=== systolic_feeder_flat ===
Fig. 1: systolic_feeder_flat, congestion heat map
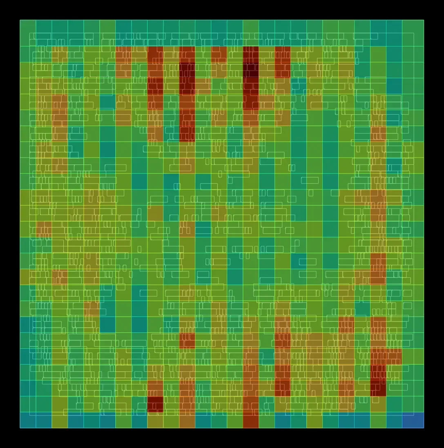
Fig. 2: systolic_feeder_flat, signal metal coverage by tile
Drawn at 2 px/um. The die is cut into 35 by 35 equal tiles; dark blue is low, red is high, scaled to the fullest tile. Values are wire area over tile area, all layers added.
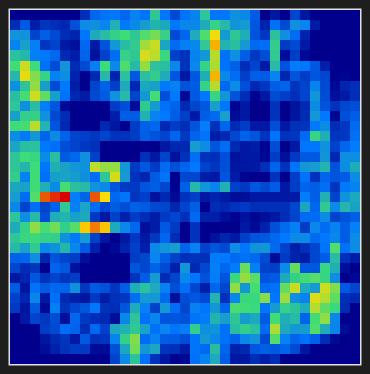
==> src/rtl/systolic_feeder_if.sv <==
// rtl/systolic_feeder_if.sv - tile-control and operand stream bundle into systolic_feeder
interface systolic_feeder_if #(
    parameter int W     = 16,
    parameter int N     = 4,
    parameter int LEN_W = 8
) ();
    logic             start;
    logic [LEN_W-1:0] len;
    logic             mode;
    logic             valid;
    logic             ready;
    logic [N*W-1:0]   a;
    logic [N*W-1:0]   b;

    modport master (output start, len, mode, valid, a, b, input ready);
    modport slave  (input start, len, mode, valid, a, b, output ready);
endinterface

==> src/rtl/systolic_feeder.sv <==
// rtl/systolic_feeder.sv - skewing operand feeder and control sequencer for an N x N PE array
module systolic_feeder #(
    parameter int W     = 16,
    parameter int N     = 4,
    parameter int LEN_W = 8,
    parameter int DRAIN = 2*N+1
) (
    input  logic               i_clk,
    input  logic               i_rst_n,
    systolic_feeder_if.slave   feed_if,
    output logic [N*W-1:0]     o_A,
    output logic [N*W-1:0]     o_B,
    output logic               o_sync,
    output logic               o_en,
    output logic               o_mode,
    output logic               o_busy,
    output logic               o_done
);
    localparam int FLUSH_W = $clog2(DRAIN+1);

    typedef enum logic [2:0] {
        S_IDLE,
        S_SYNC,
        S_FEED,
        S_FLUSH,
        S_DONE
    } state_e;

    state_e             state_q;
    logic [LEN_W-1:0]   len_q;
    logic [LEN_W-1:0]   beat_cnt_q;
    logic [FLUSH_W-1:0] flush_cnt_q;
    logic               ready_q;
    logic               sync_q;
    logic               en_q;
    logic               mode_q;
    logic               busy_q;
    logic               done_q;

    logic               xfer;
    logic [N*W-1:0]     a_d;
    logic [N*W-1:0]     b_d;

    // ready is only ever high in FEED, so a transfer can only happen there;
    // every other cycle pushes a zero slot into the skew lines
    assign xfer = feed_if.valid & ready_q;
    assign a_d  = xfer ? feed_if.a : '0;
    assign b_d  = xfer ? feed_if.b : '0;

    // lane k is a k+1 deep shift line; all lanes load at the same logical slot
    for (genvar k = 0; k < N; k++) begin : g_lane
        logic [W-1:0] a_line_q [k+1];
        logic [W-1:0] b_line_q [k+1];

        // shift line for lane k: stage 0 takes the slot, later stages ripple
        always_ff @(posedge i_clk) begin
            if (!i_rst_n) begin
                for (int s = 0; s <= k; s++) begin
                    a_line_q[s] <= '0;
                    b_line_q[s] <= '0;
                end
            end else begin
                a_line_q[0] <= a_d[k*W +: W];
                b_line_q[0] <= b_d[k*W +: W];
                for (int s = 1; s <= k; s++) begin
                    a_line_q[s] <= a_line_q[s-1];
                    b_line_q[s] <= b_line_q[s-1];
                end
            end
        end

        assign o_A[k*W +: W] = a_line_q[k];
        assign o_B[k*W +: W] = b_line_q[k];
    end

    // tile sequencer; every array control is registered and set on the
    // transition into the state it belongs to
    always_ff @(posedge i_clk) begin
        if (!i_rst_n) begin
            state_q     <= S_IDLE;
            len_q       <= '0;
            beat_cnt_q  <= '0;
            flush_cnt_q <= '0;
            ready_q     <= 1'b0;
            sync_q      <= 1'b0;
            en_q        <= 1'b0;
            mode_q      <= 1'b0;
            busy_q      <= 1'b0;
            done_q      <= 1'b0;
        end else begin
            case (state_q)
                S_IDLE: begin
                    if (feed_if.start) begin
                        len_q      <= feed_if.len;
                        mode_q     <= feed_if.mode;
                        beat_cnt_q <= '0;
                        sync_q     <= 1'b1;
                        en_q       <= 1'b1;
                        busy_q     <= 1'b1;
                        state_q    <= S_SYNC;
                    end
                end
                S_SYNC: begin
                    sync_q <= 1'b0;
                    if (len_q == '0) begin
                        flush_cnt_q <= '0;
                        ready_q     <= 1'b0;
                        state_q     <= S_FLUSH;
                    end else begin
                        ready_q <= 1'b1;
                        state_q <= S_FEED;
                    end
                end
                S_FEED: begin
                    if (xfer) begin
                        beat_cnt_q <= beat_cnt_q + LEN_W'(1);
                        // beat_cnt never passes len, so it cannot wrap even at len = 2^LEN_W-1
                        if (beat_cnt_q == len_q - LEN_W'(1)) begin
                            ready_q     <= 1'b0;
                            flush_cnt_q <= '0;
                            state_q     <= S_FLUSH;
                        end
                    end
                end
                S_FLUSH: begin
                    if (flush_cnt_q == FLUSH_W'(DRAIN-1)) begin
                        done_q  <= 1'b1;
                        state_q <= S_DONE;
                    end else begin
                        flush_cnt_q <= flush_cnt_q + FLUSH_W'(1);
                    end
                end
                S_DONE: begin
                    done_q  <= 1'b0;
                    en_q    <= 1'b0;
                    busy_q  <= 1'b0;
                    state_q <= S_IDLE;
                end
                default: begin
                    state_q <= S_IDLE;
                end
            endcase
        end
    end

    assign feed_if.ready = ready_q;
    assign o_sync        = sync_q;
    assign o_en          = en_q;
    assign o_mode        = mode_q;
    assign o_busy        = busy_q;
    assign o_done        = done_q;
endmodule

==> src/flat_wrapper.sv <==
// flat-port wrapper written by rule: the top's interface ports become plain ports
module systolic_feeder_flat 
#(
    parameter int W     = 16,
    parameter int N     = 4,
    parameter int LEN_W = 8,
    parameter int DRAIN = 2*N+1
)
  (i_clk, i_rst_n, o_A, o_B, o_sync, o_en, o_mode, o_busy, o_done, feed_if_start, feed_if_len, feed_if_mode, feed_if_valid, feed_if_a, feed_if_b, feed_if_ready);
  systolic_feeder_if #(.W(W), .N(N), .LEN_W(LEN_W)) feed_if_i ();
  input  logic i_clk;
  input  logic i_rst_n;
  output logic [N*W-1:0] o_A;
  output logic [N*W-1:0] o_B;
  output logic o_sync;
  output logic o_en;
  output logic o_mode;
  output logic o_busy;
  output logic o_done;
  input wire logic [$bits(feed_if_i.start)-1:0] feed_if_start;
  input wire logic [$bits(feed_if_i.len)-1:0] feed_if_len;
  input wire logic [$bits(feed_if_i.mode)-1:0] feed_if_mode;
  input wire logic [$bits(feed_if_i.valid)-1:0] feed_if_valid;
  input wire logic [$bits(feed_if_i.a)-1:0] feed_if_a;
  input wire logic [$bits(feed_if_i.b)-1:0] feed_if_b;
  output wire logic [$bits(feed_if_i.ready)-1:0] feed_if_ready;
  assign feed_if_i.start = feed_if_start;
  assign feed_if_i.len = feed_if_len;
  assign feed_if_i.mode = feed_if_mode;
  assign feed_if_i.valid = feed_if_valid;
  assign feed_if_i.a = feed_if_a;
  assign feed_if_i.b = feed_if_b;
  assign feed_if_ready = feed_if_i.ready;
  systolic_feeder #(.W(W), .N(N), .LEN_W(LEN_W), .DRAIN(DRAIN)) u_core (.i_clk(i_clk), .i_rst_n(i_rst_n), .feed_if(feed_if_i), .o_A(o_A), .o_B(o_B), .o_sync(o_sync), .o_en(o_en), .o_mode(o_mode), .o_busy(o_busy), .o_done(o_done));
endmodule
==> config.mk <==
export PLATFORM = sky130hd
export DESIGN_NAME = systolic_feeder_flat
export DESIGN_NICKNAME = d
export VERILOG_FILES = /design/src/rtl/systolic_feeder_if.sv /design/src/rtl/systolic_feeder.sv /design/src/flat_wrapper.sv
export SDC_FILE = /design/constraint.sdc
export NUM_CORES = 1
export LEC_CHECK = 0
export ABC_AREA = 1
export CAP_MARGIN = 40
export CORE_AREA = 4 4 171 173
export CTS_BUF_LIST = sky130_fd_sc_hd__clkbuf_8 sky130_fd_sc_hd__clkbuf_16
export CTS_CLUSTER_DIAMETER = 80
export DETAILED_ROUTE_END_ITERATION = 12
export DIE_AREA = 0 0 175 177
export PLACE_DENSITY = 0.67
export SETUP_SLACK_MARGIN = 0.5
export SLEW_MARGIN = 10
export SYNTH_ARGS = -nofsm -noshare
export SYNTH_HDL_FRONTEND = slang
export SYNTH_SLANG_ARGS = --single-unit
==> constraint.sdc <==
create_clock -name i_clk -period 2 [get_ports i_clk]
set_input_delay 0.3 -clock i_clk [delete_from_list [all_inputs] [get_ports i_clk]]
set_output_delay 0.3 -clock i_clk [all_outputs]
set_load 0.02 [all_outputs]
==> results.json <==
{
  "wl_per_cell_um": 11.1,
  "dp_cells": 1855,
  "antenna_found_initial": 5,
  "fp-utilization_pct": 39.8,
  "sh_seq_area_pct": 46.9,
  "wl_met3_um": 2110,
  "flop-count": 348,
  "setup_violations": 0,
  "ys_seq_share_pct": 63.3,
  "fill_cells": 2599,
  "hold_viol_final": 0,
  "gp_congestion": 0.844,
  "slew_headroom_pct": 61.1,
  "nonClkBufAreaFrac_pct": 18.5,
  "hold_start": "i_rst_n",
  "final_layout_size_suffix_gt1_share_pct": 8.03,
  "period_used_pct": 80.2,
  "run_status": "finished clean",
  "vdd.ir_drop.worst_v": 0.000598,
  "critPathArrivalTime_ns": 1.97
}
About Fig. 1:
GR met1 Demand/Resource: 14.0%
Most Crowded Layer GR: met2
Total GRT Usage: 13.2%
Core Util, Final: 53.8%

About Fig. 2:
fullest tile: 0.56
tiles over half the peak: 6.5%
mean over tiles: 0.12
nearly empty tiles: 13%
Routed WL: 21300 um
via count: 7591

## worst max-delay path: stages (launching register included)
cell and delay, ns:
dfxtp_2 0.35, inv_4 0.05, ha_4 0.26, nand2_1 0.05, nand2_1 0.06, nand3_1 0.07, nor2_1 0.09, nand2_1 0.05
nor2_1 0.08, nand2_1 0.09, nand2_4 0.12, nand3_1 0.10, nand2_2 0.08, nor2_2 0.03
## report_power, final
| part | internal (mW) | leakage (nW) | switching (mW) |
|---|---|---|---|
| Clock | 4.02 | 0.609 | 2.56 |
| Sequential | 7.12 | 2.81 | 0.0772 |
| Combinational | 0.583 | 5.01 | 0.669 |

=== alu_issue_unit ===
Fig. 3: alu_issue_unit, signal metal coverage by tile
Drawn at 4 px/um. The die is cut into 17 by 17 equal tiles; dark blue is low, red is high, scaled to the fullest tile. Values are wire area over tile area, all layers added.
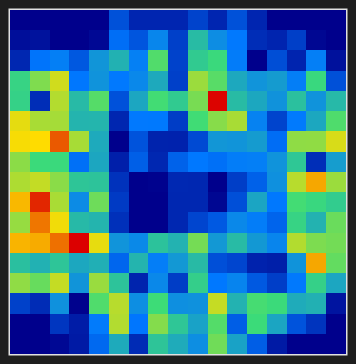
Fig. 4: alu_issue_unit, M3 wires
Drawn at 6 px/um. Cells faint in the background.
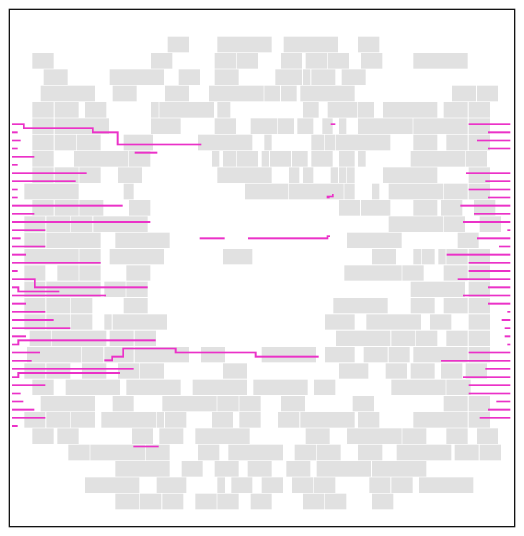
Fig. 5: alu_issue_unit, ports around the boundary
Drawn at 6 px/um. Pins as bars across the die edge, other pins in gray.
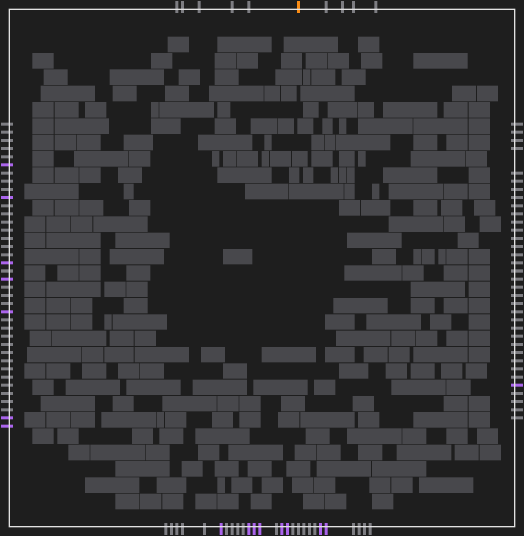
--- config.mk ---
export PLATFORM = sky130hd
export DESIGN_NAME = alu_issue_unit
export DESIGN_NICKNAME = d
export VERILOG_FILES = /design/src/rtl/alu_issue_unit.sv
export SDC_FILE = /design/constraint.sdc
export NUM_CORES = 1
export LEC_CHECK = 0
export CAP_MARGIN = 15
export CORE_AREA = 2 2 82 84
export CTS_CLUSTER_DIAMETER = 120
export CTS_CLUSTER_SIZE = 8
export DETAILED_ROUTE_END_ITERATION = 12
export DIE_AREA = 0 0 84 86
export PLACE_DENSITY = 0.81
export SETUP_SLACK_MARGIN = 0.4
export SLEW_MARGIN = 20
export SYNTH_ARGS = -nofsm -noshare
export SYNTH_HDL_FRONTEND = slang
export SYNTH_SLANG_ARGS = --single-unit
--- constraint.sdc ---
create_clock -name clk -period 2.8 [get_ports clk]
set_input_delay 0.56 -clock clk [delete_from_list [all_inputs] [get_ports clk]]
set_output_delay 0.56 -clock clk [all_outputs]
set_load 0.02 [all_outputs]
--- src/rtl/alu_issue_unit.sv ---
// Issue unit for the combinational ALU: accepts one operation at a time, holds the
// operands stable for a programmable settle time, then captures and returns the result.
module alu_issue_unit #(
   parameter int SETTLE = 1,
   parameter int WIDTH  = 16
) (
   input  logic             clk,
   input  logic             rst,
   input  logic             req_valid,
   output logic             req_ready,
   input  logic [WIDTH-1:0] req_a,
   input  logic [WIDTH-1:0] req_b,
   input  logic             req_op,
   output logic [WIDTH-1:0] alu_a,
   output logic [WIDTH-1:0] alu_b,
   output logic             alu_op,
   input  logic [WIDTH-1:0] alu_r,
   input  logic             alu_zero,
   input  logic             alu_ovfl,
   output logic             rsp_valid,
   input  logic             rsp_ready,
   output logic [WIDTH-1:0] rsp_r,
   output logic             rsp_zero,
   output logic             rsp_ovfl,
   output logic             ovfl_sticky,
   input  logic             ovfl_clr
);

   if (SETTLE < 1 || SETTLE > 15) begin : g_bad_settle
      $error("alu_issue_unit: SETTLE must be in 1..15");
   end

   typedef enum logic [1:0] {
      S_IDLE   = 2'd0,
      S_SETTLE = 2'd1,
      S_HOLD   = 2'd2
   } state_t;

   state_t           state_r;
   state_t           state_s;
   logic [3:0]       cnt_r;
   logic [WIDTH-1:0] opa_r;
   logic [WIDTH-1:0] opb_r;
   logic             op_r;
   logic             accept_s;
   logic             capture_s;

   assign alu_a  = opa_r;
   assign alu_b  = opb_r;
   assign alu_op = op_r;

   // State register.
   always_ff @(posedge clk or posedge rst) begin
      if (rst) begin
         state_r <= S_IDLE;
      end else begin
         state_r <= state_s;
      end
   end

   // Next-state decode and the accept/capture strobes.
   always_comb begin
      state_s   = state_r;
      accept_s  = 1'b0;
      capture_s = 1'b0;
      case (state_r)
         S_IDLE: begin
            if (req_valid) begin
               accept_s = 1'b1;
               state_s  = S_SETTLE;
            end else begin
               state_s  = S_IDLE;
            end
         end
         S_SETTLE: begin
            if (cnt_r == 4'd0) begin
               capture_s = 1'b1;
               state_s   = S_HOLD;
            end else begin
               state_s   = S_SETTLE;
            end
         end
         S_HOLD: begin
            if (rsp_ready) begin
               state_s = S_IDLE;
            end else begin
               state_s = S_HOLD;
            end
         end
         default: begin
            state_s = S_IDLE;
         end
      endcase
   end

   // Operand registers and settle counter; counter starts at SETTLE so the capture
   // edge lands SETTLE+1 edges after acceptance.
   always_ff @(posedge clk or posedge rst) begin
      if (rst) begin
         opa_r <= {WIDTH{1'b0}};
         opb_r <= {WIDTH{1'b0}};
         op_r  <= 1'b0;
         cnt_r <= 4'd0;
      end else if (accept_s) begin
         opa_r <= req_a;
         opb_r <= req_b;
         op_r  <= req_op;
         cnt_r <= 4'(SETTLE);
      end else if (state_r == S_SETTLE && cnt_r != 4'd0) begin
         cnt_r <= cnt_r - 4'd1;
      end else begin
         cnt_r <= cnt_r;
      end
   end

   // Result capture, registered handshake outputs and sticky overflow (set beats clear).
   always_ff @(posedge clk or posedge rst) begin
      if (rst) begin
         rsp_r       <= {WIDTH{1'b0}};
         rsp_zero    <= 1'b0;
         rsp_ovfl    <= 1'b0;
         req_ready   <= 1'b1;
         rsp_valid   <= 1'b0;
         ovfl_sticky <= 1'b0;
      end else begin
         if (capture_s) begin
            rsp_r    <= alu_r;
            rsp_zero <= alu_zero;
            rsp_ovfl <= alu_ovfl;
         end
         req_ready <= (state_s == S_IDLE);
         rsp_valid <= (state_s == S_HOLD);
         if (capture_s && alu_ovfl) begin
            ovfl_sticky <= 1'b1;
         end else if (ovfl_clr) begin
            ovfl_sticky <= 1'b0;
         end
      end
   end

endmodule
==> results.json <==
{
  "grt_pass1_wl_um": 8180,
  "synthMuxAreaShare_pct": 25.9,
  "power_switching_mw": 1.54,
  "p_int_mw": 2.91,
  "hpwlAfterDp_um": 3520,
  "flop_area_um2": 1500,
  "clock_power_share_pct": 14.6,
  "io_pins": 110,
  "grt_overflow": 0,
  "run_status": "finished clean",
  "fin_crit_ns": 2.01,
  "path_delay_family": "buffers and inverters",
  "combGateArea_um2": 748,
  "reg2reg_to": "rsp_r[15]$_DFFE_PP0P_",
  "ys_top_logic_family": "multiplexers",
  "diodes": 0,
  "compound_area_share_pct": 1.47,
  "rr_worst_depth": 6
}
Notes on Fig. 3 above:
densest ninth of the die: middle left
tiles over half the peak: 22%
nearly empty tiles: 12%
Total GRT Usage: 14.5%
DR WL/cell: 13.8 um
Routed WL: 4820 um
via count: 1616

Notes on Fig. 4 above:
wire length on this layer: 536 um
nets with wire on the layer: 74
share of all routed wire: 11%
main direction: horizontal
longest straight run: 22.8 um

Notes on Fig. 5 above:
| port | color | pins | direction | edge |
|---|---|---|---|---|
| alu_a | purple | 16 | output | 8 bottom, 7 left, 1 right |
| req_valid | orange | 1 | input | top |
all pins by edge: 38 left, 35 right, 27 bottom, 10 top

## cell type report
| cell class | count | share of cell area [%] |
|---|---|---|
| repair buffers | 113 | 31.0 |
| flip-flops and latches | 60 | 41.0 |
| clock buffers | 14 | 4.17 |
| inverters | 5 | 0.512 |
| clock inverters | 2 | 0.273 |
| multi-input cells | 77 | 20.4 |
| well taps | 77 | 2.63 |
## flip-flops by register name, indices dropped and copies added (netlist names)
name and flops:
alu_a 16, rsp_r 16, rsp_zero 1, alu_b 16, rsp_ovfl 1, state_r 2, req_ready 1, cnt_r 4
alu_op 1, ovfl_sticky 1, rsp_valid 1

=== square_painter ===
Fig. 6: square_painter, M3 wires
Drawn at 6 px/um. Cells faint in the background.
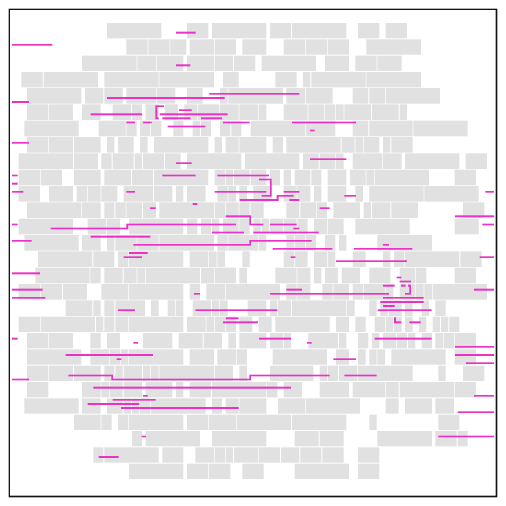
Fig. 7: square_painter, congestion heat map
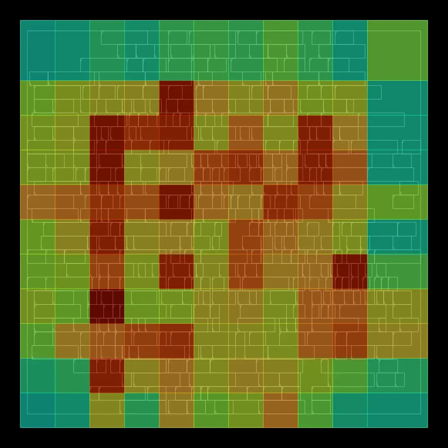
Fig. 8: square_painter, met2 routing
Drawn at 6 px/um. Cells faint in the background.
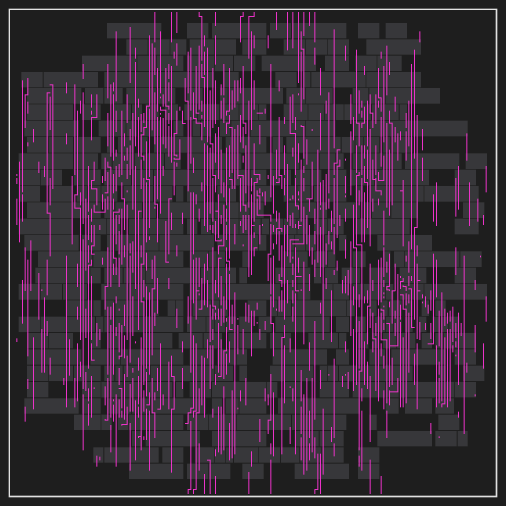
===== src/rtl/draw_pkg.sv =====
// ---------------------------------------------------------------------------
// draw_pkg
// Shared types and defaults for the drawing pipeline that sits between the
// game logic and the framebuffer write port.
//   xcoord_t        : screen x coordinate (10 bits)
//   ycoord_t        : screen y coordinate (9 bits)
//   painter_state_t : square_painter FSM states
//   DEFAULT_*       : default screen geometry and square size
// ---------------------------------------------------------------------------
package draw_pkg;

    typedef logic [9:0] xcoord_t;
    typedef logic [8:0] ycoord_t;

    typedef enum logic [2:0] {
        IDLE,
        CLEAR,
        SYNC,
        WAIT,
        PAINT,
        DONE
    } painter_state_t;

    localparam int DEFAULT_H_PIX   = 640;
    localparam int DEFAULT_V_PIX   = 480;
    localparam int DEFAULT_SQ_SIZE = 10;

endpackage : draw_pkg


===== src/rtl/raster_counter.sv =====
// ---------------------------------------------------------------------------
// raster_counter
// Two-dimensional x/y scan counter, x fastest. The registered position is the
// pixel being shown this cycle; x_next/y_next expose the position for the
// following cycle so the owner can register its outputs from them.
// Ports:
//   draw_clk, reset   : clock, asynchronous active-high reset
//   load              : next position is (0,0)
//   en                : advance one step (wraps to (0,0) after the last)
//   x_limit, y_limit  : last index in each dimension (inclusive)
//   x_next, y_next    : position that will be held after the next edge
//   last              : current position is (x_limit, y_limit)
// ---------------------------------------------------------------------------
module raster_counter
    import draw_pkg::*;
(
    input  logic       draw_clk,
    input  logic       reset,
    input  logic       load,
    input  logic       en,
    input  logic [9:0] x_limit,
    input  logic [8:0] y_limit,
    output logic [9:0] x_next,
    output logic [8:0] y_next,
    output logic       last
);

    xcoord_t x_q, x_d;
    ycoord_t y_q, y_d;

    // NOTE: every signal assigned in always_comb gets a default first so no
    // path leaves it unassigned, which would otherwise infer a latch.
    always_comb begin
        x_d = x_q;
        y_d = y_q;
        if (load) begin
            x_d = '0;
            y_d = '0;
        end else if (en) begin
            if (x_q == x_limit) begin
                x_d = '0;
                y_d = (y_q == y_limit) ? '0 : y_q + 9'd1;
            end else begin
                x_d = x_q + 10'd1;
            end
        end
    end

    assign last   = (x_q == x_limit) && (y_q == y_limit);
    assign x_next = x_d;
    assign y_next = y_d;

    // NOTE: state registers use non-blocking assignments so every flop in the
    // design samples its _d value from before the edge, regardless of order.
    always_ff @(posedge draw_clk or posedge reset) begin
        if (reset) begin
            x_q <= '0;
            y_q <= '0;
        end else begin
            x_q <= x_d;
            y_q <= y_d;
        end
    end

endmodule : raster_counter


===== src/rtl/square_painter.sv =====
// ---------------------------------------------------------------------------
// square_painter
// Consumer of the snake/food coordinate stream. Per frame it clears the
// framebuffer to BG_COLOR, pulses `cleared` so the producer restarts its
// stream, then paints each accepted top-left coordinate as an
// SQ_SIZE x SQ_SIZE block of FG_COLOR through a single-pixel write port,
// until the producer reports stream_done.
// Ports:
//   draw_clk, reset      : clock, asynchronous active-high reset
//   frame_start          : start a frame (sampled only in IDLE)
//   in_valid/in_ready    : coordinate handshake; in_x/in_y = square top-left
//   stream_done          : producer has no more coordinates this frame
//   cleared              : one-cycle pulse after the clear completes
//   px_x/px_y/px_color   : pixel write address and colour
//   px_we                : pixel write enable (low for clipped pixels)
//   busy                 : high in every state except IDLE
//   frame_done           : one-cycle pulse at end of frame
// All outputs are registered: they are computed from next-state values.
// ---------------------------------------------------------------------------
module square_painter
    import draw_pkg::*;
#(
    parameter int   SQ_SIZE  = DEFAULT_SQ_SIZE,
    parameter int   H_PIX    = DEFAULT_H_PIX,
    parameter int   V_PIX    = DEFAULT_V_PIX,
    parameter logic FG_COLOR = 1'b1,
    parameter logic BG_COLOR = 1'b0
) (
    input  logic       draw_clk,
    input  logic       reset,
    input  logic       frame_start,
    input  logic       in_valid,
    output logic       in_ready,
    input  logic [9:0] in_x,
    input  logic [8:0] in_y,
    input  logic       stream_done,
    output logic       cleared,
    output logic [9:0] px_x,
    output logic [8:0] px_y,
    output logic       px_color,
    output logic       px_we,
    output logic       busy,
    output logic       frame_done
);

    localparam xcoord_t CLR_X_LAST = xcoord_t'(H_PIX - 1);
    localparam ycoord_t CLR_Y_LAST = ycoord_t'(V_PIX - 1);
    localparam xcoord_t SQ_X_LAST  = xcoord_t'(SQ_SIZE - 1);
    localparam ycoord_t SQ_Y_LAST  = ycoord_t'(SQ_SIZE - 1);

    painter_state_t state_q, state_d;

    xcoord_t cx_q, cx_d;
    ycoord_t cy_q, cy_d;
    logic    done_latch_q, done_latch_d;

    logic    in_ready_q, in_ready_d;
    logic    cleared_q, cleared_d;
    xcoord_t px_x_q, px_x_d;
    ycoord_t px_y_q, px_y_d;
    logic    px_color_q, px_color_d;
    logic    px_we_q, px_we_d;
    logic    busy_q, busy_d;
    logic    frame_done_q, frame_done_d;

    // One counter serves both the full-screen clear and the square scan;
    // it free-runs in CLEAR/PAINT and is parked at (0,0) everywhere else so
    // each scan starts from the origin on entry.
    logic    scan_load;
    logic    scan_last;
    xcoord_t scan_x_limit, scan_x_next;
    ycoord_t scan_y_limit, scan_y_next;

    assign scan_load    = !(state_q == CLEAR || state_q == PAINT);
    assign scan_x_limit = (state_q == CLEAR) ? CLR_X_LAST : SQ_X_LAST;
    assign scan_y_limit = (state_q == CLEAR) ? CLR_Y_LAST : SQ_Y_LAST;

    raster_counter u_scan (
        .draw_clk (draw_clk),
        .reset    (reset),
        .load     (scan_load),
        .en       (!scan_load),
        .x_limit  (scan_x_limit),
        .y_limit  (scan_y_limit),
        .x_next   (scan_x_next),
        .y_next   (scan_y_next),
        .last     (scan_last)
    );

    // Square pixel sums are widened by one bit so a coordinate near the edge
    // (or a wrapped negative one) is seen as off-screen rather than wrapping.
    logic [10:0] sum_x;
    logic [9:0]  sum_y;

    assign sum_x = {1'b0, cx_d} + {1'b0, scan_x_next};
    assign sum_y = {1'b0, cy_d} + {1'b0, scan_y_next};

    // Next-state and capture logic.
    always_comb begin
        state_d      = state_q;
        cx_d         = cx_q;
        cy_d         = cy_q;
        done_latch_d = done_latch_q;

        unique case (state_q)
            IDLE:  if (frame_start) state_d = CLEAR;
            CLEAR: if (scan_last)   state_d = SYNC;
            SYNC:  state_d = WAIT;
            WAIT: begin
                // A coordinate beats a concurrent end-of-stream indication.
                if (in_valid && in_ready_q) begin
                    state_d = PAINT;
                    cx_d    = in_x;
                    cy_d    = in_y;
                end else if (done_latch_q) begin
                    state_d = DONE;
                end
            end
            PAINT: if (scan_last)   state_d = WAIT;
            DONE:  state_d = IDLE;
            default: state_d = IDLE;
        endcase

        // Stale stream_done from a previous frame must not end this one.
        if (state_q == IDLE && state_d == CLEAR) begin
            done_latch_d = 1'b0;
        end else if ((state_q == WAIT || state_q == PAINT) && stream_done) begin
            done_latch_d = 1'b1;
        end
    end

    // Output values for the cycle that follows the next edge.
    always_comb begin
        in_ready_d   = (state_d == WAIT);
        cleared_d    = (state_d == SYNC);
        busy_d       = (state_d != IDLE);
        frame_done_d = (state_d == DONE);
        px_x_d       = '0;
        px_y_d       = '0;
        px_color_d   = 1'b0;
        px_we_d      = 1'b0;

        if (state_d == CLEAR) begin
            px_x_d     = scan_x_next;
            px_y_d     = scan_y_next;
            px_color_d = BG_COLOR;
            px_we_d    = 1'b1;
        end else if (state_d == PAINT) begin
            // Clipped pixels still take their cycle so square latency is fixed.
            px_x_d     = sum_x[9:0];
            px_y_d     = sum_y[8:0];
            px_color_d = FG_COLOR;
            px_we_d    = (sum_x < 11'(H_PIX)) && (sum_y < 10'(V_PIX));
        end
    end

    always_ff @(posedge draw_clk or posedge reset) begin
        if (reset) begin
            state_q      <= IDLE;
            cx_q         <= '0;
            cy_q         <= '0;
            done_latch_q <= 1'b0;
            in_ready_q   <= 1'b0;
            cleared_q    <= 1'b0;
            px_x_q       <= '0;
            px_y_q       <= '0;
            px_color_q   <= 1'b0;
            px_we_q      <= 1'b0;
            busy_q       <= 1'b0;
            frame_done_q <= 1'b0;
        end else begin
            state_q      <= state_d;
            cx_q         <= cx_d;
            cy_q         <= cy_d;
            done_latch_q <= done_latch_d;
            in_ready_q   <= in_ready_d;
            cleared_q    <= cleared_d;
            px_x_q       <= px_x_d;
            px_y_q       <= px_y_d;
            px_color_q   <= px_color_d;
            px_we_q      <= px_we_d;
            busy_q       <= busy_d;
            frame_done_q <= frame_done_d;
        end
    end

    assign in_ready   = in_ready_q;
    assign cleared    = cleared_q;
    assign px_x       = px_x_q;
    assign px_y       = px_y_q;
    assign px_color   = px_color_q;
    assign px_we      = px_we_q;
    assign busy       = busy_q;
    assign frame_done = frame_done_q;

endmodule : square_painter


===== config.mk =====
export PLATFORM = sky130hd
export DESIGN_NAME = square_painter
export DESIGN_NICKNAME = d
export VERILOG_FILES = /design/src/rtl/draw_pkg.sv /design/src/rtl/raster_counter.sv /design/src/rtl/square_painter.sv
export SDC_FILE = /design/constraint.sdc
export NUM_CORES = 1
export LEC_CHECK = 0
export CAP_MARGIN = 20
export CORE_UTILIZATION = 60
export DETAILED_ROUTE_END_ITERATION = 7
export GPL_TIMING_DRIVEN = 0
export PLACE_DENSITY = 0.91
export RECOVER_POWER = 100
export SLEW_MARGIN = 20
export SYNTH_ARGS = -nofsm -noshare
export SYNTH_HDL_FRONTEND = slang
export SYNTH_SLANG_ARGS = --single-unit

===== constraint.sdc =====
create_clock -name draw_clk -period 6.1 [get_ports draw_clk]
set_input_delay 1.22 -clock draw_clk [delete_from_list [all_inputs] [get_ports draw_clk]]
set_output_delay 1.22 -clock draw_clk [all_outputs]
set_load 0.02 [all_outputs]

==> results.json <==
{
  "run_status": "finished, violations left",
  "failed_checks": "max-capacitance violations, max-slew violations",
  "wl_met3_um": 600,
  "fmax_mhz": 183,
  "ys_chip_area_um2": 3740,
  "async_reset_ff_share_pct": 100,
  "ys_seq_share_pct": 44.8,
  "dpl_cell_area_um2": 4340,
  "comb_power_share_pct": 20.1,
  "ys_cells": 365,
  "grt_pass1_wl_um": 14100,
  "hold_buffers": 0,
  "tns_ns": 0,
  "io_pins": 49,
  "hold_path.class": "reg2reg",
  "maxCapViolations": 1,
  "cts_root_buf": "clkbuf_8",
  "vdd.ir_drop.worst_v": 0.000113,
  "drc": 0,
  "slew_violations": 39,
  "sequentialPower_mw": 0.499,
  "simple_gate_share_pct": 17.3,
  "io_buffer_count": 48,
  "xor_share_pct": 5.62,
  "drtPass1Iterations": 7,
  "final_cell_mix": "dfrtp_1, nor2_1, dlygate4sd3_1, a21oi_1"
}
## Picture notes: Fig. 6
wire length on this layer: 600 um
main direction: horizontal
Routed WL: 8720 um
met3 usage: 6.52%
via count: 3151

## Picture notes: Fig. 7
Total GRT Usage: 28.7%
Core Util, Final: 74.2%
met2 Track Usage GR: 47.4%
DR WL/cell: 17.4 um

## Picture notes: Fig. 8
nets with wire on the layer: 425
longest straight run: 30.8 um
share of all routed wire: 49%

-- area by class of cell --
class / count / area share, %
multi-input combinational: 277 / 43.9
sequential: 67 / 37.9
timing repair buffer: 50 / 11.0
clock buffer: 11 / 2.97
tap: 75 / 2.12
inverter: 11 / 0.962
buffer: 10 / 0.934
clock inverter: 1 / 0.113
-- registers in the layout (all words and copies together), names as in the netlist --
signal / cells
cx_q: 10
px_x: 10
u_scan.x_q: 10
cy_q: 9
px_y: 9
u_scan.y_q: 9
state_q: 3
busy: 1
cleared: 1
done_latch_q: 1
frame_done: 1
in_ready: 1
px_color: 1
px_we: 1

=== alu_sequencer_flat ===
Fig. 9: alu_sequencer_flat, M3 wires
Drawn at 6 px/um. Cells faint in the background.
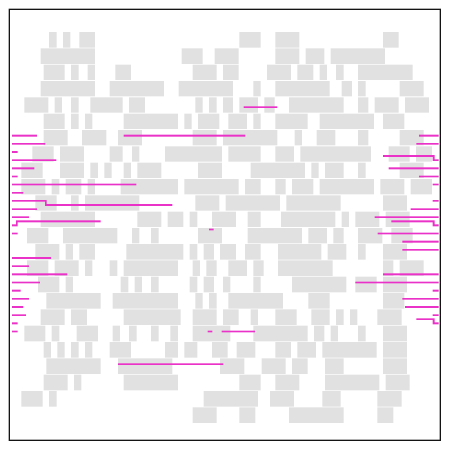
Fig. 10: alu_sequencer_flat, congestion heat map
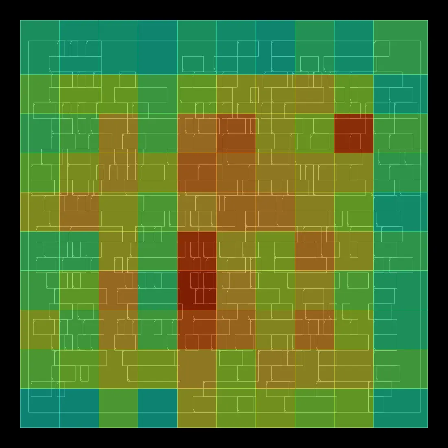
### config.mk
export PLATFORM = sky130hd
export DESIGN_NAME = alu_sequencer_flat
export DESIGN_NICKNAME = d
export VERILOG_FILES = /design/src/rtl/alu_seq_pkg.sv /design/src/rtl/alu_seq_if.sv /design/src/rtl/alu_sequencer.sv /design/src/flat_wrapper.sv
export SDC_FILE = /design/constraint.sdc
export NUM_CORES = 1
export LEC_CHECK = 0
export ABC_AREA = 1
export ABC_CLOCK_PERIOD_IN_PS = 990
export CAP_MARGIN = 10
export CELL_PAD_IN_SITES_DETAIL_PLACEMENT = 1
export CELL_PAD_IN_SITES_GLOBAL_PLACEMENT = 1
export CORE_UTILIZATION = 28
export CTS_BUF_LIST = sky130_fd_sc_hd__clkbuf_16
export DETAILED_ROUTE_END_ITERATION = 12
export GPL_TIMING_DRIVEN = 0
export PLACE_DENSITY = 0.72
export SYNTH_ARGS = -nofsm -noshare
export SYNTH_HDL_FRONTEND = slang
export SYNTH_SLANG_ARGS = --single-unit
### constraint.sdc
create_clock -name clk -period 0.99 [get_ports clk]
set_input_delay 0.198 -clock clk [delete_from_list [all_inputs] [get_ports clk]]
set_output_delay 0.198 -clock clk [all_outputs]
set_load 0.02 [all_outputs]
### src/rtl/alu_seq_pkg.sv
// alu_seq_pkg: opcodes, FSM states and helpers shared by the ALU sequencer.
// The ALU_SEQ_ZERO_FLAG_EN build option is handled in alu_sequencer.sv.
package alu_seq_pkg;

    typedef logic [2:0] op_t;

    localparam op_t OP_ADD  = 3'b000;
    localparam op_t OP_ASHL = 3'b001;
    localparam op_t OP_XNOR = 3'b010;
    localparam op_t OP_DIV2 = 3'b011;
    localparam op_t OP_LOAD = 3'b100;
    localparam op_t OP_PASS = 3'b101;
    localparam op_t OP_CMP2 = 3'b110;
    localparam op_t OP_CLR  = 3'b111;

    typedef enum logic [1:0] {
        S_IDLE = 2'd0,
        S_EXEC = 2'd1,
        S_WB   = 2'd2
    } state_e;

    function automatic logic op_writes_e(input op_t op);
        return (op == OP_ADD) || (op == OP_ASHL) ||
               (op == OP_DIV2) || (op == OP_CLR);
    endfunction

endpackage

### src/rtl/alu_seq_if.sv
// alu_seq_if: instruction handshake plus the operand/result path to the ALU.
// master = decode + ALU side, slave = the sequencer.
interface alu_seq_if #(
    parameter int WIDTH = 8,
    parameter int OP_W  = 3
);
    logic             instr_valid;
    logic             instr_ready;
    logic [OP_W-1:0]  instr_op;
    logic [WIDTH-1:0] instr_operand;
    logic [WIDTH-1:0] alu_ac;
    logic [WIDTH-1:0] alu_dr;
    logic [OP_W-1:0]  alu_sel;
    logic [WIDTH-1:0] alu_result;
    logic             alu_e;

    modport master (
        output instr_valid, instr_op, instr_operand,
        output alu_result, alu_e,
        input  instr_ready, alu_ac, alu_dr, alu_sel
    );

    modport slave (
        input  instr_valid, instr_op, instr_operand,
        input  alu_result, alu_e,
        output instr_ready, alu_ac, alu_dr, alu_sel
    );
endinterface

### src/rtl/alu_sequencer.sv
// alu_sequencer: IDLE->EXEC->WB control around the 8-bit ALU, owns AC and E.
// Define ALU_SEQ_ZERO_FLAG_EN to add the z_out zero flag.
module alu_sequencer
    import alu_seq_pkg::*;
#(
    parameter int WIDTH = 8,
    parameter int OP_W  = 3
) (
    input  logic             clk,
    input  logic             rst_n,
    alu_seq_if.slave         bus,
    output logic [WIDTH-1:0] ac_out,
    output logic             e_out,
    output logic             done
`ifdef ALU_SEQ_ZERO_FLAG_EN
    ,
    output logic             z_out
`endif
);

    state_e           state_q, state_d;
    logic [OP_W-1:0]  op_q, op_d;
    logic [WIDTH-1:0] dr_q, dr_d;
    logic [WIDTH-1:0] ac_q, ac_d;
    logic [WIDTH-1:0] res_q, res_d;
    logic             e_q, e_d;
    logic             ecap_q, ecap_d;
    logic             done_q, done_d;

    always_ff @(posedge clk or negedge rst_n) begin
        if (!rst_n) begin
            state_q <= S_IDLE;
            op_q    <= '0;
            dr_q    <= '0;
            ac_q    <= '0;
            res_q   <= '0;
            e_q     <= 1'b0;
            ecap_q  <= 1'b0;
            done_q  <= 1'b0;
        end else begin
            state_q <= state_d;
            op_q    <= op_d;
            dr_q    <= dr_d;
            ac_q    <= ac_d;
            res_q   <= res_d;
            e_q     <= e_d;
            ecap_q  <= ecap_d;
            done_q  <= done_d;
        end
    end

    always_comb begin
        state_d         = state_q;
        op_d            = op_q;
        dr_d            = dr_q;
        ac_d            = ac_q;
        res_d           = res_q;
        e_d             = e_q;
        ecap_d          = ecap_q;
        done_d          = 1'b0;
        bus.instr_ready = 1'b0;
        bus.alu_sel     = OP_PASS;
        unique case (state_q)
            S_IDLE: begin
                bus.instr_ready = 1'b1;
                if (bus.instr_valid) begin
                    op_d    = bus.instr_op;
                    dr_d    = bus.instr_operand;
                    state_d = S_EXEC;
                end
            end
            S_EXEC: begin
                // clear never reaches the ALU; it keeps seeing the benign pass
                if (op_q == OP_CLR) begin
                    res_d  = '0;
                    ecap_d = 1'b0;
                end else begin
                    bus.alu_sel = op_q;
                    res_d       = bus.alu_result;
                    ecap_d      = bus.alu_e;
                end
                state_d = S_WB;
            end
            S_WB: begin
                ac_d = res_q;
                if (op_writes_e(op_q)) begin
                    e_d = ecap_q;
                end
                done_d  = 1'b1;
                state_d = S_IDLE;
            end
            default: state_d = S_IDLE;
        endcase
    end

    assign bus.alu_ac = ac_q;
    assign bus.alu_dr = dr_q;
    assign ac_out     = ac_q;
    assign e_out      = e_q;
    assign done       = done_q;

`ifdef ALU_SEQ_ZERO_FLAG_EN
    logic z_q;

    always_ff @(posedge clk or negedge rst_n) begin
        if (!rst_n) begin
            z_q <= 1'b0;
        end else if (state_q == S_WB) begin
            z_q <= (res_q == '0);
        end
    end

    assign z_out = z_q;
`endif

endmodule

### src/flat_wrapper.sv
// flat-port wrapper written by rule: the top's interface ports become plain ports
module alu_sequencer_flat import alu_seq_pkg::*;
#(
    parameter int WIDTH = 8,
    parameter int OP_W  = 3
)
  (clk, rst_n, ac_out, e_out, done, bus_instr_valid, bus_instr_op, bus_instr_operand, bus_alu_result, bus_alu_e, bus_instr_ready, bus_alu_ac, bus_alu_dr, bus_alu_sel);
  alu_seq_if #(.WIDTH(WIDTH), .OP_W(OP_W)) bus_i ();
  input  logic clk;
  input  logic rst_n;
  output logic [WIDTH-1:0] ac_out;
  output logic e_out;
  output logic done;
  input wire logic [$bits(bus_i.instr_valid)-1:0] bus_instr_valid;
  input wire logic [$bits(bus_i.instr_op)-1:0] bus_instr_op;
  input wire logic [$bits(bus_i.instr_operand)-1:0] bus_instr_operand;
  input wire logic [$bits(bus_i.alu_result)-1:0] bus_alu_result;
  input wire logic [$bits(bus_i.alu_e)-1:0] bus_alu_e;
  output wire logic [$bits(bus_i.instr_ready)-1:0] bus_instr_ready;
  output wire logic [$bits(bus_i.alu_ac)-1:0] bus_alu_ac;
  output wire logic [$bits(bus_i.alu_dr)-1:0] bus_alu_dr;
  output wire logic [$bits(bus_i.alu_sel)-1:0] bus_alu_sel;
  assign bus_i.instr_valid = bus_instr_valid;
  assign bus_i.instr_op = bus_instr_op;
  assign bus_i.instr_operand = bus_instr_operand;
  assign bus_i.alu_result = bus_alu_result;
  assign bus_i.alu_e = bus_alu_e;
  assign bus_instr_ready = bus_i.instr_ready;
  assign bus_alu_ac = bus_i.alu_ac;
  assign bus_alu_dr = bus_i.alu_dr;
  assign bus_alu_sel = bus_i.alu_sel;
  alu_sequencer #(.WIDTH(WIDTH), .OP_W(OP_W)) u_core (.clk(clk), .rst_n(rst_n), .bus(bus_i), .ac_out(ac_out), .e_out(e_out), .done(done));
endmodule
==> results.json <==
{
  "syn_area_per_cell_um2": 9.42,
  "cts_sinks": 32,
  "fin_hold_ws_ns": -0.0144,
  "critPathBufInv": 1,
  "clk_latency_ns": 0.28,
  "hold_buffers": 0,
  "sh_seq_area_pct": 31.6,
  "n_clock_buffer": 5,
  "taps": 52,
  "cts_resized": 217,
  "grt_pass1_vias": 1431,
  "fin_ws_ns": -0.359,
  "failed_checks": "negative hold slack, negative setup slack",
  "run_status": "finished, violations left",
  "setup_violations": 60,
  "hold_viol_final": 32,
  "numCtsBuffers": 5,
  "period_used_pct": 136,
  "r2r_slack_ns": -0.22,
  "critPathLaunchType": "flop"
}
## Picture notes: Fig. 9
wire length on this layer: 284 um
main direction: horizontal

## Picture notes: Fig. 10
met2 Track Usage GR: 34.1%
met3 usage: 6.05%
GR met1 Demand/Resource: 19.2%
DR WL/cell: 14.9 um

-- state kept, by name (all words and copies together) (netlist names) --
name / count
u_core.ac_out: 8
u_core.bus.alu_dr: 8
u_core.state_q: 2
u_core.done: 1
u_core.e_out: 1
u_core.op_q: 3
u_core.ecap_q: 1
u_core.res_q: 8
-- cells by family (layout without fill, tap and decap cells) --
family,Yosys count,after routing,synth area share (%)
AOI/OAI and AO/OA,18,18,8.86
and+or+nand+nor,66,66,20.8
DFF,32,32,59.0
buffers and inverters,28,114,11.3

=== eth_pkt_wr_arb_flat ===
**src/rtl/eth_pkt_wr_arb_if.sv**
```systemverilog
// Signal bundle around the packet write arbiter: source handshakes, FIFO write port and status.
// Names carry the arbiter's view: i_ flows into the arbiter, o_ flows out of it.
interface eth_pkt_wr_arb_if #(
    parameter int NUM_SRC    = 4,
    parameter int DATA_WIDTH = 32,
    parameter int LEN_WIDTH  = 11
);
    logic [NUM_SRC-1:0]            i_src_req;
    logic [NUM_SRC*LEN_WIDTH-1:0]  i_src_len;
    logic [NUM_SRC*DATA_WIDTH-1:0] i_src_data;
    logic [NUM_SRC-1:0]            i_src_valid;
    logic [NUM_SRC-1:0]            o_src_ready;
    logic [NUM_SRC-1:0]            o_src_grant;
    logic [DATA_WIDTH-1:0]         o_fifo_wr_data;
    logic                          o_fifo_wr_en;
    logic                          i_fifo_full;
    logic [LEN_WIDTH-1:0]          i_fifo_wr_water_level;
    logic                          o_busy;
    logic [$clog2(NUM_SRC)-1:0]    o_cur_src;
    logic                          o_pkt_done;
    logic                          o_err_len;

    modport master (
        input  i_src_req, i_src_len, i_src_data, i_src_valid,
        input  i_fifo_full, i_fifo_wr_water_level,
        output o_src_ready, o_src_grant, o_fifo_wr_data, o_fifo_wr_en,
        output o_busy, o_cur_src, o_pkt_done, o_err_len
    );

    modport slave (
        output i_src_req, i_src_len, i_src_data, i_src_valid,
        output i_fifo_full, i_fifo_wr_water_level,
        input  o_src_ready, o_src_grant, o_fifo_wr_data, o_fifo_wr_en,
        input  o_busy, o_cur_src, o_pkt_done, o_err_len
    );
endinterface

```
**src/rtl/eth_pkt_wr_arb.sv**
```systemverilog
// Round-robin whole-packet write arbiter: four sources share one packet FIFO, each packet
// is preceded by a {tag, length} header word and only granted when the FIFO can hold it all.
module eth_pkt_wr_arb #(
    parameter int          DATA_WIDTH = 32,
    parameter int          ADDR_WIDTH = 10,
    parameter int          LEN_WIDTH  = 11,
    parameter int          GAP_CYCLES = 2,
    parameter logic [15:0] HDR_TAG    = 16'hA55A
) (
    input  logic             i_sys_clk,
    input  logic             i_sys_rst_n,
    eth_pkt_wr_arb_if.master bus
);
    localparam int NUM_SRC = 4;

    localparam logic [1:0] S_IDLE = 2'd0;
    localparam logic [1:0] S_HDR  = 2'd1;
    localparam logic [1:0] S_DATA = 2'd2;
    localparam logic [1:0] S_GAP  = 2'd3;

    localparam logic [LEN_WIDTH-1:0] MAX_LEN    = LEN_WIDTH'((1 << ADDR_WIDTH) - 1);
    localparam logic [LEN_WIDTH:0]   FIFO_DEPTH = (LEN_WIDTH + 1)'(1 << ADDR_WIDTH);

    logic [1:0]            r_state;
    logic [1:0]            w_state_next;
    logic [1:0]            r_rr_ptr;
    logic [1:0]            r_cur_src;
    logic [LEN_WIDTH-1:0]  r_len;
    logic [ADDR_WIDTH-1:0] r_cnt;
    logic [2:0]            r_gap;
    logic [NUM_SRC-1:0]    r_grant;
    logic                  r_err;
    logic                  r_done;
    logic                  r_busy;

    logic [LEN_WIDTH-1:0]  w_len_arr  [NUM_SRC];
    logic [DATA_WIDTH-1:0] w_data_arr [NUM_SRC];

    logic [1:0]            w_cand;
    logic                  w_any;
    logic [LEN_WIDTH-1:0]  w_cand_len;
    logic                  w_len_bad;
    logic [LEN_WIDTH:0]    w_need;
    logic                  w_space_ok;
    logic                  w_arb;
    logic                  w_take;
    logic                  w_reject;
    logic                  w_data_wr;
    logic                  w_last;

    logic [NUM_SRC-1:0]    w_src_ready;
    logic                  w_fifo_wr_en;
    logic [DATA_WIDTH-1:0] w_fifo_wr_data;

    generate
        for (genvar gi = 0; gi < NUM_SRC; gi++) begin : g_unpack
            assign w_len_arr[gi]  = bus.i_src_len[gi*LEN_WIDTH +: LEN_WIDTH];
            assign w_data_arr[gi] = bus.i_src_data[gi*DATA_WIDTH +: DATA_WIDTH];
        end
    endgenerate

    // Scan downward so the requester closest to the pointer is the one left standing.
    always_comb begin
        w_cand = r_rr_ptr;
        w_any  = 1'b0;
        for (int k = NUM_SRC - 1; k >= 0; k--) begin
            if (bus.i_src_req[r_rr_ptr + 2'(k)]) begin
                w_cand = r_rr_ptr + 2'(k);
                w_any  = 1'b1;
            end
        end
    end

    assign w_cand_len = w_len_arr[w_cand];
    assign w_len_bad  = (w_cand_len == '0) || (w_cand_len > MAX_LEN);
    assign w_need     = {1'b0, bus.i_fifo_wr_water_level} + {1'b0, w_cand_len} + (LEN_WIDTH + 1)'(1);
    assign w_space_ok = (w_need <= FIFO_DEPTH);

    // The cycle carrying a rejection pulse is skipped so the source can retract its request.
    assign w_arb    = (r_state == S_IDLE) && w_any && !r_err;
    assign w_take   = w_arb && !w_len_bad && w_space_ok;
    assign w_reject = w_arb && w_len_bad;

    assign w_data_wr = (r_state == S_DATA) && bus.i_src_valid[r_cur_src] && !bus.i_fifo_full;
    assign w_last    = w_data_wr && (LEN_WIDTH'(r_cnt) == r_len - LEN_WIDTH'(1));

    always_comb begin
        w_fifo_wr_en   = 1'b0;
        w_fifo_wr_data = '0;
        w_src_ready    = '0;
        case (r_state)
            S_HDR: begin
                w_fifo_wr_en   = !bus.i_fifo_full;
                w_fifo_wr_data = {HDR_TAG, {(DATA_WIDTH - 16 - LEN_WIDTH){1'b0}}, r_len};
            end
            S_DATA: begin
                w_src_ready[r_cur_src] = !bus.i_fifo_full;
                w_fifo_wr_en           = w_data_wr;
                w_fifo_wr_data         = w_data_arr[r_cur_src];
            end
            default: ;
        endcase
    end

    always_comb begin
        w_state_next = r_state;
        case (r_state)
            S_IDLE:  if (w_take)             w_state_next = S_HDR;
            S_HDR:   if (!bus.i_fifo_full)   w_state_next = S_DATA;
            S_DATA:  if (w_last)             w_state_next = S_GAP;
            S_GAP:   if (r_gap == 3'd0)      w_state_next = S_IDLE;
            default:                         w_state_next = S_IDLE;
        endcase
    end

    always_ff @(posedge i_sys_clk or negedge i_sys_rst_n) begin
        if (!i_sys_rst_n) begin
            r_state   <= S_IDLE;
            r_rr_ptr  <= '0;
            r_cur_src <= '0;
            r_len     <= '0;
            r_cnt     <= '0;
            r_gap     <= '0;
            r_grant   <= '0;
            r_err     <= 1'b0;
            r_done    <= 1'b0;
            r_busy    <= 1'b0;
        end else begin
            r_state <= w_state_next;
            r_busy  <= (w_state_next != S_IDLE);
            r_grant <= '0;
            r_err   <= 1'b0;
            r_done  <= 1'b0;
            case (r_state)
                S_IDLE: begin
                    if (w_reject) begin
                        r_grant  <= NUM_SRC'(1) << w_cand;
                        r_err    <= 1'b1;
                        r_rr_ptr <= w_cand + 2'd1;
                    end else if (w_take) begin
                        r_grant   <= NUM_SRC'(1) << w_cand;
                        r_cur_src <= w_cand;
                        r_len     <= w_cand_len;
                        r_cnt     <= '0;
                    end
                end
                S_DATA: begin
                    if (w_last) begin
                        r_done   <= 1'b1;
                        r_rr_ptr <= r_cur_src + 2'd1;
                        r_cnt    <= '0;
                        r_gap    <= 3'(GAP_CYCLES - 1);
                    end else if (w_data_wr) begin
                        r_cnt <= r_cnt + ADDR_WIDTH'(1);
                    end
                end
                S_GAP: begin
                    if (r_gap != 3'd0) r_gap <= r_gap - 3'd1;
                end
                default: ;
            endcase
        end
    end

    assign bus.o_src_ready    = w_src_ready;
    assign bus.o_src_grant    = r_grant;
    assign bus.o_fifo_wr_en   = w_fifo_wr_en;
    assign bus.o_fifo_wr_data = w_fifo_wr_data;
    assign bus.o_busy         = r_busy;
    assign bus.o_cur_src      = r_cur_src;
    assign bus.o_pkt_done     = r_done;
    assign bus.o_err_len      = r_err;
endmodule

```
**src/flat_wrapper.sv**
```systemverilog
// flat-port wrapper written by rule: the top's interface ports become plain ports
module eth_pkt_wr_arb_flat 
#(
    parameter int          DATA_WIDTH = 32,
    parameter int          ADDR_WIDTH = 10,
    parameter int          LEN_WIDTH  = 11,
    parameter int          GAP_CYCLES = 2,
    parameter logic [15:0] HDR_TAG    = 16'hA55A
)
  (i_sys_clk, i_sys_rst_n, bus_i_src_req, bus_i_src_len, bus_i_src_data, bus_i_src_valid, bus_i_fifo_full, bus_i_fifo_wr_water_level, bus_o_src_ready, bus_o_src_grant, bus_o_fifo_wr_data, bus_o_fifo_wr_en, bus_o_busy, bus_o_cur_src, bus_o_pkt_done, bus_o_err_len);
  eth_pkt_wr_arb_if #(.DATA_WIDTH(DATA_WIDTH), .LEN_WIDTH(LEN_WIDTH)) bus_i ();
  input  logic i_sys_clk;
  input  logic i_sys_rst_n;
  input wire logic [$bits(bus_i.i_src_req)-1:0] bus_i_src_req;
  input wire logic [$bits(bus_i.i_src_len)-1:0] bus_i_src_len;
  input wire logic [$bits(bus_i.i_src_data)-1:0] bus_i_src_data;
  input wire logic [$bits(bus_i.i_src_valid)-1:0] bus_i_src_valid;
  input wire logic [$bits(bus_i.i_fifo_full)-1:0] bus_i_fifo_full;
  input wire logic [$bits(bus_i.i_fifo_wr_water_level)-1:0] bus_i_fifo_wr_water_level;
  output wire logic [$bits(bus_i.o_src_ready)-1:0] bus_o_src_ready;
  output wire logic [$bits(bus_i.o_src_grant)-1:0] bus_o_src_grant;
  output wire logic [$bits(bus_i.o_fifo_wr_data)-1:0] bus_o_fifo_wr_data;
  output wire logic [$bits(bus_i.o_fifo_wr_en)-1:0] bus_o_fifo_wr_en;
  output wire logic [$bits(bus_i.o_busy)-1:0] bus_o_busy;
  output wire logic [$bits(bus_i.o_cur_src)-1:0] bus_o_cur_src;
  output wire logic [$bits(bus_i.o_pkt_done)-1:0] bus_o_pkt_done;
  output wire logic [$bits(bus_i.o_err_len)-1:0] bus_o_err_len;
  assign bus_i.i_src_req = bus_i_src_req;
  assign bus_i.i_src_len = bus_i_src_len;
  assign bus_i.i_src_data = bus_i_src_data;
  assign bus_i.i_src_valid = bus_i_src_valid;
  assign bus_i.i_fifo_full = bus_i_fifo_full;
  assign bus_i.i_fifo_wr_water_level = bus_i_fifo_wr_water_level;
  assign bus_o_src_ready = bus_i.o_src_ready;
  assign bus_o_src_grant = bus_i.o_src_grant;
  assign bus_o_fifo_wr_data = bus_i.o_fifo_wr_data;
  assign bus_o_fifo_wr_en = bus_i.o_fifo_wr_en;
  assign bus_o_busy = bus_i.o_busy;
  assign bus_o_cur_src = bus_i.o_cur_src;
  assign bus_o_pkt_done = bus_i.o_pkt_done;
  assign bus_o_err_len = bus_i.o_err_len;
  eth_pkt_wr_arb #(.DATA_WIDTH(DATA_WIDTH), .ADDR_WIDTH(ADDR_WIDTH), .LEN_WIDTH(LEN_WIDTH), .GAP_CYCLES(GAP_CYCLES), .HDR_TAG(HDR_TAG)) u_core (.i_sys_clk(i_sys_clk), .i_sys_rst_n(i_sys_rst_n), .bus(bus_i));
endmodule
```
**config.mk**
```make
export PLATFORM = sky130hd
export DESIGN_NAME = eth_pkt_wr_arb_flat
export DESIGN_NICKNAME = d
export VERILOG_FILES = /design/src/rtl/eth_pkt_wr_arb_if.sv /design/src/rtl/eth_pkt_wr_arb.sv /design/src/flat_wrapper.sv
export SDC_FILE = /design/constraint.sdc
export NUM_CORES = 1
export LEC_CHECK = 0
export CAP_MARGIN = 10
export CORE_MARGIN = 2
export CORE_UTILIZATION = 35
export DETAILED_ROUTE_END_ITERATION = 7
export GPL_ROUTABILITY_DRIVEN = 0
export PLACE_DENSITY_LB_ADDON = 0.05
export SYNTH_ARGS = -nofsm -noshare
export SYNTH_HDL_FRONTEND = slang
export SYNTH_SLANG_ARGS = --single-unit
```
**constraint.sdc**
```tcl
create_clock -name i_sys_clk -period 5 [get_ports i_sys_clk]
set_input_delay 1 -clock i_sys_clk [delete_from_list [all_inputs] [get_ports i_sys_clk]]
set_output_delay 1 -clock i_sys_clk [all_outputs]
set_load 0.05 [all_outputs]
```
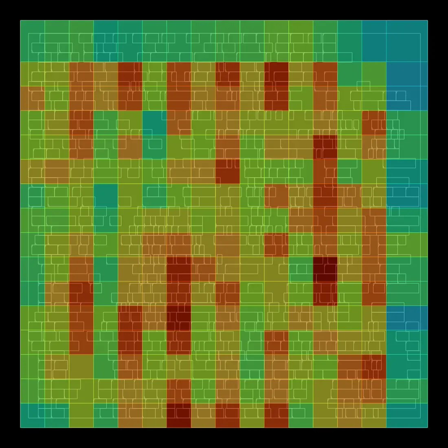
Fig. 11. Congestion heat map (eth_pkt_wr_arb_flat).
Core Util, Final: 63.6%
DR WL/cell: 19.1 um

==> results.json <==
{
  "final_layout_size_suffix_gt1_share_pct": 22.4,
  "first_iter_violations": 369,
  "run_status": "finished clean",
  "n_clock_buffer": 7,
  "comb_power_share_pct": 72.4,
  "slew_headroom_pct": 39.3,
  "syn_area_um2": 4330,
  "fin_crit_ns": 4.82,
  "grt_pass1_vias": 4824,
  "min_path_cells": 1,
  "cp_num_cells": 21,
  "most_common_cell": "nand2_1",
  "numCtsBuffers": 5,
  "switching_share_pct": 43.0,
  "dieArea_um2": 13300,
  "via_count": 4765,
  "slew_violations": 0,
  "crit_slowest_cell": "or4b_4",
  "die_h_um": 115,
  "taps": 168,
  "area_growth_pct": 77.2,
  "total_power_mw": 3.41,
  "antenna_found_initial": 0
}
metal layers:
layer / up-vias / track usage [%] / part of all wire, %
met2: 180 / 44.8 / 53
met3: 20 / 3.80 / 5.1
met4: 0 / 5.54 / 1.6
met1: 2314 / 31.1 / 40
li1: 2251 / - / -
met5: - / 0 / 0
kinds of logic after synthesis:
logic type / Yosys count
AOI/OAI and AO/OA: 104
xor gates and xnor gates: 19
adders and majority gates: 22
buffers and inverters: 47
DFF: 37
muxes: 80
and+or+nand+nor: 140

=== multiplicador_algoritmico_flat ===
Fig. 12: multiplicador_algoritmico_flat, met2 routing
Drawn at 2 px/um. Cells faint in the background.
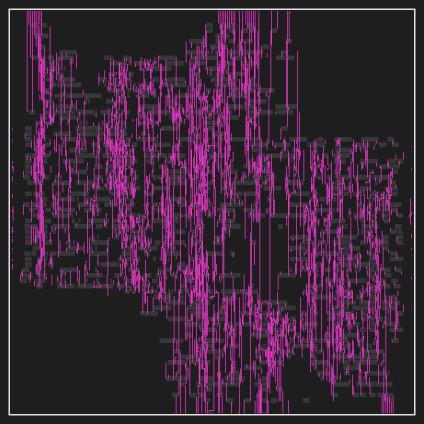
Fig. 13: multiplicador_algoritmico_flat, M3 wires
Drawn at 2 px/um. Cells faint in the background.
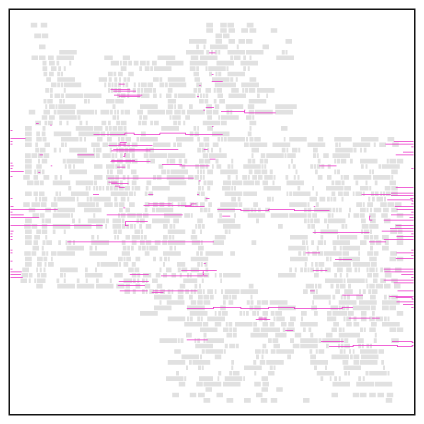
## config.mk

```make
export PLATFORM = sky130hd
export DESIGN_NAME = multiplicador_algoritmico_flat
export DESIGN_NICKNAME = d
export VERILOG_FILES = /design/src/rtl/multiplicador_algoritmico_if.sv /design/src/rtl/multiplicador_algoritmico.sv /design/src/flat_wrapper.sv
export SDC_FILE = /design/constraint.sdc
export NUM_CORES = 1
export LEC_CHECK = 0
export CORE_MARGIN = 5
export CORE_UTILIZATION = 30
export CTS_CLUSTER_SIZE = 40
export DETAILED_ROUTE_END_ITERATION = 16
export PLACE_DENSITY = 0.56
export SYNTH_ARGS = -nofsm -noshare
export SYNTH_HDL_FRONTEND = slang
export SYNTH_SLANG_ARGS = --single-unit
```

## constraint.sdc

```tcl
create_clock -name CLK -period 3.65 [get_ports CLK]
set_input_delay 0.73 -clock CLK [delete_from_list [all_inputs] [get_ports CLK]]
set_output_delay 0.73 -clock CLK [all_outputs]
set_load 0.02 [all_outputs]
```

## src/rtl/multiplicador_algoritmico_if.sv

```systemverilog
// Start/Done handshake bundle shared by the sequential multiplier and its controller.
`default_nettype none

interface multiplicador_algoritmico_if #(
   parameter int tamanyo = 32
) ();
   logic                   Start;
   logic [tamanyo-1:0]     A;
   logic [tamanyo-1:0]     B;
   logic [2*tamanyo-1:0]   Prod;
   logic                   Busy;
   logic                   Done;

   modport master (output Start, output A, output B, input Prod, input Busy, input Done);
   modport slave  (input Start, input A, input B, output Prod, output Busy, output Done);
endinterface

`default_nettype wire

```

## src/rtl/multiplicador_algoritmico.sv

```systemverilog
// Sequential signed shift-and-add multiplier: multiplies operand magnitudes, then applies the sign.
`default_nettype none

module multiplicador_algoritmico #(
   parameter int tamanyo = 32
) (
   input  wire logic                   CLK,
   input  wire logic                   RSTa,
   multiplicador_algoritmico_if.slave  bus
);

   localparam int                    CW        = $clog2(tamanyo);
   localparam logic [CW-1:0]         CONT_INIT = CW'(tamanyo - 1);
   localparam logic [CW-1:0]         ONE_C     = 1;
   localparam logic [tamanyo-1:0]    ONE_N     = 1;
   localparam logic [2*tamanyo-1:0]  ONE_P     = 1;

   typedef enum logic [1:0] {
      S_IDLE  = 2'd0,
      S_ADD   = 2'd1,
      S_SHIFT = 2'd2,
      S_FIN   = 2'd3
   } state_t;

   state_t                 state_q, state_d;
   logic [tamanyo-1:0]     accu_q, accu_d;
   logic [tamanyo-1:0]     q_q, q_d;
   logic [tamanyo-1:0]     m_q, m_d;
   logic                   c_q, c_d;
   logic [CW-1:0]          cont_q, cont_d;
   logic                   sign_a_q, sign_a_d;
   logic                   sign_b_q, sign_b_d;
   logic [2*tamanyo-1:0]   prod_q, prod_d;
   logic                   done_q, done_d;
   logic                   busy_q, busy_d;

   logic [tamanyo:0]       sum;
   logic [2*tamanyo-1:0]   mag;

   assign sum = {1'b0, accu_q} + {1'b0, m_q};
   assign mag = {accu_q, q_q};

   always_comb begin
      state_d  = state_q;
      accu_d   = accu_q;
      q_d      = q_q;
      m_d      = m_q;
      c_d      = c_q;
      cont_d   = cont_q;
      sign_a_d = sign_a_q;
      sign_b_d = sign_b_q;
      prod_d   = prod_q;
      done_d   = done_q;
      busy_d   = busy_q;

      case (state_q)
         S_IDLE: begin
            if (bus.Start) begin
               sign_a_d = bus.A[tamanyo-1];
               sign_b_d = bus.B[tamanyo-1];
               // The most-negative operand negates to 2^(tamanyo-1), which is exact as unsigned.
               m_d      = bus.A[tamanyo-1] ? (~bus.A + ONE_N) : bus.A;
               q_d      = bus.B[tamanyo-1] ? (~bus.B + ONE_N) : bus.B;
               accu_d   = '0;
               c_d      = 1'b0;
               cont_d   = CONT_INIT;
               done_d   = 1'b0;
               busy_d   = 1'b1;
               state_d  = S_ADD;
            end
         end
         S_ADD: begin
            if (q_q[0]) begin
               {c_d, accu_d} = sum;
            end
            state_d = S_SHIFT;
         end
         S_SHIFT: begin
            {c_d, accu_d, q_d} = {1'b0, c_q, accu_q, q_q[tamanyo-1:1]};
            cont_d  = cont_q - ONE_C;
            state_d = (cont_q != '0) ? S_ADD : S_FIN;
         end
         S_FIN: begin
            prod_d  = (sign_a_q ^ sign_b_q) ? (~mag + ONE_P) : mag;
            done_d  = 1'b1;
            busy_d  = 1'b0;
            state_d = S_IDLE;
         end
         default: begin
            state_d = S_IDLE;
         end
      endcase
   end

   always_ff @(posedge CLK or negedge RSTa) begin
      if (!RSTa) begin
         state_q  <= S_IDLE;
         accu_q   <= '0;
         q_q      <= '0;
         m_q      <= '0;
         c_q      <= 1'b0;
         cont_q   <= '0;
         sign_a_q <= 1'b0;
         sign_b_q <= 1'b0;
         prod_q   <= '0;
         done_q   <= 1'b0;
         busy_q   <= 1'b0;
      end else begin
         state_q  <= state_d;
         accu_q   <= accu_d;
         q_q      <= q_d;
         m_q      <= m_d;
         c_q      <= c_d;
         cont_q   <= cont_d;
         sign_a_q <= sign_a_d;
         sign_b_q <= sign_b_d;
         prod_q   <= prod_d;
         done_q   <= done_d;
         busy_q   <= busy_d;
      end
   end

   assign bus.Prod = prod_q;
   assign bus.Done = done_q;
   assign bus.Busy = busy_q;

endmodule

`default_nettype wire

```

## src/flat_wrapper.sv

```systemverilog
// flat-port wrapper written by rule: the top's interface ports become plain ports
module multiplicador_algoritmico_flat 
#(
   parameter int tamanyo = 32
)
  (CLK, RSTa, bus_Start, bus_A, bus_B, bus_Prod, bus_Busy, bus_Done);
  multiplicador_algoritmico_if #(.tamanyo(tamanyo)) bus_i ();
  input  wire logic CLK;
  input  wire logic RSTa;
  input wire logic [$bits(bus_i.Start)-1:0] bus_Start;
  input wire logic [$bits(bus_i.A)-1:0] bus_A;
  input wire logic [$bits(bus_i.B)-1:0] bus_B;
  output wire logic [$bits(bus_i.Prod)-1:0] bus_Prod;
  output wire logic [$bits(bus_i.Busy)-1:0] bus_Busy;
  output wire logic [$bits(bus_i.Done)-1:0] bus_Done;
  assign bus_i.Start = bus_Start;
  assign bus_i.A = bus_A;
  assign bus_i.B = bus_B;
  assign bus_Prod = bus_i.Prod;
  assign bus_Busy = bus_i.Busy;
  assign bus_Done = bus_i.Done;
  multiplicador_algoritmico #(.tamanyo(tamanyo)) u_core (.CLK(CLK), .RSTa(RSTa), .bus(bus_i));
endmodule
```

==> results.json <==
{
  "run_status": "finished clean",
  "clockBufferDepth": 2,
  "drtAntennaViolNets": 0,
  "layout_top_cell": "dfrtp_1",
  "seqPwrFrac_pct": 45.4,
  "tns_ns": 0,
  "wl_per_cell_um": 16.8,
  "die_h_um": 202,
  "crit_chain": "nor4_1, nand4b_1, nor4_4, nor3b_2, a21oi_1, a21o_1, xor2_1, mux2_2",
  "flop_cell": "dfrtp_1",
  "flop_area_um2": 4300,
  "highest_layer": "met4",
  "fin_skew_ns": 0.0156,
  "largest_register_ffs": 64,
  "maxCapViolations": 0,
  "num_rows": 70,
  "grt_pass1_vias": 9338,
  "edf_count": 0,
  "io_pins": 133,
  "fill_cells": 3741,
  "crit_start": "u_core.q_q[20]$_DFFE_PN0P_",
  "power.density_nw_per_um2": 309,
  "die_w_um": 202,
  "yosys-top-cells-area": "dfrtp_1, xor2_1, a21oi_1, o21ai_0, xnor2_1",
  "crit_slowest_cell": "nor4_1",
  "end_kind": "flop",
  "p_int_mw": 3.19
}
About Fig. 12:
nets with wire on the layer: 1166
longest straight run: 79.4 um
share of all routed wire: 46%
Routed WL: 31400 um
met2 Track Usage GR: 24.3%
via count: 9567

About Fig. 13:
longest straight run: 73.1 um
nets with wire on the layer: 128
main direction: horizontal
share of all routed wire: 4.7%
wire length on this layer: 1470 um
met3 usage: 2.92%

[cell families after synthesis]
logic type / synth area share (%)
and+or+nand+nor: 18.0
AOI/OAI and AO/OA: 21.9
DFF: 38.9
xor gates and xnor gates: 11.6
buffers and inverters: 3.36
adders and majority gates: 4.71
muxes: 1.58
[metrics by stage]
step           setup WS, ns  instances  util, %  power [mW]
2_1_floorplan         0.921       1283        -        2.05
3_3_place_gp          0.286       1839     35.5        2.22
3_5_place_dp          0.220       1839     35.5        2.22
4_1_cts               0.474       1871     37.2        4.26
5_1_grt               0.266       1871     37.2        4.35
6_report              0.526       1871     37.2        4.20

=== intr_controller ===
Fig. 14: intr_controller, met2 routing
Drawn at 6 px/um. Cells faint in the background.
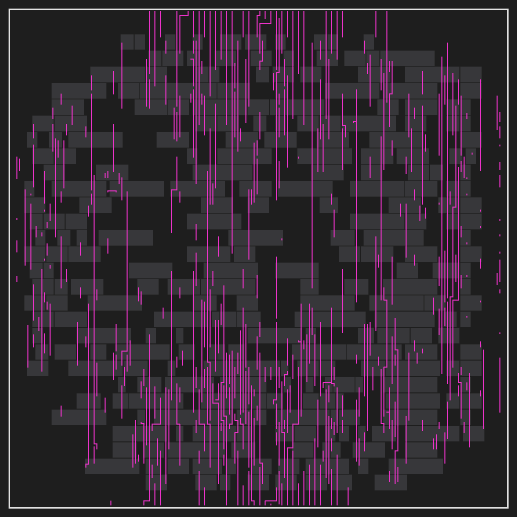
Fig. 15: intr_controller, signal metal coverage by tile
Drawn at 4 px/um. The die is cut into 17 by 17 equal tiles; dark blue is low, red is high, scaled to the fullest tile. Values are wire area over tile area, all layers added.
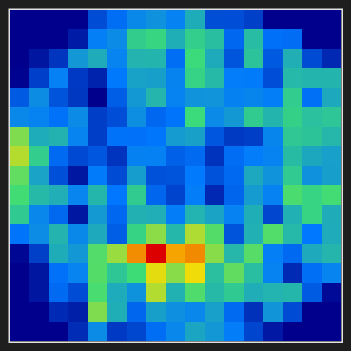
`src/rtl/intr_controller.sv`:
```
// intr_controller: multi-source interrupt controller.
// Event pulses are latched as pending bits and masked by an enable register.
// The lowest-numbered active source wins and is presented to the cpu as a
// trap request with a vector address. Further requests are held off until
// the handler returns with iret.
// Optional build macro INTC_VECTORED_EN: when defined, each source gets its
// own vector (vector_base + claim_id*VEC_STRIDE). When undefined, every
// source traps to vector_base and the handler reads CLAIM to dispatch.
//
// Handshake: irq_req stays high from the cycle the FSM enters REQ until the
// cycle after irq_take (accepted) or until the claimed source is no longer
// pending&enabled (withdrawn). irq_vector is valid whenever irq_req=1.
// irq_take and irq_ret are single-cycle strobes. A take outside REQ and a
// ret outside SERVICE are ignored, and a take wins over a simultaneous ret.
module intr_controller #(
  parameter int NUM_SRC    = 4,
  parameter int VEC_STRIDE = 4
) (
  input  logic               clk,
  input  logic               reset,
  input  logic [NUM_SRC-1:0] src_evt,
  input  logic               cfg_we,
  input  logic [1:0]         cfg_addr,
  input  logic [31:0]        cfg_wdata,
  output logic [31:0]        cfg_rdata,
  output logic               irq_req,
  output logic [31:0]        irq_vector,
  input  logic               irq_take,
  input  logic               irq_ret,
  output logic               in_service,
  output logic [1:0]         state_dbg
);

  // Elaboration-time range check on the parameters.
  if (NUM_SRC < 1 || NUM_SRC > 16 || VEC_STRIDE < 0) begin : g_bad_param
    $error("intr_controller: NUM_SRC must be 1..16 and VEC_STRIDE >= 0");
  end

  typedef logic [NUM_SRC-1:0] src_t;

  typedef enum logic [1:0] {
    ST_IDLE    = 2'd0,
    ST_REQ     = 2'd1,
    ST_SERVICE = 2'd2
  } state_t;

  localparam logic [1:0] ADDR_ACK    = 2'd0;
  localparam logic [1:0] ADDR_ENABLE = 2'd1;
  localparam logic [1:0] ADDR_VECTOR = 2'd2;
  localparam logic [1:0] ADDR_CLAIM  = 2'd3;

  state_t      state;
  state_t      state_nxt;
  src_t        pending;
  src_t        enable;
  logic [31:0] vector_base;
  logic [3:0]  claim_id;

  src_t        active;
  src_t        ack_clr;
  src_t        claim_mask;
  logic        any_active;
  logic        claim_live;
  logic [3:0]  winner;

  assign active     = pending & enable;
  assign any_active = |active;
  assign ack_clr    = (cfg_we && cfg_addr == ADDR_ACK) ? cfg_wdata[NUM_SRC-1:0] : '0;
  assign claim_mask = src_t'(1) << claim_id;
  assign claim_live = |(active & claim_mask);
  assign state_dbg  = state;

  // Fixed priority pick: lowest index among pending & enabled sources.
  always_comb begin
    winner = '0;
    for (int i = NUM_SRC - 1; i >= 0; i--) begin
      if (active[i]) winner = 4'(i);
    end
  end

  // Pending bits: a new event beats a same-cycle write-1-to-clear.
  always_ff @(posedge clk or negedge reset) begin
    if (!reset) pending <= '0;
    else        pending <= (pending & ~ack_clr) | src_evt;
  end

  // Configuration registers written from the cpu register port.
  always_ff @(posedge clk or negedge reset) begin
    if (!reset) begin
      enable      <= '0;
      vector_base <= '0;
    end else if (cfg_we) begin
      if (cfg_addr == ADDR_ENABLE) enable      <= cfg_wdata[NUM_SRC-1:0];
      if (cfg_addr == ADDR_VECTOR) vector_base <= cfg_wdata;
    end
  end

  // Claim id is captured only when IDLE hands a winner over to REQ.
  always_ff @(posedge clk or negedge reset) begin
    if (!reset)                           claim_id <= '0;
    else if (state == ST_IDLE && any_active) claim_id <= winner;
  end

  // FSM state register.
  always_ff @(posedge clk or negedge reset) begin
    if (!reset) state <= ST_IDLE;
    else        state <= state_nxt;
  end

  // FSM next-state: take beats withdrawal; no re-arbitration inside REQ.
  always_comb begin
    state_nxt = state;
    case (state)
      ST_IDLE:    if (any_active) state_nxt = ST_REQ;
      ST_REQ: begin
        if (irq_take)         state_nxt = ST_SERVICE;
        else if (!claim_live) state_nxt = ST_IDLE;
      end
      ST_SERVICE: if (irq_ret) state_nxt = ST_IDLE;
      default:    state_nxt = ST_IDLE;
    endcase
  end

  // FSM outputs decoded from the registered state so reset drops them at once.
  always_comb begin
    irq_req    = 1'b0;
    in_service = 1'b0;
    case (state)
      ST_REQ:     irq_req    = 1'b1;
      ST_SERVICE: in_service = 1'b1;
      default:    ;
    endcase
  end

`ifdef INTC_VECTORED_EN
  // Per-source vector table, 32-bit wrap-around.
  assign irq_vector = vector_base + (32'(claim_id) * 32'(VEC_STRIDE));
`else
  // Single shared entry point; the handler dispatches on CLAIM.
  assign irq_vector = vector_base;
`endif

  // Combinational register read-back.
  always_comb begin
    cfg_rdata = '0;
    case (cfg_addr)
      ADDR_ACK:    cfg_rdata = 32'(pending);
      ADDR_ENABLE: cfg_rdata = 32'(enable);
      ADDR_VECTOR: cfg_rdata = vector_base;
      ADDR_CLAIM:  cfg_rdata = {28'd0, claim_id};
      default:     cfg_rdata = '0;
    endcase
  end

endmodule
```
`config.mk`:
```
export PLATFORM = sky130hd
export DESIGN_NAME = intr_controller
export DESIGN_NICKNAME = d
export VERILOG_FILES = /design/src/rtl/intr_controller.sv
export SDC_FILE = /design/constraint.sdc
export NUM_CORES = 1
export LEC_CHECK = 0
export ABC_AREA = 0
export CORE_MARGIN = 2
export CORE_UTILIZATION = 35
export CTS_BUF_LIST = sky130_fd_sc_hd__clkbuf_16
export DETAILED_ROUTE_END_ITERATION = 12
export PLACE_DENSITY = 0.72
export SLEW_MARGIN = 20
export SYNTH_ARGS = -nofsm -noshare
export SYNTH_HDL_FRONTEND = slang
export SYNTH_SLANG_ARGS = --single-unit
```
`constraint.sdc`:
```
create_clock -name clk -period 2.5 [get_ports clk]
set_clock_uncertainty 0.15 [all_clocks]
set_input_delay 0.75 -clock clk [delete_from_list [all_inputs] [get_ports clk]]
set_output_delay 0.75 -clock clk [all_outputs]
set_load 0.01 [all_outputs]
```
==> results.json <==
{
  "run_status": "finished clean",
  "hold_viol_final": 0,
  "sh_seq_area_pct": 31.3,
  "crit_slowest_cell": "mux4_1",
  "syn_inst": 154,
  "rsz0062_at_grt": "no",
  "layout_top_cell": "clkdlybuf4s50_1",
  "track_usage_pct": 16.8,
  "grt_max_degree": 28,
  "drtAntennaViolNets": 0,
  "pre_cts_ws_ns": -0.848,
  "ys_seq_share_pct": 50.6,
  "nonClkBufAreaFrac_pct": 33.8,
  "reg2reg_to": "claim_id[0]$_DFFE_PN0P_",
  "design_area_um2": 3520,
  "comb_cells": 101,
  "fin_ws_ns": 0.0706,
  "clk_latency_ns": 0.28,
  "path_delay_family": "multiplexers",
  "cp_max_fo": 4,
  "flop-count": 44,
  "ys_seq_elements": 44,
  "fin_cells": 355,
  "dieArea_um2": 6860,
  "cts_tree": "yes",
  "tns_ns": 0,
  "pg_clk_mw": 0.602,
  "most_common_cell": "dfrtp_1",
  "combinationalPower_mw": 0.898
}
## Picture notes: Fig. 14
longest straight run: 52.7 um
share of all routed wire: 49%
main direction: vertical

## Picture notes: Fig. 15
mean over tiles: 0.13
densest ninth of the die: bottom center
emptiest ninth of the die: upper left
tiles over half the peak: 9.7%

## layer usage
layer / track usage (%) / share of wire, % / wire length [um]
met1: 21.6 / 44 / 2500
met2: 28.7 / 49 / 2810
met3: 3.08 / 5.1 / 292
met4: 5.37 / 1.4 / 77
met5: 0 / 0 / 0
## what timing repair did
| action | in CTS | in global routing |
|---|---|---|
| hold buffers | 0 | 0 |
| hold endpoints to repair | 0 | 0 |
| pin swaps | 5 | 0 |
| gates resized | 144 | 7 |
| endpoints found under the setup margin | 32 | 20 |
| buffers inserted | 4 | 0 |
| cloned | 3 | 0 |

=== fixpoint_hist_cam ===
## config.mk

```make
export PLATFORM = sky130hd
export DESIGN_NAME = fixpoint_hist_cam
export DESIGN_NICKNAME = d
export VERILOG_FILES = /design/src/rtl/fixpoint_pkg.sv /design/src/rtl/fixpoint_hist_cam.sv
export SDC_FILE = /design/constraint.sdc
export NUM_CORES = 1
export LEC_CHECK = 0
export ABC_CLOCK_PERIOD_IN_PS = 1800
export CAP_MARGIN = 5
export CORE_UTILIZATION = 61
export DETAILED_ROUTE_END_ITERATION = 8
export DONT_BUFFER_PORTS = 1
export PLACE_DENSITY = 0.82
export SLEW_MARGIN = 20
export SYNTH_ARGS = -nofsm -noshare
export SYNTH_HDL_FRONTEND = slang
export SYNTH_SLANG_ARGS = --single-unit
```

## constraint.sdc

```tcl
create_clock -name clk -period 1.8 [get_ports clk]
set_input_delay 0.18 -clock clk [delete_from_list [all_inputs] [get_ports clk]]
set_output_delay 0.18 -clock clk [all_outputs]
set_load 0.05 [all_outputs]
```

## src/rtl/fixpoint_pkg.sv

```systemverilog
// Shared types and the transition function for the sequential fixpoint checker.
// Result and FSM encodings plus a width-generic next-state helper.
package fixpoint_pkg;

  // Widest state the generic next-state helper can handle.
  localparam int MAX_W = 32;

  typedef enum logic [1:0] {
    RES_NONE  = 2'd0,
    RES_FIX   = 2'd1,
    RES_CYCLE = 2'd2
  } result_e;

  typedef enum logic [1:0] {
    ST_IDLE = 2'd0,
    ST_RUN  = 2'd1,
    ST_DONE = 2'd2
  } fsm_state_e;

  // One counter transition on zero-extended operands of the given width:
  // hold at or above the limit when saturation is enabled, otherwise add
  // modulo 2^width with the carry discarded.
  function automatic logic [MAX_W-1:0] next_state(
    input logic [MAX_W-1:0] cur,
    input logic [MAX_W-1:0] inc,
    input logic [MAX_W-1:0] limit,
    input logic             limit_en,
    input int               width
  );
    logic [MAX_W-1:0] mask;
    logic [MAX_W-1:0] sum;
    if (width >= MAX_W) begin
      mask = ~32'd0;
    end else begin
      mask = (32'd1 << width) - 32'd1;
    end
    sum = (cur + inc) & mask;
    if (limit_en && (cur >= limit)) begin
      next_state = cur;
    end else begin
      next_state = sum;
    end
  endfunction

endpackage

```

## src/rtl/fixpoint_hist_cam.sv

```systemverilog
// History register file for the fixpoint checker: one write port and a
// parallel compare against entries 0..cmp_last, returning the lowest match.
module fixpoint_hist_cam
  import fixpoint_pkg::*;
#(
  parameter int WIDTH = 5,
  parameter int DEPTH = 5,
  parameter int SW    = $clog2(DEPTH + 1)
) (
  input  logic             clk,
  input  logic             wr_en,
  input  logic [SW-1:0]    wr_idx,
  input  logic [WIDTH-1:0] wr_data,
  input  logic [WIDTH-1:0] cmp_data,
  input  logic [SW-1:0]    cmp_last,
  output logic             match_any,
  output logic [SW-1:0]    match_idx
);

  logic [WIDTH-1:0] mem_r [0:DEPTH];

  // Store one visited state per write; contents need no reset.
  always_ff @(posedge clk) begin
    if (wr_en && (int'(wr_idx) <= DEPTH)) begin
      mem_r[wr_idx] <= wr_data;
    end
  end

  // Compare all valid entries at once; scan high to low so the lowest index wins.
  always_comb begin
    match_any = 1'b0;
    match_idx = {SW{1'b0}};
    for (int j = DEPTH; j >= 0; j--) begin
      if ((j <= int'(cmp_last)) && (mem_r[j] == cmp_data)) begin
        match_any = 1'b1;
        match_idx = SW'(j);
      end else begin
        match_any = match_any;
      end
    end
  end

endmodule

```

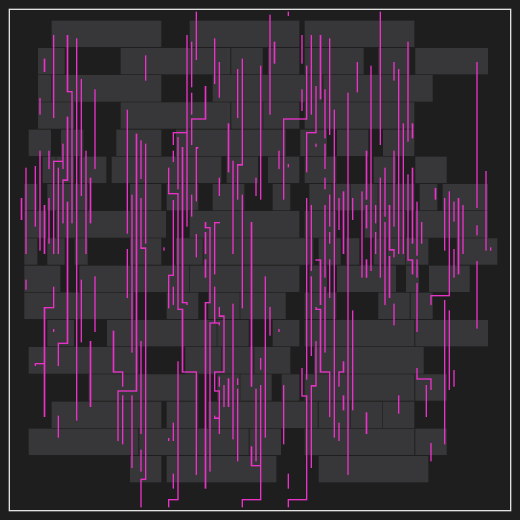
Fig. 16. Met2 routing (fixpoint_hist_cam).
Drawn at 10 px/um. Cells faint in the background.
wire length on this layer: 1290 um
main direction: vertical
share of all routed wire: 50%
longest straight run: 38.1 um
nets with wire on the layer: 119
met2 Track Usage GR: 37.8%
via count: 808
Routed WL: 2580 um

==> results.json <==
{
  "yosys-top-cells-area": "edfxtp_1, xor2_1, xnor2_1, buf_6, nor2_1",
  "top_power_group": "registers",
  "fin_hold_ws_ns": 0.199,
  "final_layout_size_suffix_gt1_share_pct": 16.1,
  "hold_path.class": "in2reg",
  "fin_ws_ns": -0.366,
  "failed_checks": "negative setup slack",
  "syn_nets": 118,
  "run_status": "finished, violations left",
  "clock_area_share_pct": 2.56,
  "syn_area_um2": 1410,
  "power_switching_mw": 0.289,
  "dpl_cell_area_um2": 1490,
  "critPathLaunchType": "flop",
  "ys_cells": 100,
  "ys_warn_count": 0,
  "use_met3_pct": 6.79,
  "track_usage_pct": 24.1,
  "setup_violations": 4,
  "grt_overflow": 0,
  "cts_setup_buffers": 0
}
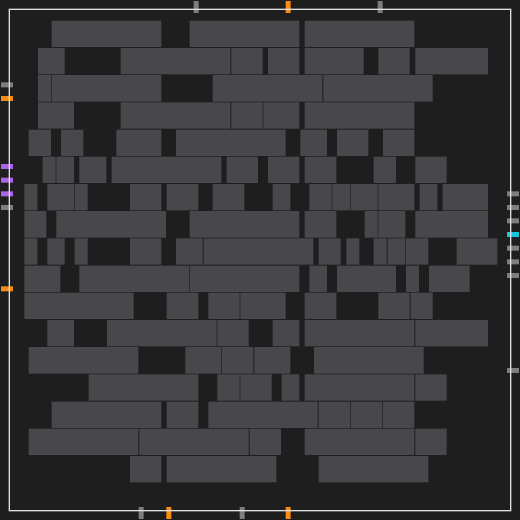
Fig. 17. Ports around the boundary (fixpoint_hist_cam).
Drawn at 10 px/um. Pins as bars across the die edge, other pins in gray.
| port | color | pins | direction | edge |
|---|---|---|---|---|
| wr_idx | purple | 3 | input | left |
| match_any | cyan | 1 | output | right |
| wr_data | orange | 5 | input | 2 bottom, 2 left, 1 top |
Chip Height: 50.0 um
Die Wd: 50.0 um
PortBufs: 0

-- Yosys cell counts --
cell type and n:
xnor2_1 13, nor3_1 4, inv_1 1, nor3_2 1, nand4_1 2, nor2b_1 1
and3_1 1, nor3b_1 1, and2_1 1, o211ai_1 2, nand2b_1 3, nand2_1 2
nand3_1 3, buf_2 1, nor2_1 7, edfxtp_1 30, a21oi_1 1, xor2_1 17
buf_6 3, nor4_1 4, o311a_1 1, buf_4 1
-- what timing repair did --
item                       in CTS  in global routing
gates resized                   4                  2
pin swaps                       6                  5
setup endpoints to repair       4                  4
hold buffers                    5                  0
hold endpoints to repair       30                  0

=== usb_tx_serializer_flat ===
Fig. 18: usb_tx_serializer_flat, met2 routing
Drawn at 8 px/um. Cells faint in the background.
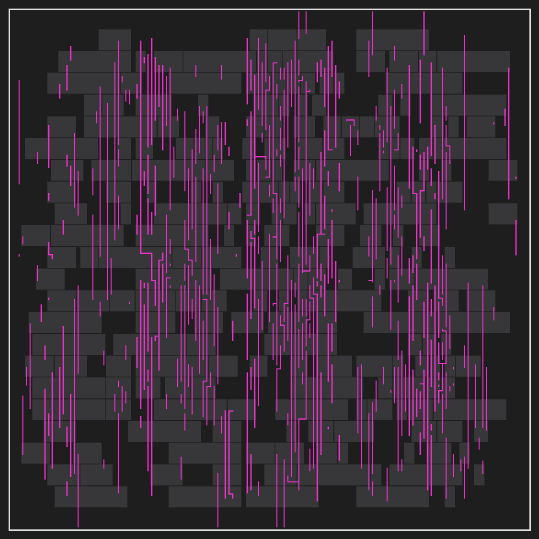
Fig. 19: usb_tx_serializer_flat, congestion heat map
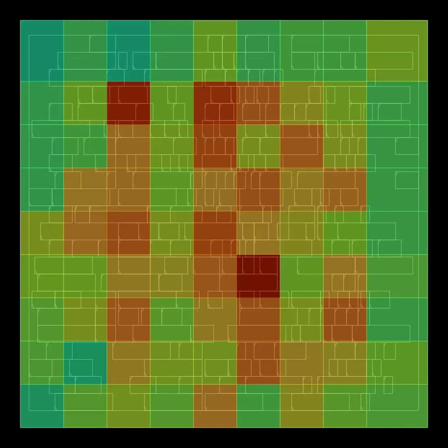
===== src/rtl/usb_tx_serializer_if.sv =====
// usb_tx_serializer_if: byte handshake, bit strobe and line-side outputs of the USB FS transmit serializer
//   bit_tick              bit-time strobe from the upstream clock recovery
//   in_byte/in_last       packet byte (LSB first) and end-of-packet qualifier
//   in_valid/in_ready     byte handshake; transfer when both are high
//   out_dp/out_dn/out_oe  line levels and drive enable
//   busy                  packet in progress
//   tx_underrun           one-cycle pulse when a non-last byte has no successor
//   one_count             current run of transmitted data 1s
interface usb_tx_serializer_if;
    logic       bit_tick;
    logic [7:0] in_byte;
    logic       in_last;
    logic       in_valid;
    logic       in_ready;
    logic       out_dp;
    logic       out_dn;
    logic       out_oe;
    logic       busy;
    logic       tx_underrun;
    logic [2:0] one_count;

    modport master (
        output bit_tick, in_byte, in_last, in_valid,
        input  in_ready, out_dp, out_dn, out_oe, busy, tx_underrun, one_count
    );

    modport slave (
        input  bit_tick, in_byte, in_last, in_valid,
        output in_ready, out_dp, out_dn, out_oe, busy, tx_underrun, one_count
    );
endinterface


===== src/rtl/usb_tx_serializer.sv =====
// usb_tx_serializer: USB FS transmit bit path -- byte holding register, LSB-first shifter,
// bit stuffing, NRZI encoding and SE0/J end-of-packet generation
//   clk   system clock
//   nRST  asynchronous active-low reset
//   bus   usb_tx_serializer_if.slave (handshake, bit_tick, line outputs, status)
module usb_tx_serializer #(
    parameter int STUFF_LEN    = 6,
    parameter int EOP_SE0_BITS = 2
) (
    input logic                clk,
    input logic                nRST,
    usb_tx_serializer_if.slave bus
);
    typedef enum logic [2:0] {IDLE, DATA, STUFF, EOP_SE0, EOP_J} state_t;

    localparam logic [2:0] STUFF_N  = 3'(STUFF_LEN);
    localparam logic [7:0] EOP_LAST = 8'(EOP_SE0_BITS - 1);

    state_t     state_q;
    logic [7:0] hold_q, shift_q, eop_cnt_q;
    logic [2:0] bit_idx_q, one_cnt_q;
    logic       hold_full_q, hold_last_q, cur_last_q, last_taken_q;
    logic       lvl_q, dp_q, dn_q, oe_q, underrun_q;

    logic       take, bit_d, lvl_d, boundary;
    logic [2:0] ones_d;

    assign take   = bus.in_valid && bus.in_ready;
    assign bit_d  = shift_q[0];
    assign ones_d = bit_d ? one_cnt_q + 3'd1 : 3'd0;
    // NRZI: a 0 toggles the line, a 1 holds it; lvl_q=1 means J
    assign lvl_d  = bit_d ? lvl_q : ~lvl_q;
    // Byte boundary: bit 7 sent with no stuff owed, or the stuff bit that followed bit 7
    assign boundary = bus.bit_tick && bit_idx_q == 3'd7 &&
                      ((state_q == DATA && ones_d != STUFF_N) || state_q == STUFF);

    assign bus.in_ready    = !hold_full_q && !last_taken_q;
    assign bus.out_dp      = dp_q;
    assign bus.out_dn      = dn_q;
    assign bus.out_oe      = oe_q;
    assign bus.busy        = state_q != IDLE;
    assign bus.tx_underrun = underrun_q;
    assign bus.one_count   = one_cnt_q;

    always_ff @(posedge clk or negedge nRST) begin
        if (!nRST) begin
            state_q      <= IDLE;
            hold_q       <= 8'd0;
            shift_q      <= 8'd0;
            eop_cnt_q    <= 8'd0;
            bit_idx_q    <= 3'd0;
            one_cnt_q    <= 3'd0;
            hold_full_q  <= 1'b0;
            hold_last_q  <= 1'b0;
            cur_last_q   <= 1'b0;
            last_taken_q <= 1'b0;
            lvl_q        <= 1'b1;
            dp_q         <= 1'b1;
            dn_q         <= 1'b0;
            oe_q         <= 1'b0;
            underrun_q   <= 1'b0;
        end else begin
            underrun_q <= 1'b0;
            if (take) begin
                hold_q      <= bus.in_byte;
                hold_full_q <= 1'b1;
                hold_last_q <= bus.in_last;
                if (bus.in_last) last_taken_q <= 1'b1;
            end
            case (state_q)
                IDLE: begin
                    {dp_q, dn_q, oe_q} <= 3'b100;
                    if (hold_full_q) begin
                        shift_q     <= hold_q;
                        cur_last_q  <= hold_last_q;
                        hold_full_q <= 1'b0;
                        bit_idx_q   <= 3'd0;
                        one_cnt_q   <= 3'd0;
                        lvl_q       <= 1'b1;
                        state_q     <= DATA;
                    end
                end
                DATA: if (bus.bit_tick) begin
                    {dp_q, dn_q, oe_q} <= {lvl_d, ~lvl_d, 1'b1};
                    lvl_q              <= lvl_d;
                    one_cnt_q          <= ones_d;
                    if (ones_d == STUFF_N) begin
                        state_q <= STUFF;
                    end else if (bit_idx_q != 3'd7) begin
                        shift_q   <= {1'b0, shift_q[7:1]};
                        bit_idx_q <= bit_idx_q + 3'd1;
                    end
                end
                STUFF: if (bus.bit_tick) begin
                    {dp_q, dn_q, oe_q} <= {~lvl_q, lvl_q, 1'b1};
                    lvl_q              <= ~lvl_q;
                    one_cnt_q          <= 3'd0;
                    if (bit_idx_q != 3'd7) begin
                        shift_q   <= {1'b0, shift_q[7:1]};
                        bit_idx_q <= bit_idx_q + 3'd1;
                        state_q   <= DATA;
                    end
                end
                EOP_SE0: if (bus.bit_tick) begin
                    {dp_q, dn_q, oe_q} <= 3'b001;
                    if (eop_cnt_q == EOP_LAST) state_q <= EOP_J;
                    else eop_cnt_q <= eop_cnt_q + 8'd1;
                end
                EOP_J: if (bus.bit_tick) begin
                    {dp_q, dn_q, oe_q} <= 3'b101;
                    last_taken_q       <= 1'b0;
                    one_cnt_q          <= 3'd0;
                    state_q            <= IDLE;
                end
                default: state_q <= IDLE;
            endcase
            // Uses the pre-transfer hold state, so a byte taken on this very tick is not seen
            if (boundary) begin
                eop_cnt_q <= 8'd0;
                if (cur_last_q) begin
                    state_q <= EOP_SE0;
                end else if (hold_full_q) begin
                    shift_q     <= hold_q;
                    cur_last_q  <= hold_last_q;
                    hold_full_q <= 1'b0;
                    bit_idx_q   <= 3'd0;
                    state_q     <= DATA;
                end else begin
                    underrun_q <= 1'b1;
                    state_q    <= EOP_SE0;
                end
            end
        end
    end
endmodule


===== src/flat_wrapper.sv =====
// flat-port wrapper written by rule: the top's interface ports become plain ports
module usb_tx_serializer_flat 
#(
    parameter int STUFF_LEN    = 6,
    parameter int EOP_SE0_BITS = 2
)
  (clk, nRST, bus_bit_tick, bus_in_byte, bus_in_last, bus_in_valid, bus_in_ready, bus_out_dp, bus_out_dn, bus_out_oe, bus_busy, bus_tx_underrun, bus_one_count);
  usb_tx_serializer_if bus_i ();
  input logic clk;
  input logic nRST;
  input wire logic [$bits(bus_i.bit_tick)-1:0] bus_bit_tick;
  input wire logic [$bits(bus_i.in_byte)-1:0] bus_in_byte;
  input wire logic [$bits(bus_i.in_last)-1:0] bus_in_last;
  input wire logic [$bits(bus_i.in_valid)-1:0] bus_in_valid;
  output wire logic [$bits(bus_i.in_ready)-1:0] bus_in_ready;
  output wire logic [$bits(bus_i.out_dp)-1:0] bus_out_dp;
  output wire logic [$bits(bus_i.out_dn)-1:0] bus_out_dn;
  output wire logic [$bits(bus_i.out_oe)-1:0] bus_out_oe;
  output wire logic [$bits(bus_i.busy)-1:0] bus_busy;
  output wire logic [$bits(bus_i.tx_underrun)-1:0] bus_tx_underrun;
  output wire logic [$bits(bus_i.one_count)-1:0] bus_one_count;
  assign bus_i.bit_tick = bus_bit_tick;
  assign bus_i.in_byte = bus_in_byte;
  assign bus_i.in_last = bus_in_last;
  assign bus_i.in_valid = bus_in_valid;
  assign bus_in_ready = bus_i.in_ready;
  assign bus_out_dp = bus_i.out_dp;
  assign bus_out_dn = bus_i.out_dn;
  assign bus_out_oe = bus_i.out_oe;
  assign bus_busy = bus_i.busy;
  assign bus_tx_underrun = bus_i.tx_underrun;
  assign bus_one_count = bus_i.one_count;
  usb_tx_serializer #(.STUFF_LEN(STUFF_LEN), .EOP_SE0_BITS(EOP_SE0_BITS)) u_core (.clk(clk), .nRST(nRST), .bus(bus_i));
endmodule

===== config.mk =====
export PLATFORM = sky130hd
export DESIGN_NAME = usb_tx_serializer_flat
export DESIGN_NICKNAME = d
export VERILOG_FILES = /design/src/rtl/usb_tx_serializer_if.sv /design/src/rtl/usb_tx_serializer.sv /design/src/flat_wrapper.sv
export SDC_FILE = /design/constraint.sdc
export NUM_CORES = 1
export LEC_CHECK = 0
export CAP_MARGIN = 30
export CORE_UTILIZATION = 56
export CTS_CLUSTER_DIAMETER = 100
export CTS_CLUSTER_SIZE = 30
export DETAILED_ROUTE_END_ITERATION = 16
export PLACE_DENSITY_LB_ADDON = 0.1
export RECOVER_POWER = 100
export SLEW_MARGIN = 5
export SYNTH_ARGS = -nofsm -noshare
export SYNTH_HDL_FRONTEND = slang
export SYNTH_SLANG_ARGS = --single-unit

===== constraint.sdc =====
create_clock -name clk -period 4.3 [get_ports clk]
set_input_delay 0.86 -clock clk [delete_from_list [all_inputs] [get_ports clk]]
set_output_delay 0.86 -clock clk [all_outputs]
set_load 0.01 [all_outputs]

==> results.json <==
{
  "slew_violations": 33,
  "core_area_um2": 3720,
  "taps": 48,
  "power.density_nw_per_um2": 584,
  "tightestPinTransition_ns": 1.68,
  "leakagePower_nw": 1.10,
  "num_rows": 22,
  "ys_types": 43,
  "top_area_cell": "dfrtp_1",
  "run_status": "finished, violations left",
  "gp_congestion": 0.837,
  "setup_violations": 0,
  "grt_overflow": 0,
  "r2r-start": "u_core.bus.one_count[0]$_DFFE_PN0P_",
  "final_cell_mix": "dfrtp_1, nand2_1, nor2_1, dlygate4sd3_1",
  "hold_buffers": 0,
  "maxCapViolations": 1,
  "wl_met3_um": 158,
  "cts_resized": 0,
  "failed_checks": "max-capacitance violations, max-slew violations",
  "crit_chain": "dlygate4sd3_1, and4bb_1, o21ai_0, a2111o_1, nand2_1, mux2_1",
  "io_buffer_count": 21,
  "drtPass1Iterations": 4,
  "period_used_pct": 72.8,
  "crit_path_max_incr_delay_ns": 0.75,
  "sh_seq_area_pct": 42.3,
  "edf_count": 0,
  "drtAntennaViolNets": 0
}
## Picture notes: Fig. 18
nets with wire on the layer: 222
share of all routed wire: 51%
via count: 1690
Routed WL: 4360 um
met2 Track Usage GR: 40.5%

## Picture notes: Fig. 19
Most Crowded Layer GR: met2
Core Util, Final: 67.1%
DR WL/cell: 15.5 um
GR met1 Demand/Resource: 29.4%

[per-stage QoR]
step / instances / instance area (um2) / setup slack, ns / utilization, % / hold slack (ns)
finish: 282 / 2490 / 1.17 / 67.1 / 0.506
global route: 282 / 2490 / 1.06 / 67.1 / 0.524
CTS: 281 / 2500 / 1.44 / 67.4 / 0.509
detailed placement: 273 / 2410 / 1.14 / 64.8 / 0.487
global placement: 273 / 2410 / 1.21 / 64.8 / 0.475
floorplan: 215 / 2220 / 2.12 / - / 0.447
[power breakdown]
group          switching [mW]  internal, mW
clock network           0.141         0.129
logic                   0.255         0.258
registers               0.136         0.537

=== ifft_reorder ===
Fig. 20: ifft_reorder, congestion heat map
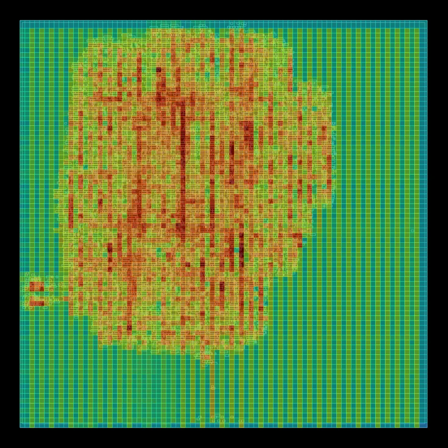
Fig. 21: ifft_reorder, ports around the boundary
Pins as bars across the die edge, other pins in gray.
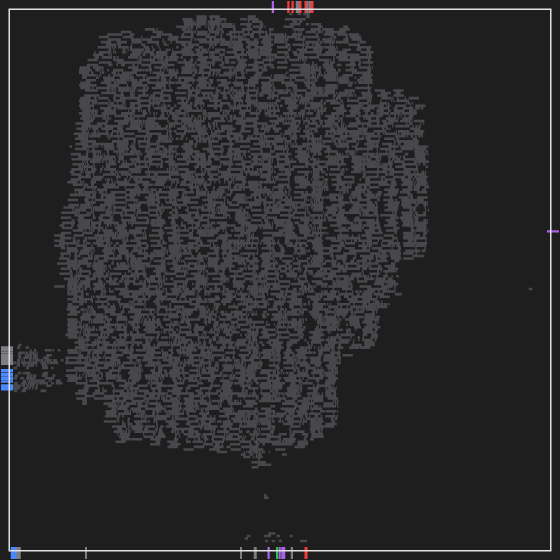
--- config.mk ---
export PLATFORM = sky130hd
export DESIGN_NAME = ifft_reorder
export DESIGN_NICKNAME = d
export VERILOG_FILES = /design/src/rtl/ofdm_pkg.sv /design/src/rtl/spram_64.sv /design/src/rtl/ifft_reorder.sv
export SDC_FILE = /design/constraint.sdc
export NUM_CORES = 2
export LEC_CHECK = 0
export ABC_AREA = 1
export CAP_MARGIN = 5
export CORE_MARGIN = 3
export CORE_UTILIZATION = 27
export CTS_BUF_LIST = sky130_fd_sc_hd__clkbuf_2 sky130_fd_sc_hd__clkbuf_4 sky130_fd_sc_hd__clkbuf_8
export CTS_CLUSTER_SIZE = 14
export DETAILED_ROUTE_END_ITERATION = 10
export GPL_TIMING_DRIVEN = 1
export SYNTH_ARGS = -nofsm -noshare
export SYNTH_HDL_FRONTEND = slang
export SYNTH_SLANG_ARGS = --single-unit
--- constraint.sdc ---
create_clock -name clk -period 18.85 [get_ports clk]
set_input_delay 5.655 -clock clk [delete_from_list [all_inputs] [get_ports clk]]
set_output_delay 5.655 -clock clk [all_outputs]
set_load 0.1 [all_outputs]
--- src/rtl/ofdm_pkg.sv ---
// Shared OFDM constants and helpers: bit reversal and sample scaling.
package ofdm_pkg;

    localparam int N_FFT  = 64;
    localparam int LOG2_N = 6;

    typedef enum logic [0:0] {
        RD_IDLE = 1'b0,
        RD_RUN  = 1'b1
    } rd_state_e;

    typedef struct packed {
        logic [7:0] val;
        logic       sat;
    } sat8_t;

    // Mirror a 6-bit address (FFT bin order <-> natural order).
    function automatic logic [5:0] bitrev6(input logic [5:0] a);
        logic [5:0] r;
        for (int i = 0; i < 6; i++) begin
            r[i] = a[5-i];
        end
        return r;
    endfunction

    // Round half up, arithmetic shift by 'shift', clamp to signed 8 bits.
    // x holds a din_w-bit signed value; the sum is formed one bit wider
    // than the input so the rounding constant can never overflow.
    function automatic sat8_t sat8(input logic signed [31:0] x,
                                   input int din_w,
                                   input int shift);
        logic signed [31:0] xs;
        logic signed [32:0] sum;
        logic signed [32:0] y;
        sat8_t              r;
        xs  = x <<< (32 - din_w);
        xs  = xs >>> (32 - din_w);
        sum = {xs[31], xs} + (33'sd1 <<< (shift - 1));
        y   = sum >>> shift;
        if (y > 33'sd127) begin
            r.val = 8'h7F;
            r.sat = 1'b1;
        end else if (y < -33'sd128) begin
            r.val = 8'h80;
            r.sat = 1'b1;
        end else begin
            r.val = y[7:0];
            r.sat = 1'b0;
        end
        return r;
    endfunction

endpackage

--- src/rtl/spram_64.sv ---
// 64 x 8 RAM: port A writes, port B reads (or writes) with a one-cycle
// registered read. Contents are not reset.
module spram_64 (
    input  logic       clk,
    input  logic       wea,
    input  logic [5:0] addra,
    input  logic [7:0] dina,
    input  logic       web,
    input  logic [5:0] addrb,
    input  logic [7:0] dinb,
    output logic [7:0] doutb
);

    logic [7:0] mem [64];

    // Array writes from either port plus the registered port-B read.
    always_ff @(posedge clk) begin
        if (wea) begin
            mem[addra] <= dina;
        end
        if (web) begin
            mem[addrb] <= dinb;
        end
        doutb <= mem[addrb];
    end

endmodule

--- src/rtl/ifft_reorder.sv ---
// IFFT output reorder: scales bit-reversed samples to 8 bits, stores each
// 64-sample symbol in one half of a ping-pong buffer and replays it in
// natural order as a contiguous indexed burst for the CP inserter.
module ifft_reorder
    import ofdm_pkg::*;
#(
    parameter int DIN_W = 16,
    parameter int SHIFT = 6
) (
    input  logic             clk,
    input  logic             rst_n,
    input  logic [DIN_W-1:0] Din_Re,
    input  logic [DIN_W-1:0] Din_Im,
    input  logic             Din_En,
    output logic             Din_Rdy,
    output logic [7:0]       Dout_Re,
    output logic [7:0]       Dout_Im,
    output logic             Dout_En,
    output logic [5:0]       Dout_Index,
    output logic             Sat
);

    rd_state_e  state_q, state_d;
    logic [1:0] full_q, full_d;
    logic       wr_bank_q, wr_bank_d;
    logic       rd_bank_q, rd_bank_d;
    logic [5:0] wr_cnt_q, wr_cnt_d;
    logic [5:0] rd_cnt_q, rd_cnt_d;
    logic       rd_sel_q, rd_sel_d;
    logic       dout_en_q, dout_en_d;
    logic [5:0] dout_index_q, dout_index_d;
    logic       sat_q, sat_d;

    sat8_t      re_sc_s, im_sc_s;
    logic       din_rdy_s, xfer_s, wr_done_s, rd_done_s, rd_valid_s;
    logic [5:0] wr_addr_s, rd_addr_s;
    logic [7:0] ram_re_s [2];
    logic [7:0] ram_im_s [2];

    // Input scaling and transfer qualification; ready depends only on flops.
    always_comb begin
        re_sc_s   = sat8(32'(signed'(Din_Re)), DIN_W, SHIFT);
        im_sc_s   = sat8(32'(signed'(Din_Im)), DIN_W, SHIFT);
        din_rdy_s = ~full_q[wr_bank_q];
        xfer_s    = Din_En & din_rdy_s;
        wr_addr_s = bitrev6(wr_cnt_q);
    end

    // Write counter and bank toggle on the 64th accepted sample.
    always_comb begin
        wr_cnt_d  = wr_cnt_q;
        wr_bank_d = wr_bank_q;
        wr_done_s = 1'b0;
        if (xfer_s) begin
            if (wr_cnt_q == 6'd63) begin
                wr_cnt_d  = 6'd0;
                wr_bank_d = ~wr_bank_q;
                wr_done_s = 1'b1;
            end else begin
                wr_cnt_d = wr_cnt_q + 6'd1;
            end
        end else begin
            wr_cnt_d = wr_cnt_q;
        end
    end

    // Reader next state: IDLE issues address 0 as soon as a bank is full,
    // RUN walks the remaining addresses and chains straight into the
    // other bank when it is already full.
    always_comb begin
        state_d   = state_q;
        rd_cnt_d  = rd_cnt_q;
        rd_bank_d = rd_bank_q;
        rd_done_s = 1'b0;
        case (state_q)
            RD_IDLE: begin
                if (full_q[rd_bank_q]) begin
                    state_d  = RD_RUN;
                    rd_cnt_d = 6'd1;
                end else begin
                    rd_cnt_d = 6'd0;
                end
            end
            RD_RUN: begin
                rd_cnt_d = rd_cnt_q + 6'd1;
                if (rd_cnt_q == 6'd63) begin
                    rd_done_s = 1'b1;
                    rd_bank_d = ~rd_bank_q;
                    if (full_q[~rd_bank_q]) begin
                        state_d = RD_RUN;
                    end else begin
                        state_d = RD_IDLE;
                    end
                end else begin
                    state_d = RD_RUN;
                end
            end
            default: begin
                state_d  = RD_IDLE;
                rd_cnt_d = 6'd0;
            end
        endcase
    end

    // Reader outputs: read strobe and address presented to the RAMs.
    always_comb begin
        rd_valid_s = 1'b0;
        rd_addr_s  = 6'd0;
        case (state_q)
            RD_IDLE: begin
                rd_valid_s = full_q[rd_bank_q];
                rd_addr_s  = 6'd0;
            end
            RD_RUN: begin
                rd_valid_s = 1'b1;
                rd_addr_s  = rd_cnt_q;
            end
            default: begin
                rd_valid_s = 1'b0;
                rd_addr_s  = 6'd0;
            end
        endcase
    end

    // Bank-full flags plus output pipeline aligned with the RAM read.
    always_comb begin
        full_d = full_q;
        if (rd_done_s) begin
            full_d[rd_bank_q] = 1'b0;
        end else begin
            full_d = full_q;
        end
        if (wr_done_s) begin
            full_d[wr_bank_q] = 1'b1;
        end else begin
            full_d[wr_bank_q] = full_d[wr_bank_q];
        end
        rd_sel_d     = rd_bank_q;
        dout_en_d    = rd_valid_s;
        dout_index_d = rd_valid_s ? rd_addr_s : 6'd0;
        sat_d        = xfer_s & (re_sc_s.sat | im_sc_s.sat);
    end

    // State register with synchronous active-low reset.
    always_ff @(posedge clk) begin
        if (!rst_n) begin
            state_q      <= RD_IDLE;
            full_q       <= 2'b00;
            wr_bank_q    <= 1'b0;
            rd_bank_q    <= 1'b0;
            wr_cnt_q     <= 6'd0;
            rd_cnt_q     <= 6'd0;
            rd_sel_q     <= 1'b0;
            dout_en_q    <= 1'b0;
            dout_index_q <= 6'd0;
            sat_q        <= 1'b0;
        end else begin
            state_q      <= state_d;
            full_q       <= full_d;
            wr_bank_q    <= wr_bank_d;
            rd_bank_q    <= rd_bank_d;
            wr_cnt_q     <= wr_cnt_d;
            rd_cnt_q     <= rd_cnt_d;
            rd_sel_q     <= rd_sel_d;
            dout_en_q    <= dout_en_d;
            dout_index_q <= dout_index_d;
            sat_q        <= sat_d;
        end
    end

    for (genvar b = 0; b < 2; b++) begin : g_bank
        spram_64 u_ram_re (
            .clk   (clk),
            .wea   (xfer_s & (wr_bank_q == 1'(b))),
            .addra (wr_addr_s),
            .dina  (re_sc_s.val),
            .web   (1'b0),
            .addrb (rd_addr_s),
            .dinb  (8'd0),
            .doutb (ram_re_s[b])
        );
        spram_64 u_ram_im (
            .clk   (clk),
            .wea   (xfer_s & (wr_bank_q == 1'(b))),
            .addra (wr_addr_s),
            .dina  (im_sc_s.val),
            .web   (1'b0),
            .addrb (rd_addr_s),
            .dinb  (8'd0),
            .doutb (ram_im_s[b])
        );
    end

    // RAM contents are not reset, so data is forced to zero outside bursts.
    always_comb begin
        Din_Rdy    = din_rdy_s;
        Dout_En    = dout_en_q;
        Dout_Index = dout_index_q;
        Sat        = sat_q;
        if (dout_en_q) begin
            Dout_Re = ram_re_s[rd_sel_q];
            Dout_Im = ram_im_s[rd_sel_q];
        end else begin
            Dout_Re = 8'd0;
            Dout_Im = 8'd0;
        end
    end

endmodule
==> results.json <==
{
  "ys_warn_count": 0,
  "antenna_found_initial": 8,
  "clockBufferDepth": 4,
  "run_status": "finished clean",
  "hold_start": "full_q[1]$_SDFF_PN0_",
  "track_usage_pct": 14.1,
  "path_delay_family": "buffers and inverters",
  "crit_path_max_incr_delay_ns": 1.27,
  "first_iter_violations": 5674,
  "sh_seq_area_pct": 62.4,
  "cts_tree": "yes",
  "edf_count": 2048,
  "min_path_cells": 2,
  "via_count": 58000,
  "clk_latency_ns": 0.94,
  "fin_hold_ws_ns": 0.496,
  "sequentialPower_mw": 5.20,
  "cts_sinks": 2106,
  "yosys-top-cells-count": "nand2_1, edfxtp_1, nand3_1",
  "crit_start": "rd_sel_q$_SDFF_PN0_",
  "combinationalPower_mw": 0.222,
  "fp-utilization_pct": 27.1,
  "crit_top_cell": "nor2_1",
  "setup_violations": 0,
  "ys_cells": 7824,
  "numCtsBuffers": 332,
  "wl_per_cell_um": 19.3,
  "critPathArrivalTime_ns": 4.10,
  "ys_seq_elements": 2106,
  "core_area_um2": 324000
}
About Fig. 20:
met3 usage: 2.32%
met2 Track Usage GR: 22.9%
Core Util, Final: 31.0%
GR met1 Demand/Resource: 18.2%

About Fig. 21:
| port | color | pins | direction | edge |
|---|---|---|---|---|
| Dout_En | green | 1 | output | bottom |
| Dout_Index | purple | 6 | output | 4 bottom, 1 top, 1 right |
| Din_Im | blue | 16 | input | 11 left, 5 bottom |
| Dout_Im | red | 8 | output | 6 top, 2 bottom |
all pins by edge: 23 left, 22 bottom, 14 top, 1 right

placed cells by master, fill, tap and decap left out, drive strengths merged, types with 61 or more instances in the layout:
cell    Yosys  routed
edfxtp   2048    2048
buf       297     206
inv       918     926
nor2      207     207
o21ai     130     130
nor3       61      61
clkbuf    173     442
nand2    2203    2203
nand3    1203    1203
a21oi      75      75
clkinv      2     113
o211ai    416     416
layer usage:
layer,track usage [%],share of wire [%]
met4,6.63,4.7
met3,2.32,7.6
met1,18.2,40
met5,0,0.011
met2,22.9,47

=== gf_mult ===
**src/rtl/gf_mult.sv**
```systemverilog
`default_nettype none
// ============================================================================
//  Module      : gf_mult
//  Description : Bit-serial GF(2^m) multiplier, polynomial basis, MSB-first.
//                Computes P = A*B mod f(x), with f(x) = x^NUM_BITS + POLY_LOW.
//                One multiplier bit is consumed per clock; the product is
//                available NUM_BITS clocks after start is accepted.
//  Ports       :
//     clk    in   system clock, all state changes on the rising edge
//     rst    in   synchronous active-high reset
//     A      in   multiplicand [NUM_BITS:0], top bit ignored
//     B      in   multiplier   [NUM_BITS:0], top bit ignored
//     start  in   request, accepted in IDLE or DONE only
//     P      out  reduced product [NUM_BITS:0], top bit always 0
//     busy   out  high while iterating
//     done   out  single-cycle completion pulse
//  Revision    : 1.0  initial release
// ============================================================================
module gf_mult #(
   parameter int                  NUM_BITS = 163,
   parameter logic [NUM_BITS-1:0] POLY_LOW = 'hC9
) (
   input  logic              clk,
   input  logic              rst,
   input  logic [NUM_BITS:0] A,
   input  logic [NUM_BITS:0] B,
   input  logic              start,
   output logic [NUM_BITS:0] P,
   output logic              busy,
   output logic              done
);

   localparam int CNT_W = (NUM_BITS > 1) ? $clog2(NUM_BITS) : 1;
   localparam logic [CNT_W-1:0] CNT_LAST = CNT_W'(NUM_BITS - 1);

   localparam logic [1:0] ST_IDLE = 2'd0;
   localparam logic [1:0] ST_BUSY = 2'd1;
   localparam logic [1:0] ST_DONE = 2'd2;

   logic [1:0]          state;
   logic [1:0]          state_next;
   logic                load;
   logic                step;
   logic                last_step;

   logic [NUM_BITS-1:0] a_reg;
   logic [NUM_BITS-1:0] b_reg;
   logic [NUM_BITS-1:0] acc;
   logic [NUM_BITS-1:0] acc_next;
   logic [NUM_BITS-1:0] prod;
   logic [CNT_W-1:0]    count;

   // Operand MSBs are architecturally don't-care.
   logic                unused_msbs;
   assign unused_msbs = A[NUM_BITS] ^ B[NUM_BITS];

   assign last_step = (count == '0);

   // ---------------------------------------------------------------- state reg
   always_ff @(posedge clk) begin
      if (rst) begin
         state <= ST_IDLE;
      end else begin
         state <= state_next;
      end
   end

   // ---------------------------------------------------------------- next state
   always_comb begin
      state_next = state;
      case (state)
         ST_IDLE: if (start)     state_next = ST_BUSY;
         ST_BUSY: if (last_step) state_next = ST_DONE;
         ST_DONE: state_next = start ? ST_BUSY : ST_IDLE;
         default: state_next = ST_IDLE;
      endcase
   end

   // ---------------------------------------------------------------- outputs
   always_comb begin
      busy = 1'b0;
      done = 1'b0;
      load = 1'b0;
      step = 1'b0;
      case (state)
         ST_IDLE: load = start;
         ST_BUSY: begin
            busy = 1'b1;
            step = 1'b1;
         end
         ST_DONE: begin
            done = 1'b1;
            load = start;
         end
         default: ;
      endcase
   end

   // ---------------------------------------------------------------- step logic
   // Horner step: multiply accumulator by x (reducing the overflow term
   // x^NUM_BITS into POLY_LOW), then add A if the current multiplier bit is
   // set. b_reg is shifted left each step so its MSB is always Breg[count].
   always_comb begin
      acc_next = {acc[NUM_BITS-2:0], 1'b0};
      if (acc[NUM_BITS-1]) begin
         acc_next = acc_next ^ POLY_LOW;
      end
      if (b_reg[NUM_BITS-1]) begin
         acc_next = acc_next ^ a_reg;
      end
   end

   // ---------------------------------------------------------------- datapath
   always_ff @(posedge clk) begin
      if (rst) begin
         a_reg <= '0;
         b_reg <= '0;
         acc   <= '0;
         count <= '0;
         prod  <= '0;
      end else if (load) begin
         a_reg <= A[NUM_BITS-1:0];
         b_reg <= B[NUM_BITS-1:0];
         acc   <= '0;
         count <= CNT_LAST;
      end else if (step) begin
         acc   <= acc_next;
         b_reg <= {b_reg[NUM_BITS-2:0], 1'b0};
         if (last_step) begin
            // Product is held here until the next completion or reset.
            prod <= acc_next;
         end else begin
            count <= count - 1'b1;
         end
      end
   end

   assign P = {1'b0, prod};

endmodule
`default_nettype wire

```
**config.mk**
```make
export PLATFORM = sky130hd
export DESIGN_NAME = gf_mult
export DESIGN_NICKNAME = d
export VERILOG_FILES = /design/src/rtl/gf_mult.sv
export SDC_FILE = /design/constraint.sdc
export NUM_CORES = 1
export LEC_CHECK = 0
export CELL_PAD_IN_SITES_DETAIL_PLACEMENT = 2
export CELL_PAD_IN_SITES_GLOBAL_PLACEMENT = 2
export CORE_ASPECT_RATIO = 1.1
export CORE_MARGIN = 2
export CORE_UTILIZATION = 33
export CTS_CLUSTER_DIAMETER = 150
export CTS_CLUSTER_SIZE = 12
export DETAILED_ROUTE_END_ITERATION = 6
export PLACE_DENSITY = 0.95
export SKIP_CTS_REPAIR_TIMING = 1
export SYNTH_ARGS = -nofsm -noshare
export SYNTH_HDL_FRONTEND = slang
export SYNTH_SLANG_ARGS = --single-unit
```
**constraint.sdc**
```tcl
create_clock -name clk -period 3.5 [get_ports clk]
set_clock_uncertainty 0.1 [all_clocks]
set_input_delay 1.05 -clock clk [delete_from_list [all_inputs] [get_ports clk]]
set_output_delay 1.05 -clock clk [all_outputs]
set_load 0.01 [all_outputs]
```
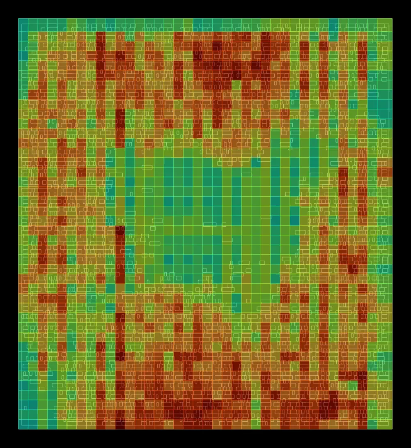
Fig. 22. Congestion heat map (gf_mult).
DR WL/cell: 24.5 um
Core Util, Final: 43.4%
Most Crowded Layer GR: met2
Total GRT Usage: 26.0%
GR met1 Demand/Resource: 29.1%

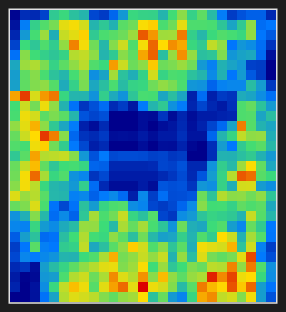
Fig. 23. Signal metal coverage by tile (gf_mult).
Drawn at 1 px/um. The die is cut into 27 by 29 equal tiles; dark blue is low, red is high, scaled to the fullest tile. Values are wire area over tile area, all layers added.
emptiest ninth of the die: center
tiles over half the peak: 42%
fullest tile: 0.51
nearly empty tiles: 2.8%

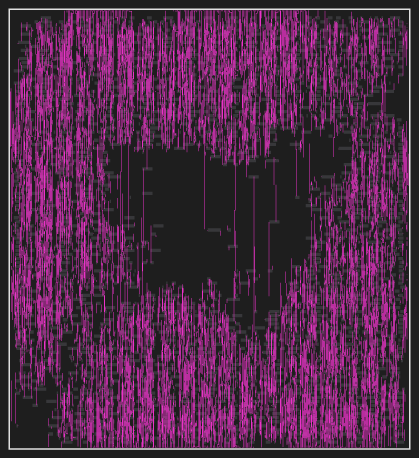
Fig. 24. Met2 routing (gf_mult).
Drawn at 1.5 px/um. Cells faint in the background.
nets with wire on the layer: 3406
share of all routed wire: 51%

## worst max path at each step
stage / cells past startpoint / end
final: 3 / busy
after global routing: 3 / busy
after CTS: 3 / busy
after detailed placement: 6 / b_reg[46]$_SDFFE_PP0P_
after global placement: 5 / b_reg[111]$_SDFFE_PP0P_
after floorplan: 5 / busy
## power groups by stage
stage               clock network, mW  logic [mW]  registers [mW]
floorplan                           0        2.01            8.86
global placement                    0        3.52            8.88
detailed placement                  0        3.78            8.96
CTS                              6.24        3.87            8.83
global route                     6.55        4.20            8.91
finish                           6.10        3.87            8.84
==> results.json <==
{
  "synth_top_area_share_pct": 53.2,
  "fmax_mhz": 307,
  "design_area_um2": 32400,
  "simple_gate_share_pct": 18.7,
  "wirelength_um": 105000,
  "nNonClkBuffers": 538,
  "yosys-top-cells-area": "dfxtp_1, a211oi_1, nor2_1, nand2_1, xor2_1",
  "antenna_found_initial": 38,
  "ys_types": 32,
  "run_status": "finished clean",
  "fill_cells": 8028,
  "crit_type": "reg2out",
  "clock_power_share_pct": 32.4,
  "flop_cell": "dfxtp_1",
  "xor_share_pct": 6.01,
  "pre_cts_ws_ns": 0.421,
  "flop_area_um2": 13300
}


==> notes/layouts.md <==
Pictures saved along the way, in no particular order.

Congestion heat map.
Plate I
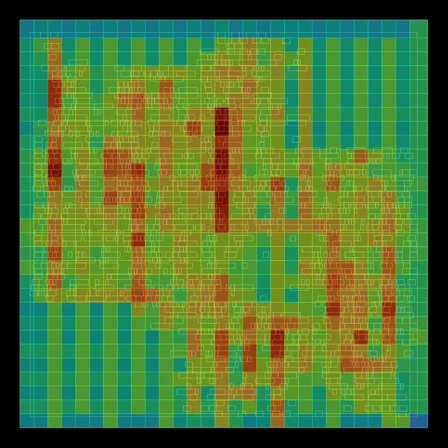
Plate II
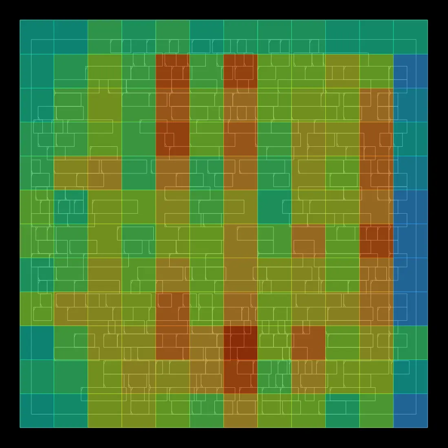
Plate III
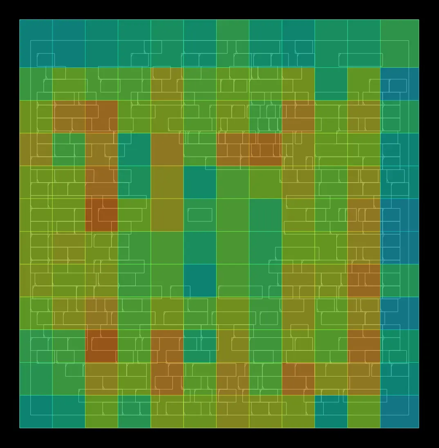
Plate IV
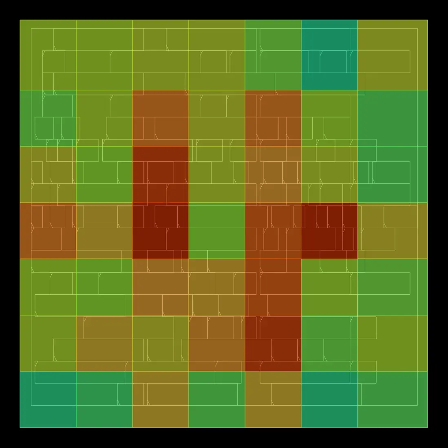
Plate II is intr_controller.
Plate III is alu_issue_unit.
Plate I is multiplicador_algoritmico_flat.
Plate IV is fixpoint_hist_cam.
Of these, lowest utilization: Plate I


==> gallery <==
M3 wires.
picture 1
Drawn at 4 px/um. Cells faint in the background.
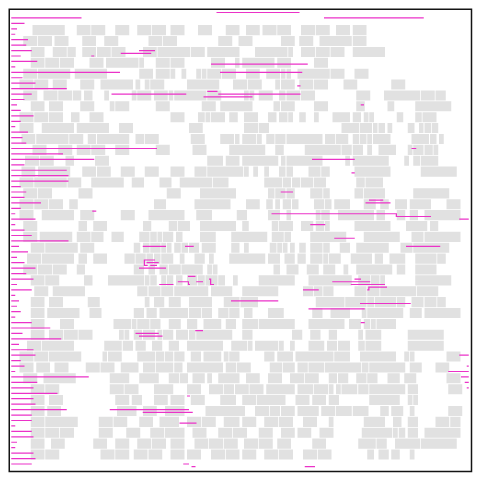
picture 2
Drawn at 6 px/um. Cells faint in the background.
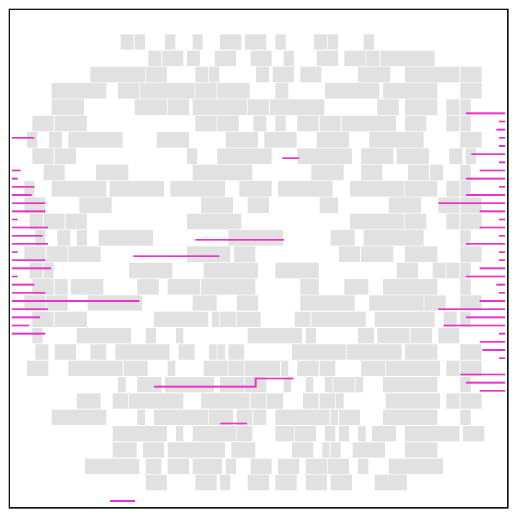
picture 3
Drawn at 1.5 px/um. Cells faint in the background.
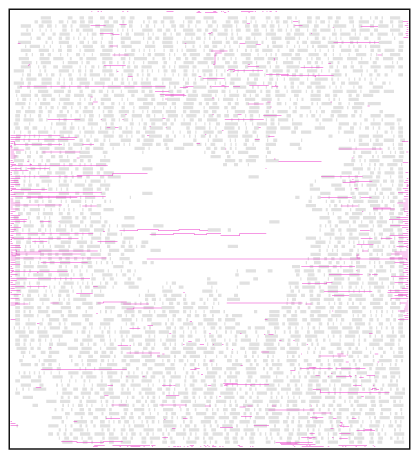
picture 4
Drawn at 10 px/um. Cells faint in the background.
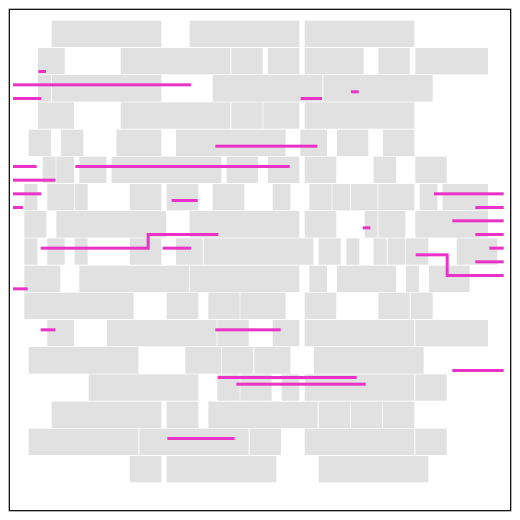
picture 5
Drawn at 1 px/um. Cells faint in the background.
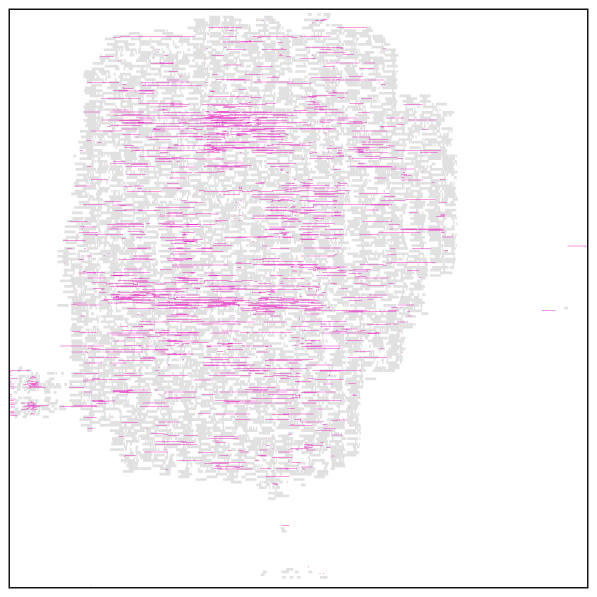
picture 6
Drawn at 8 px/um. Cells faint in the background.
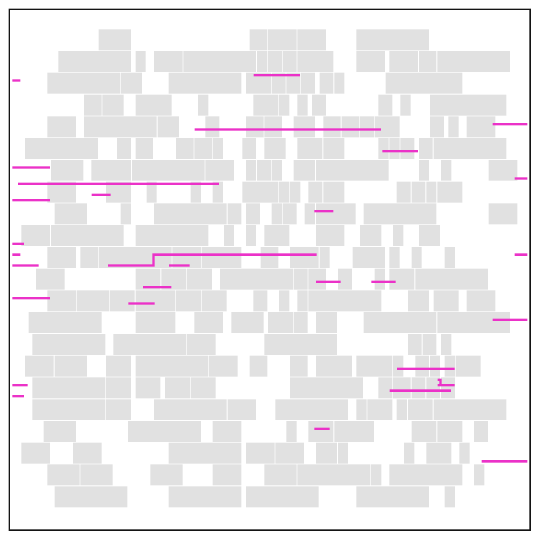
The one with the smallest die is picture 4.
The one with the largest die is picture 5.
ifft_reorder -> picture 5
fixpoint_hist_cam -> picture 4
intr_controller -> picture 2
usb_tx_serializer_flat -> picture 6
eth_pkt_wr_arb_flat -> picture 1
gf_mult -> picture 3

Power is estimated from default activity; no workload was simulated.
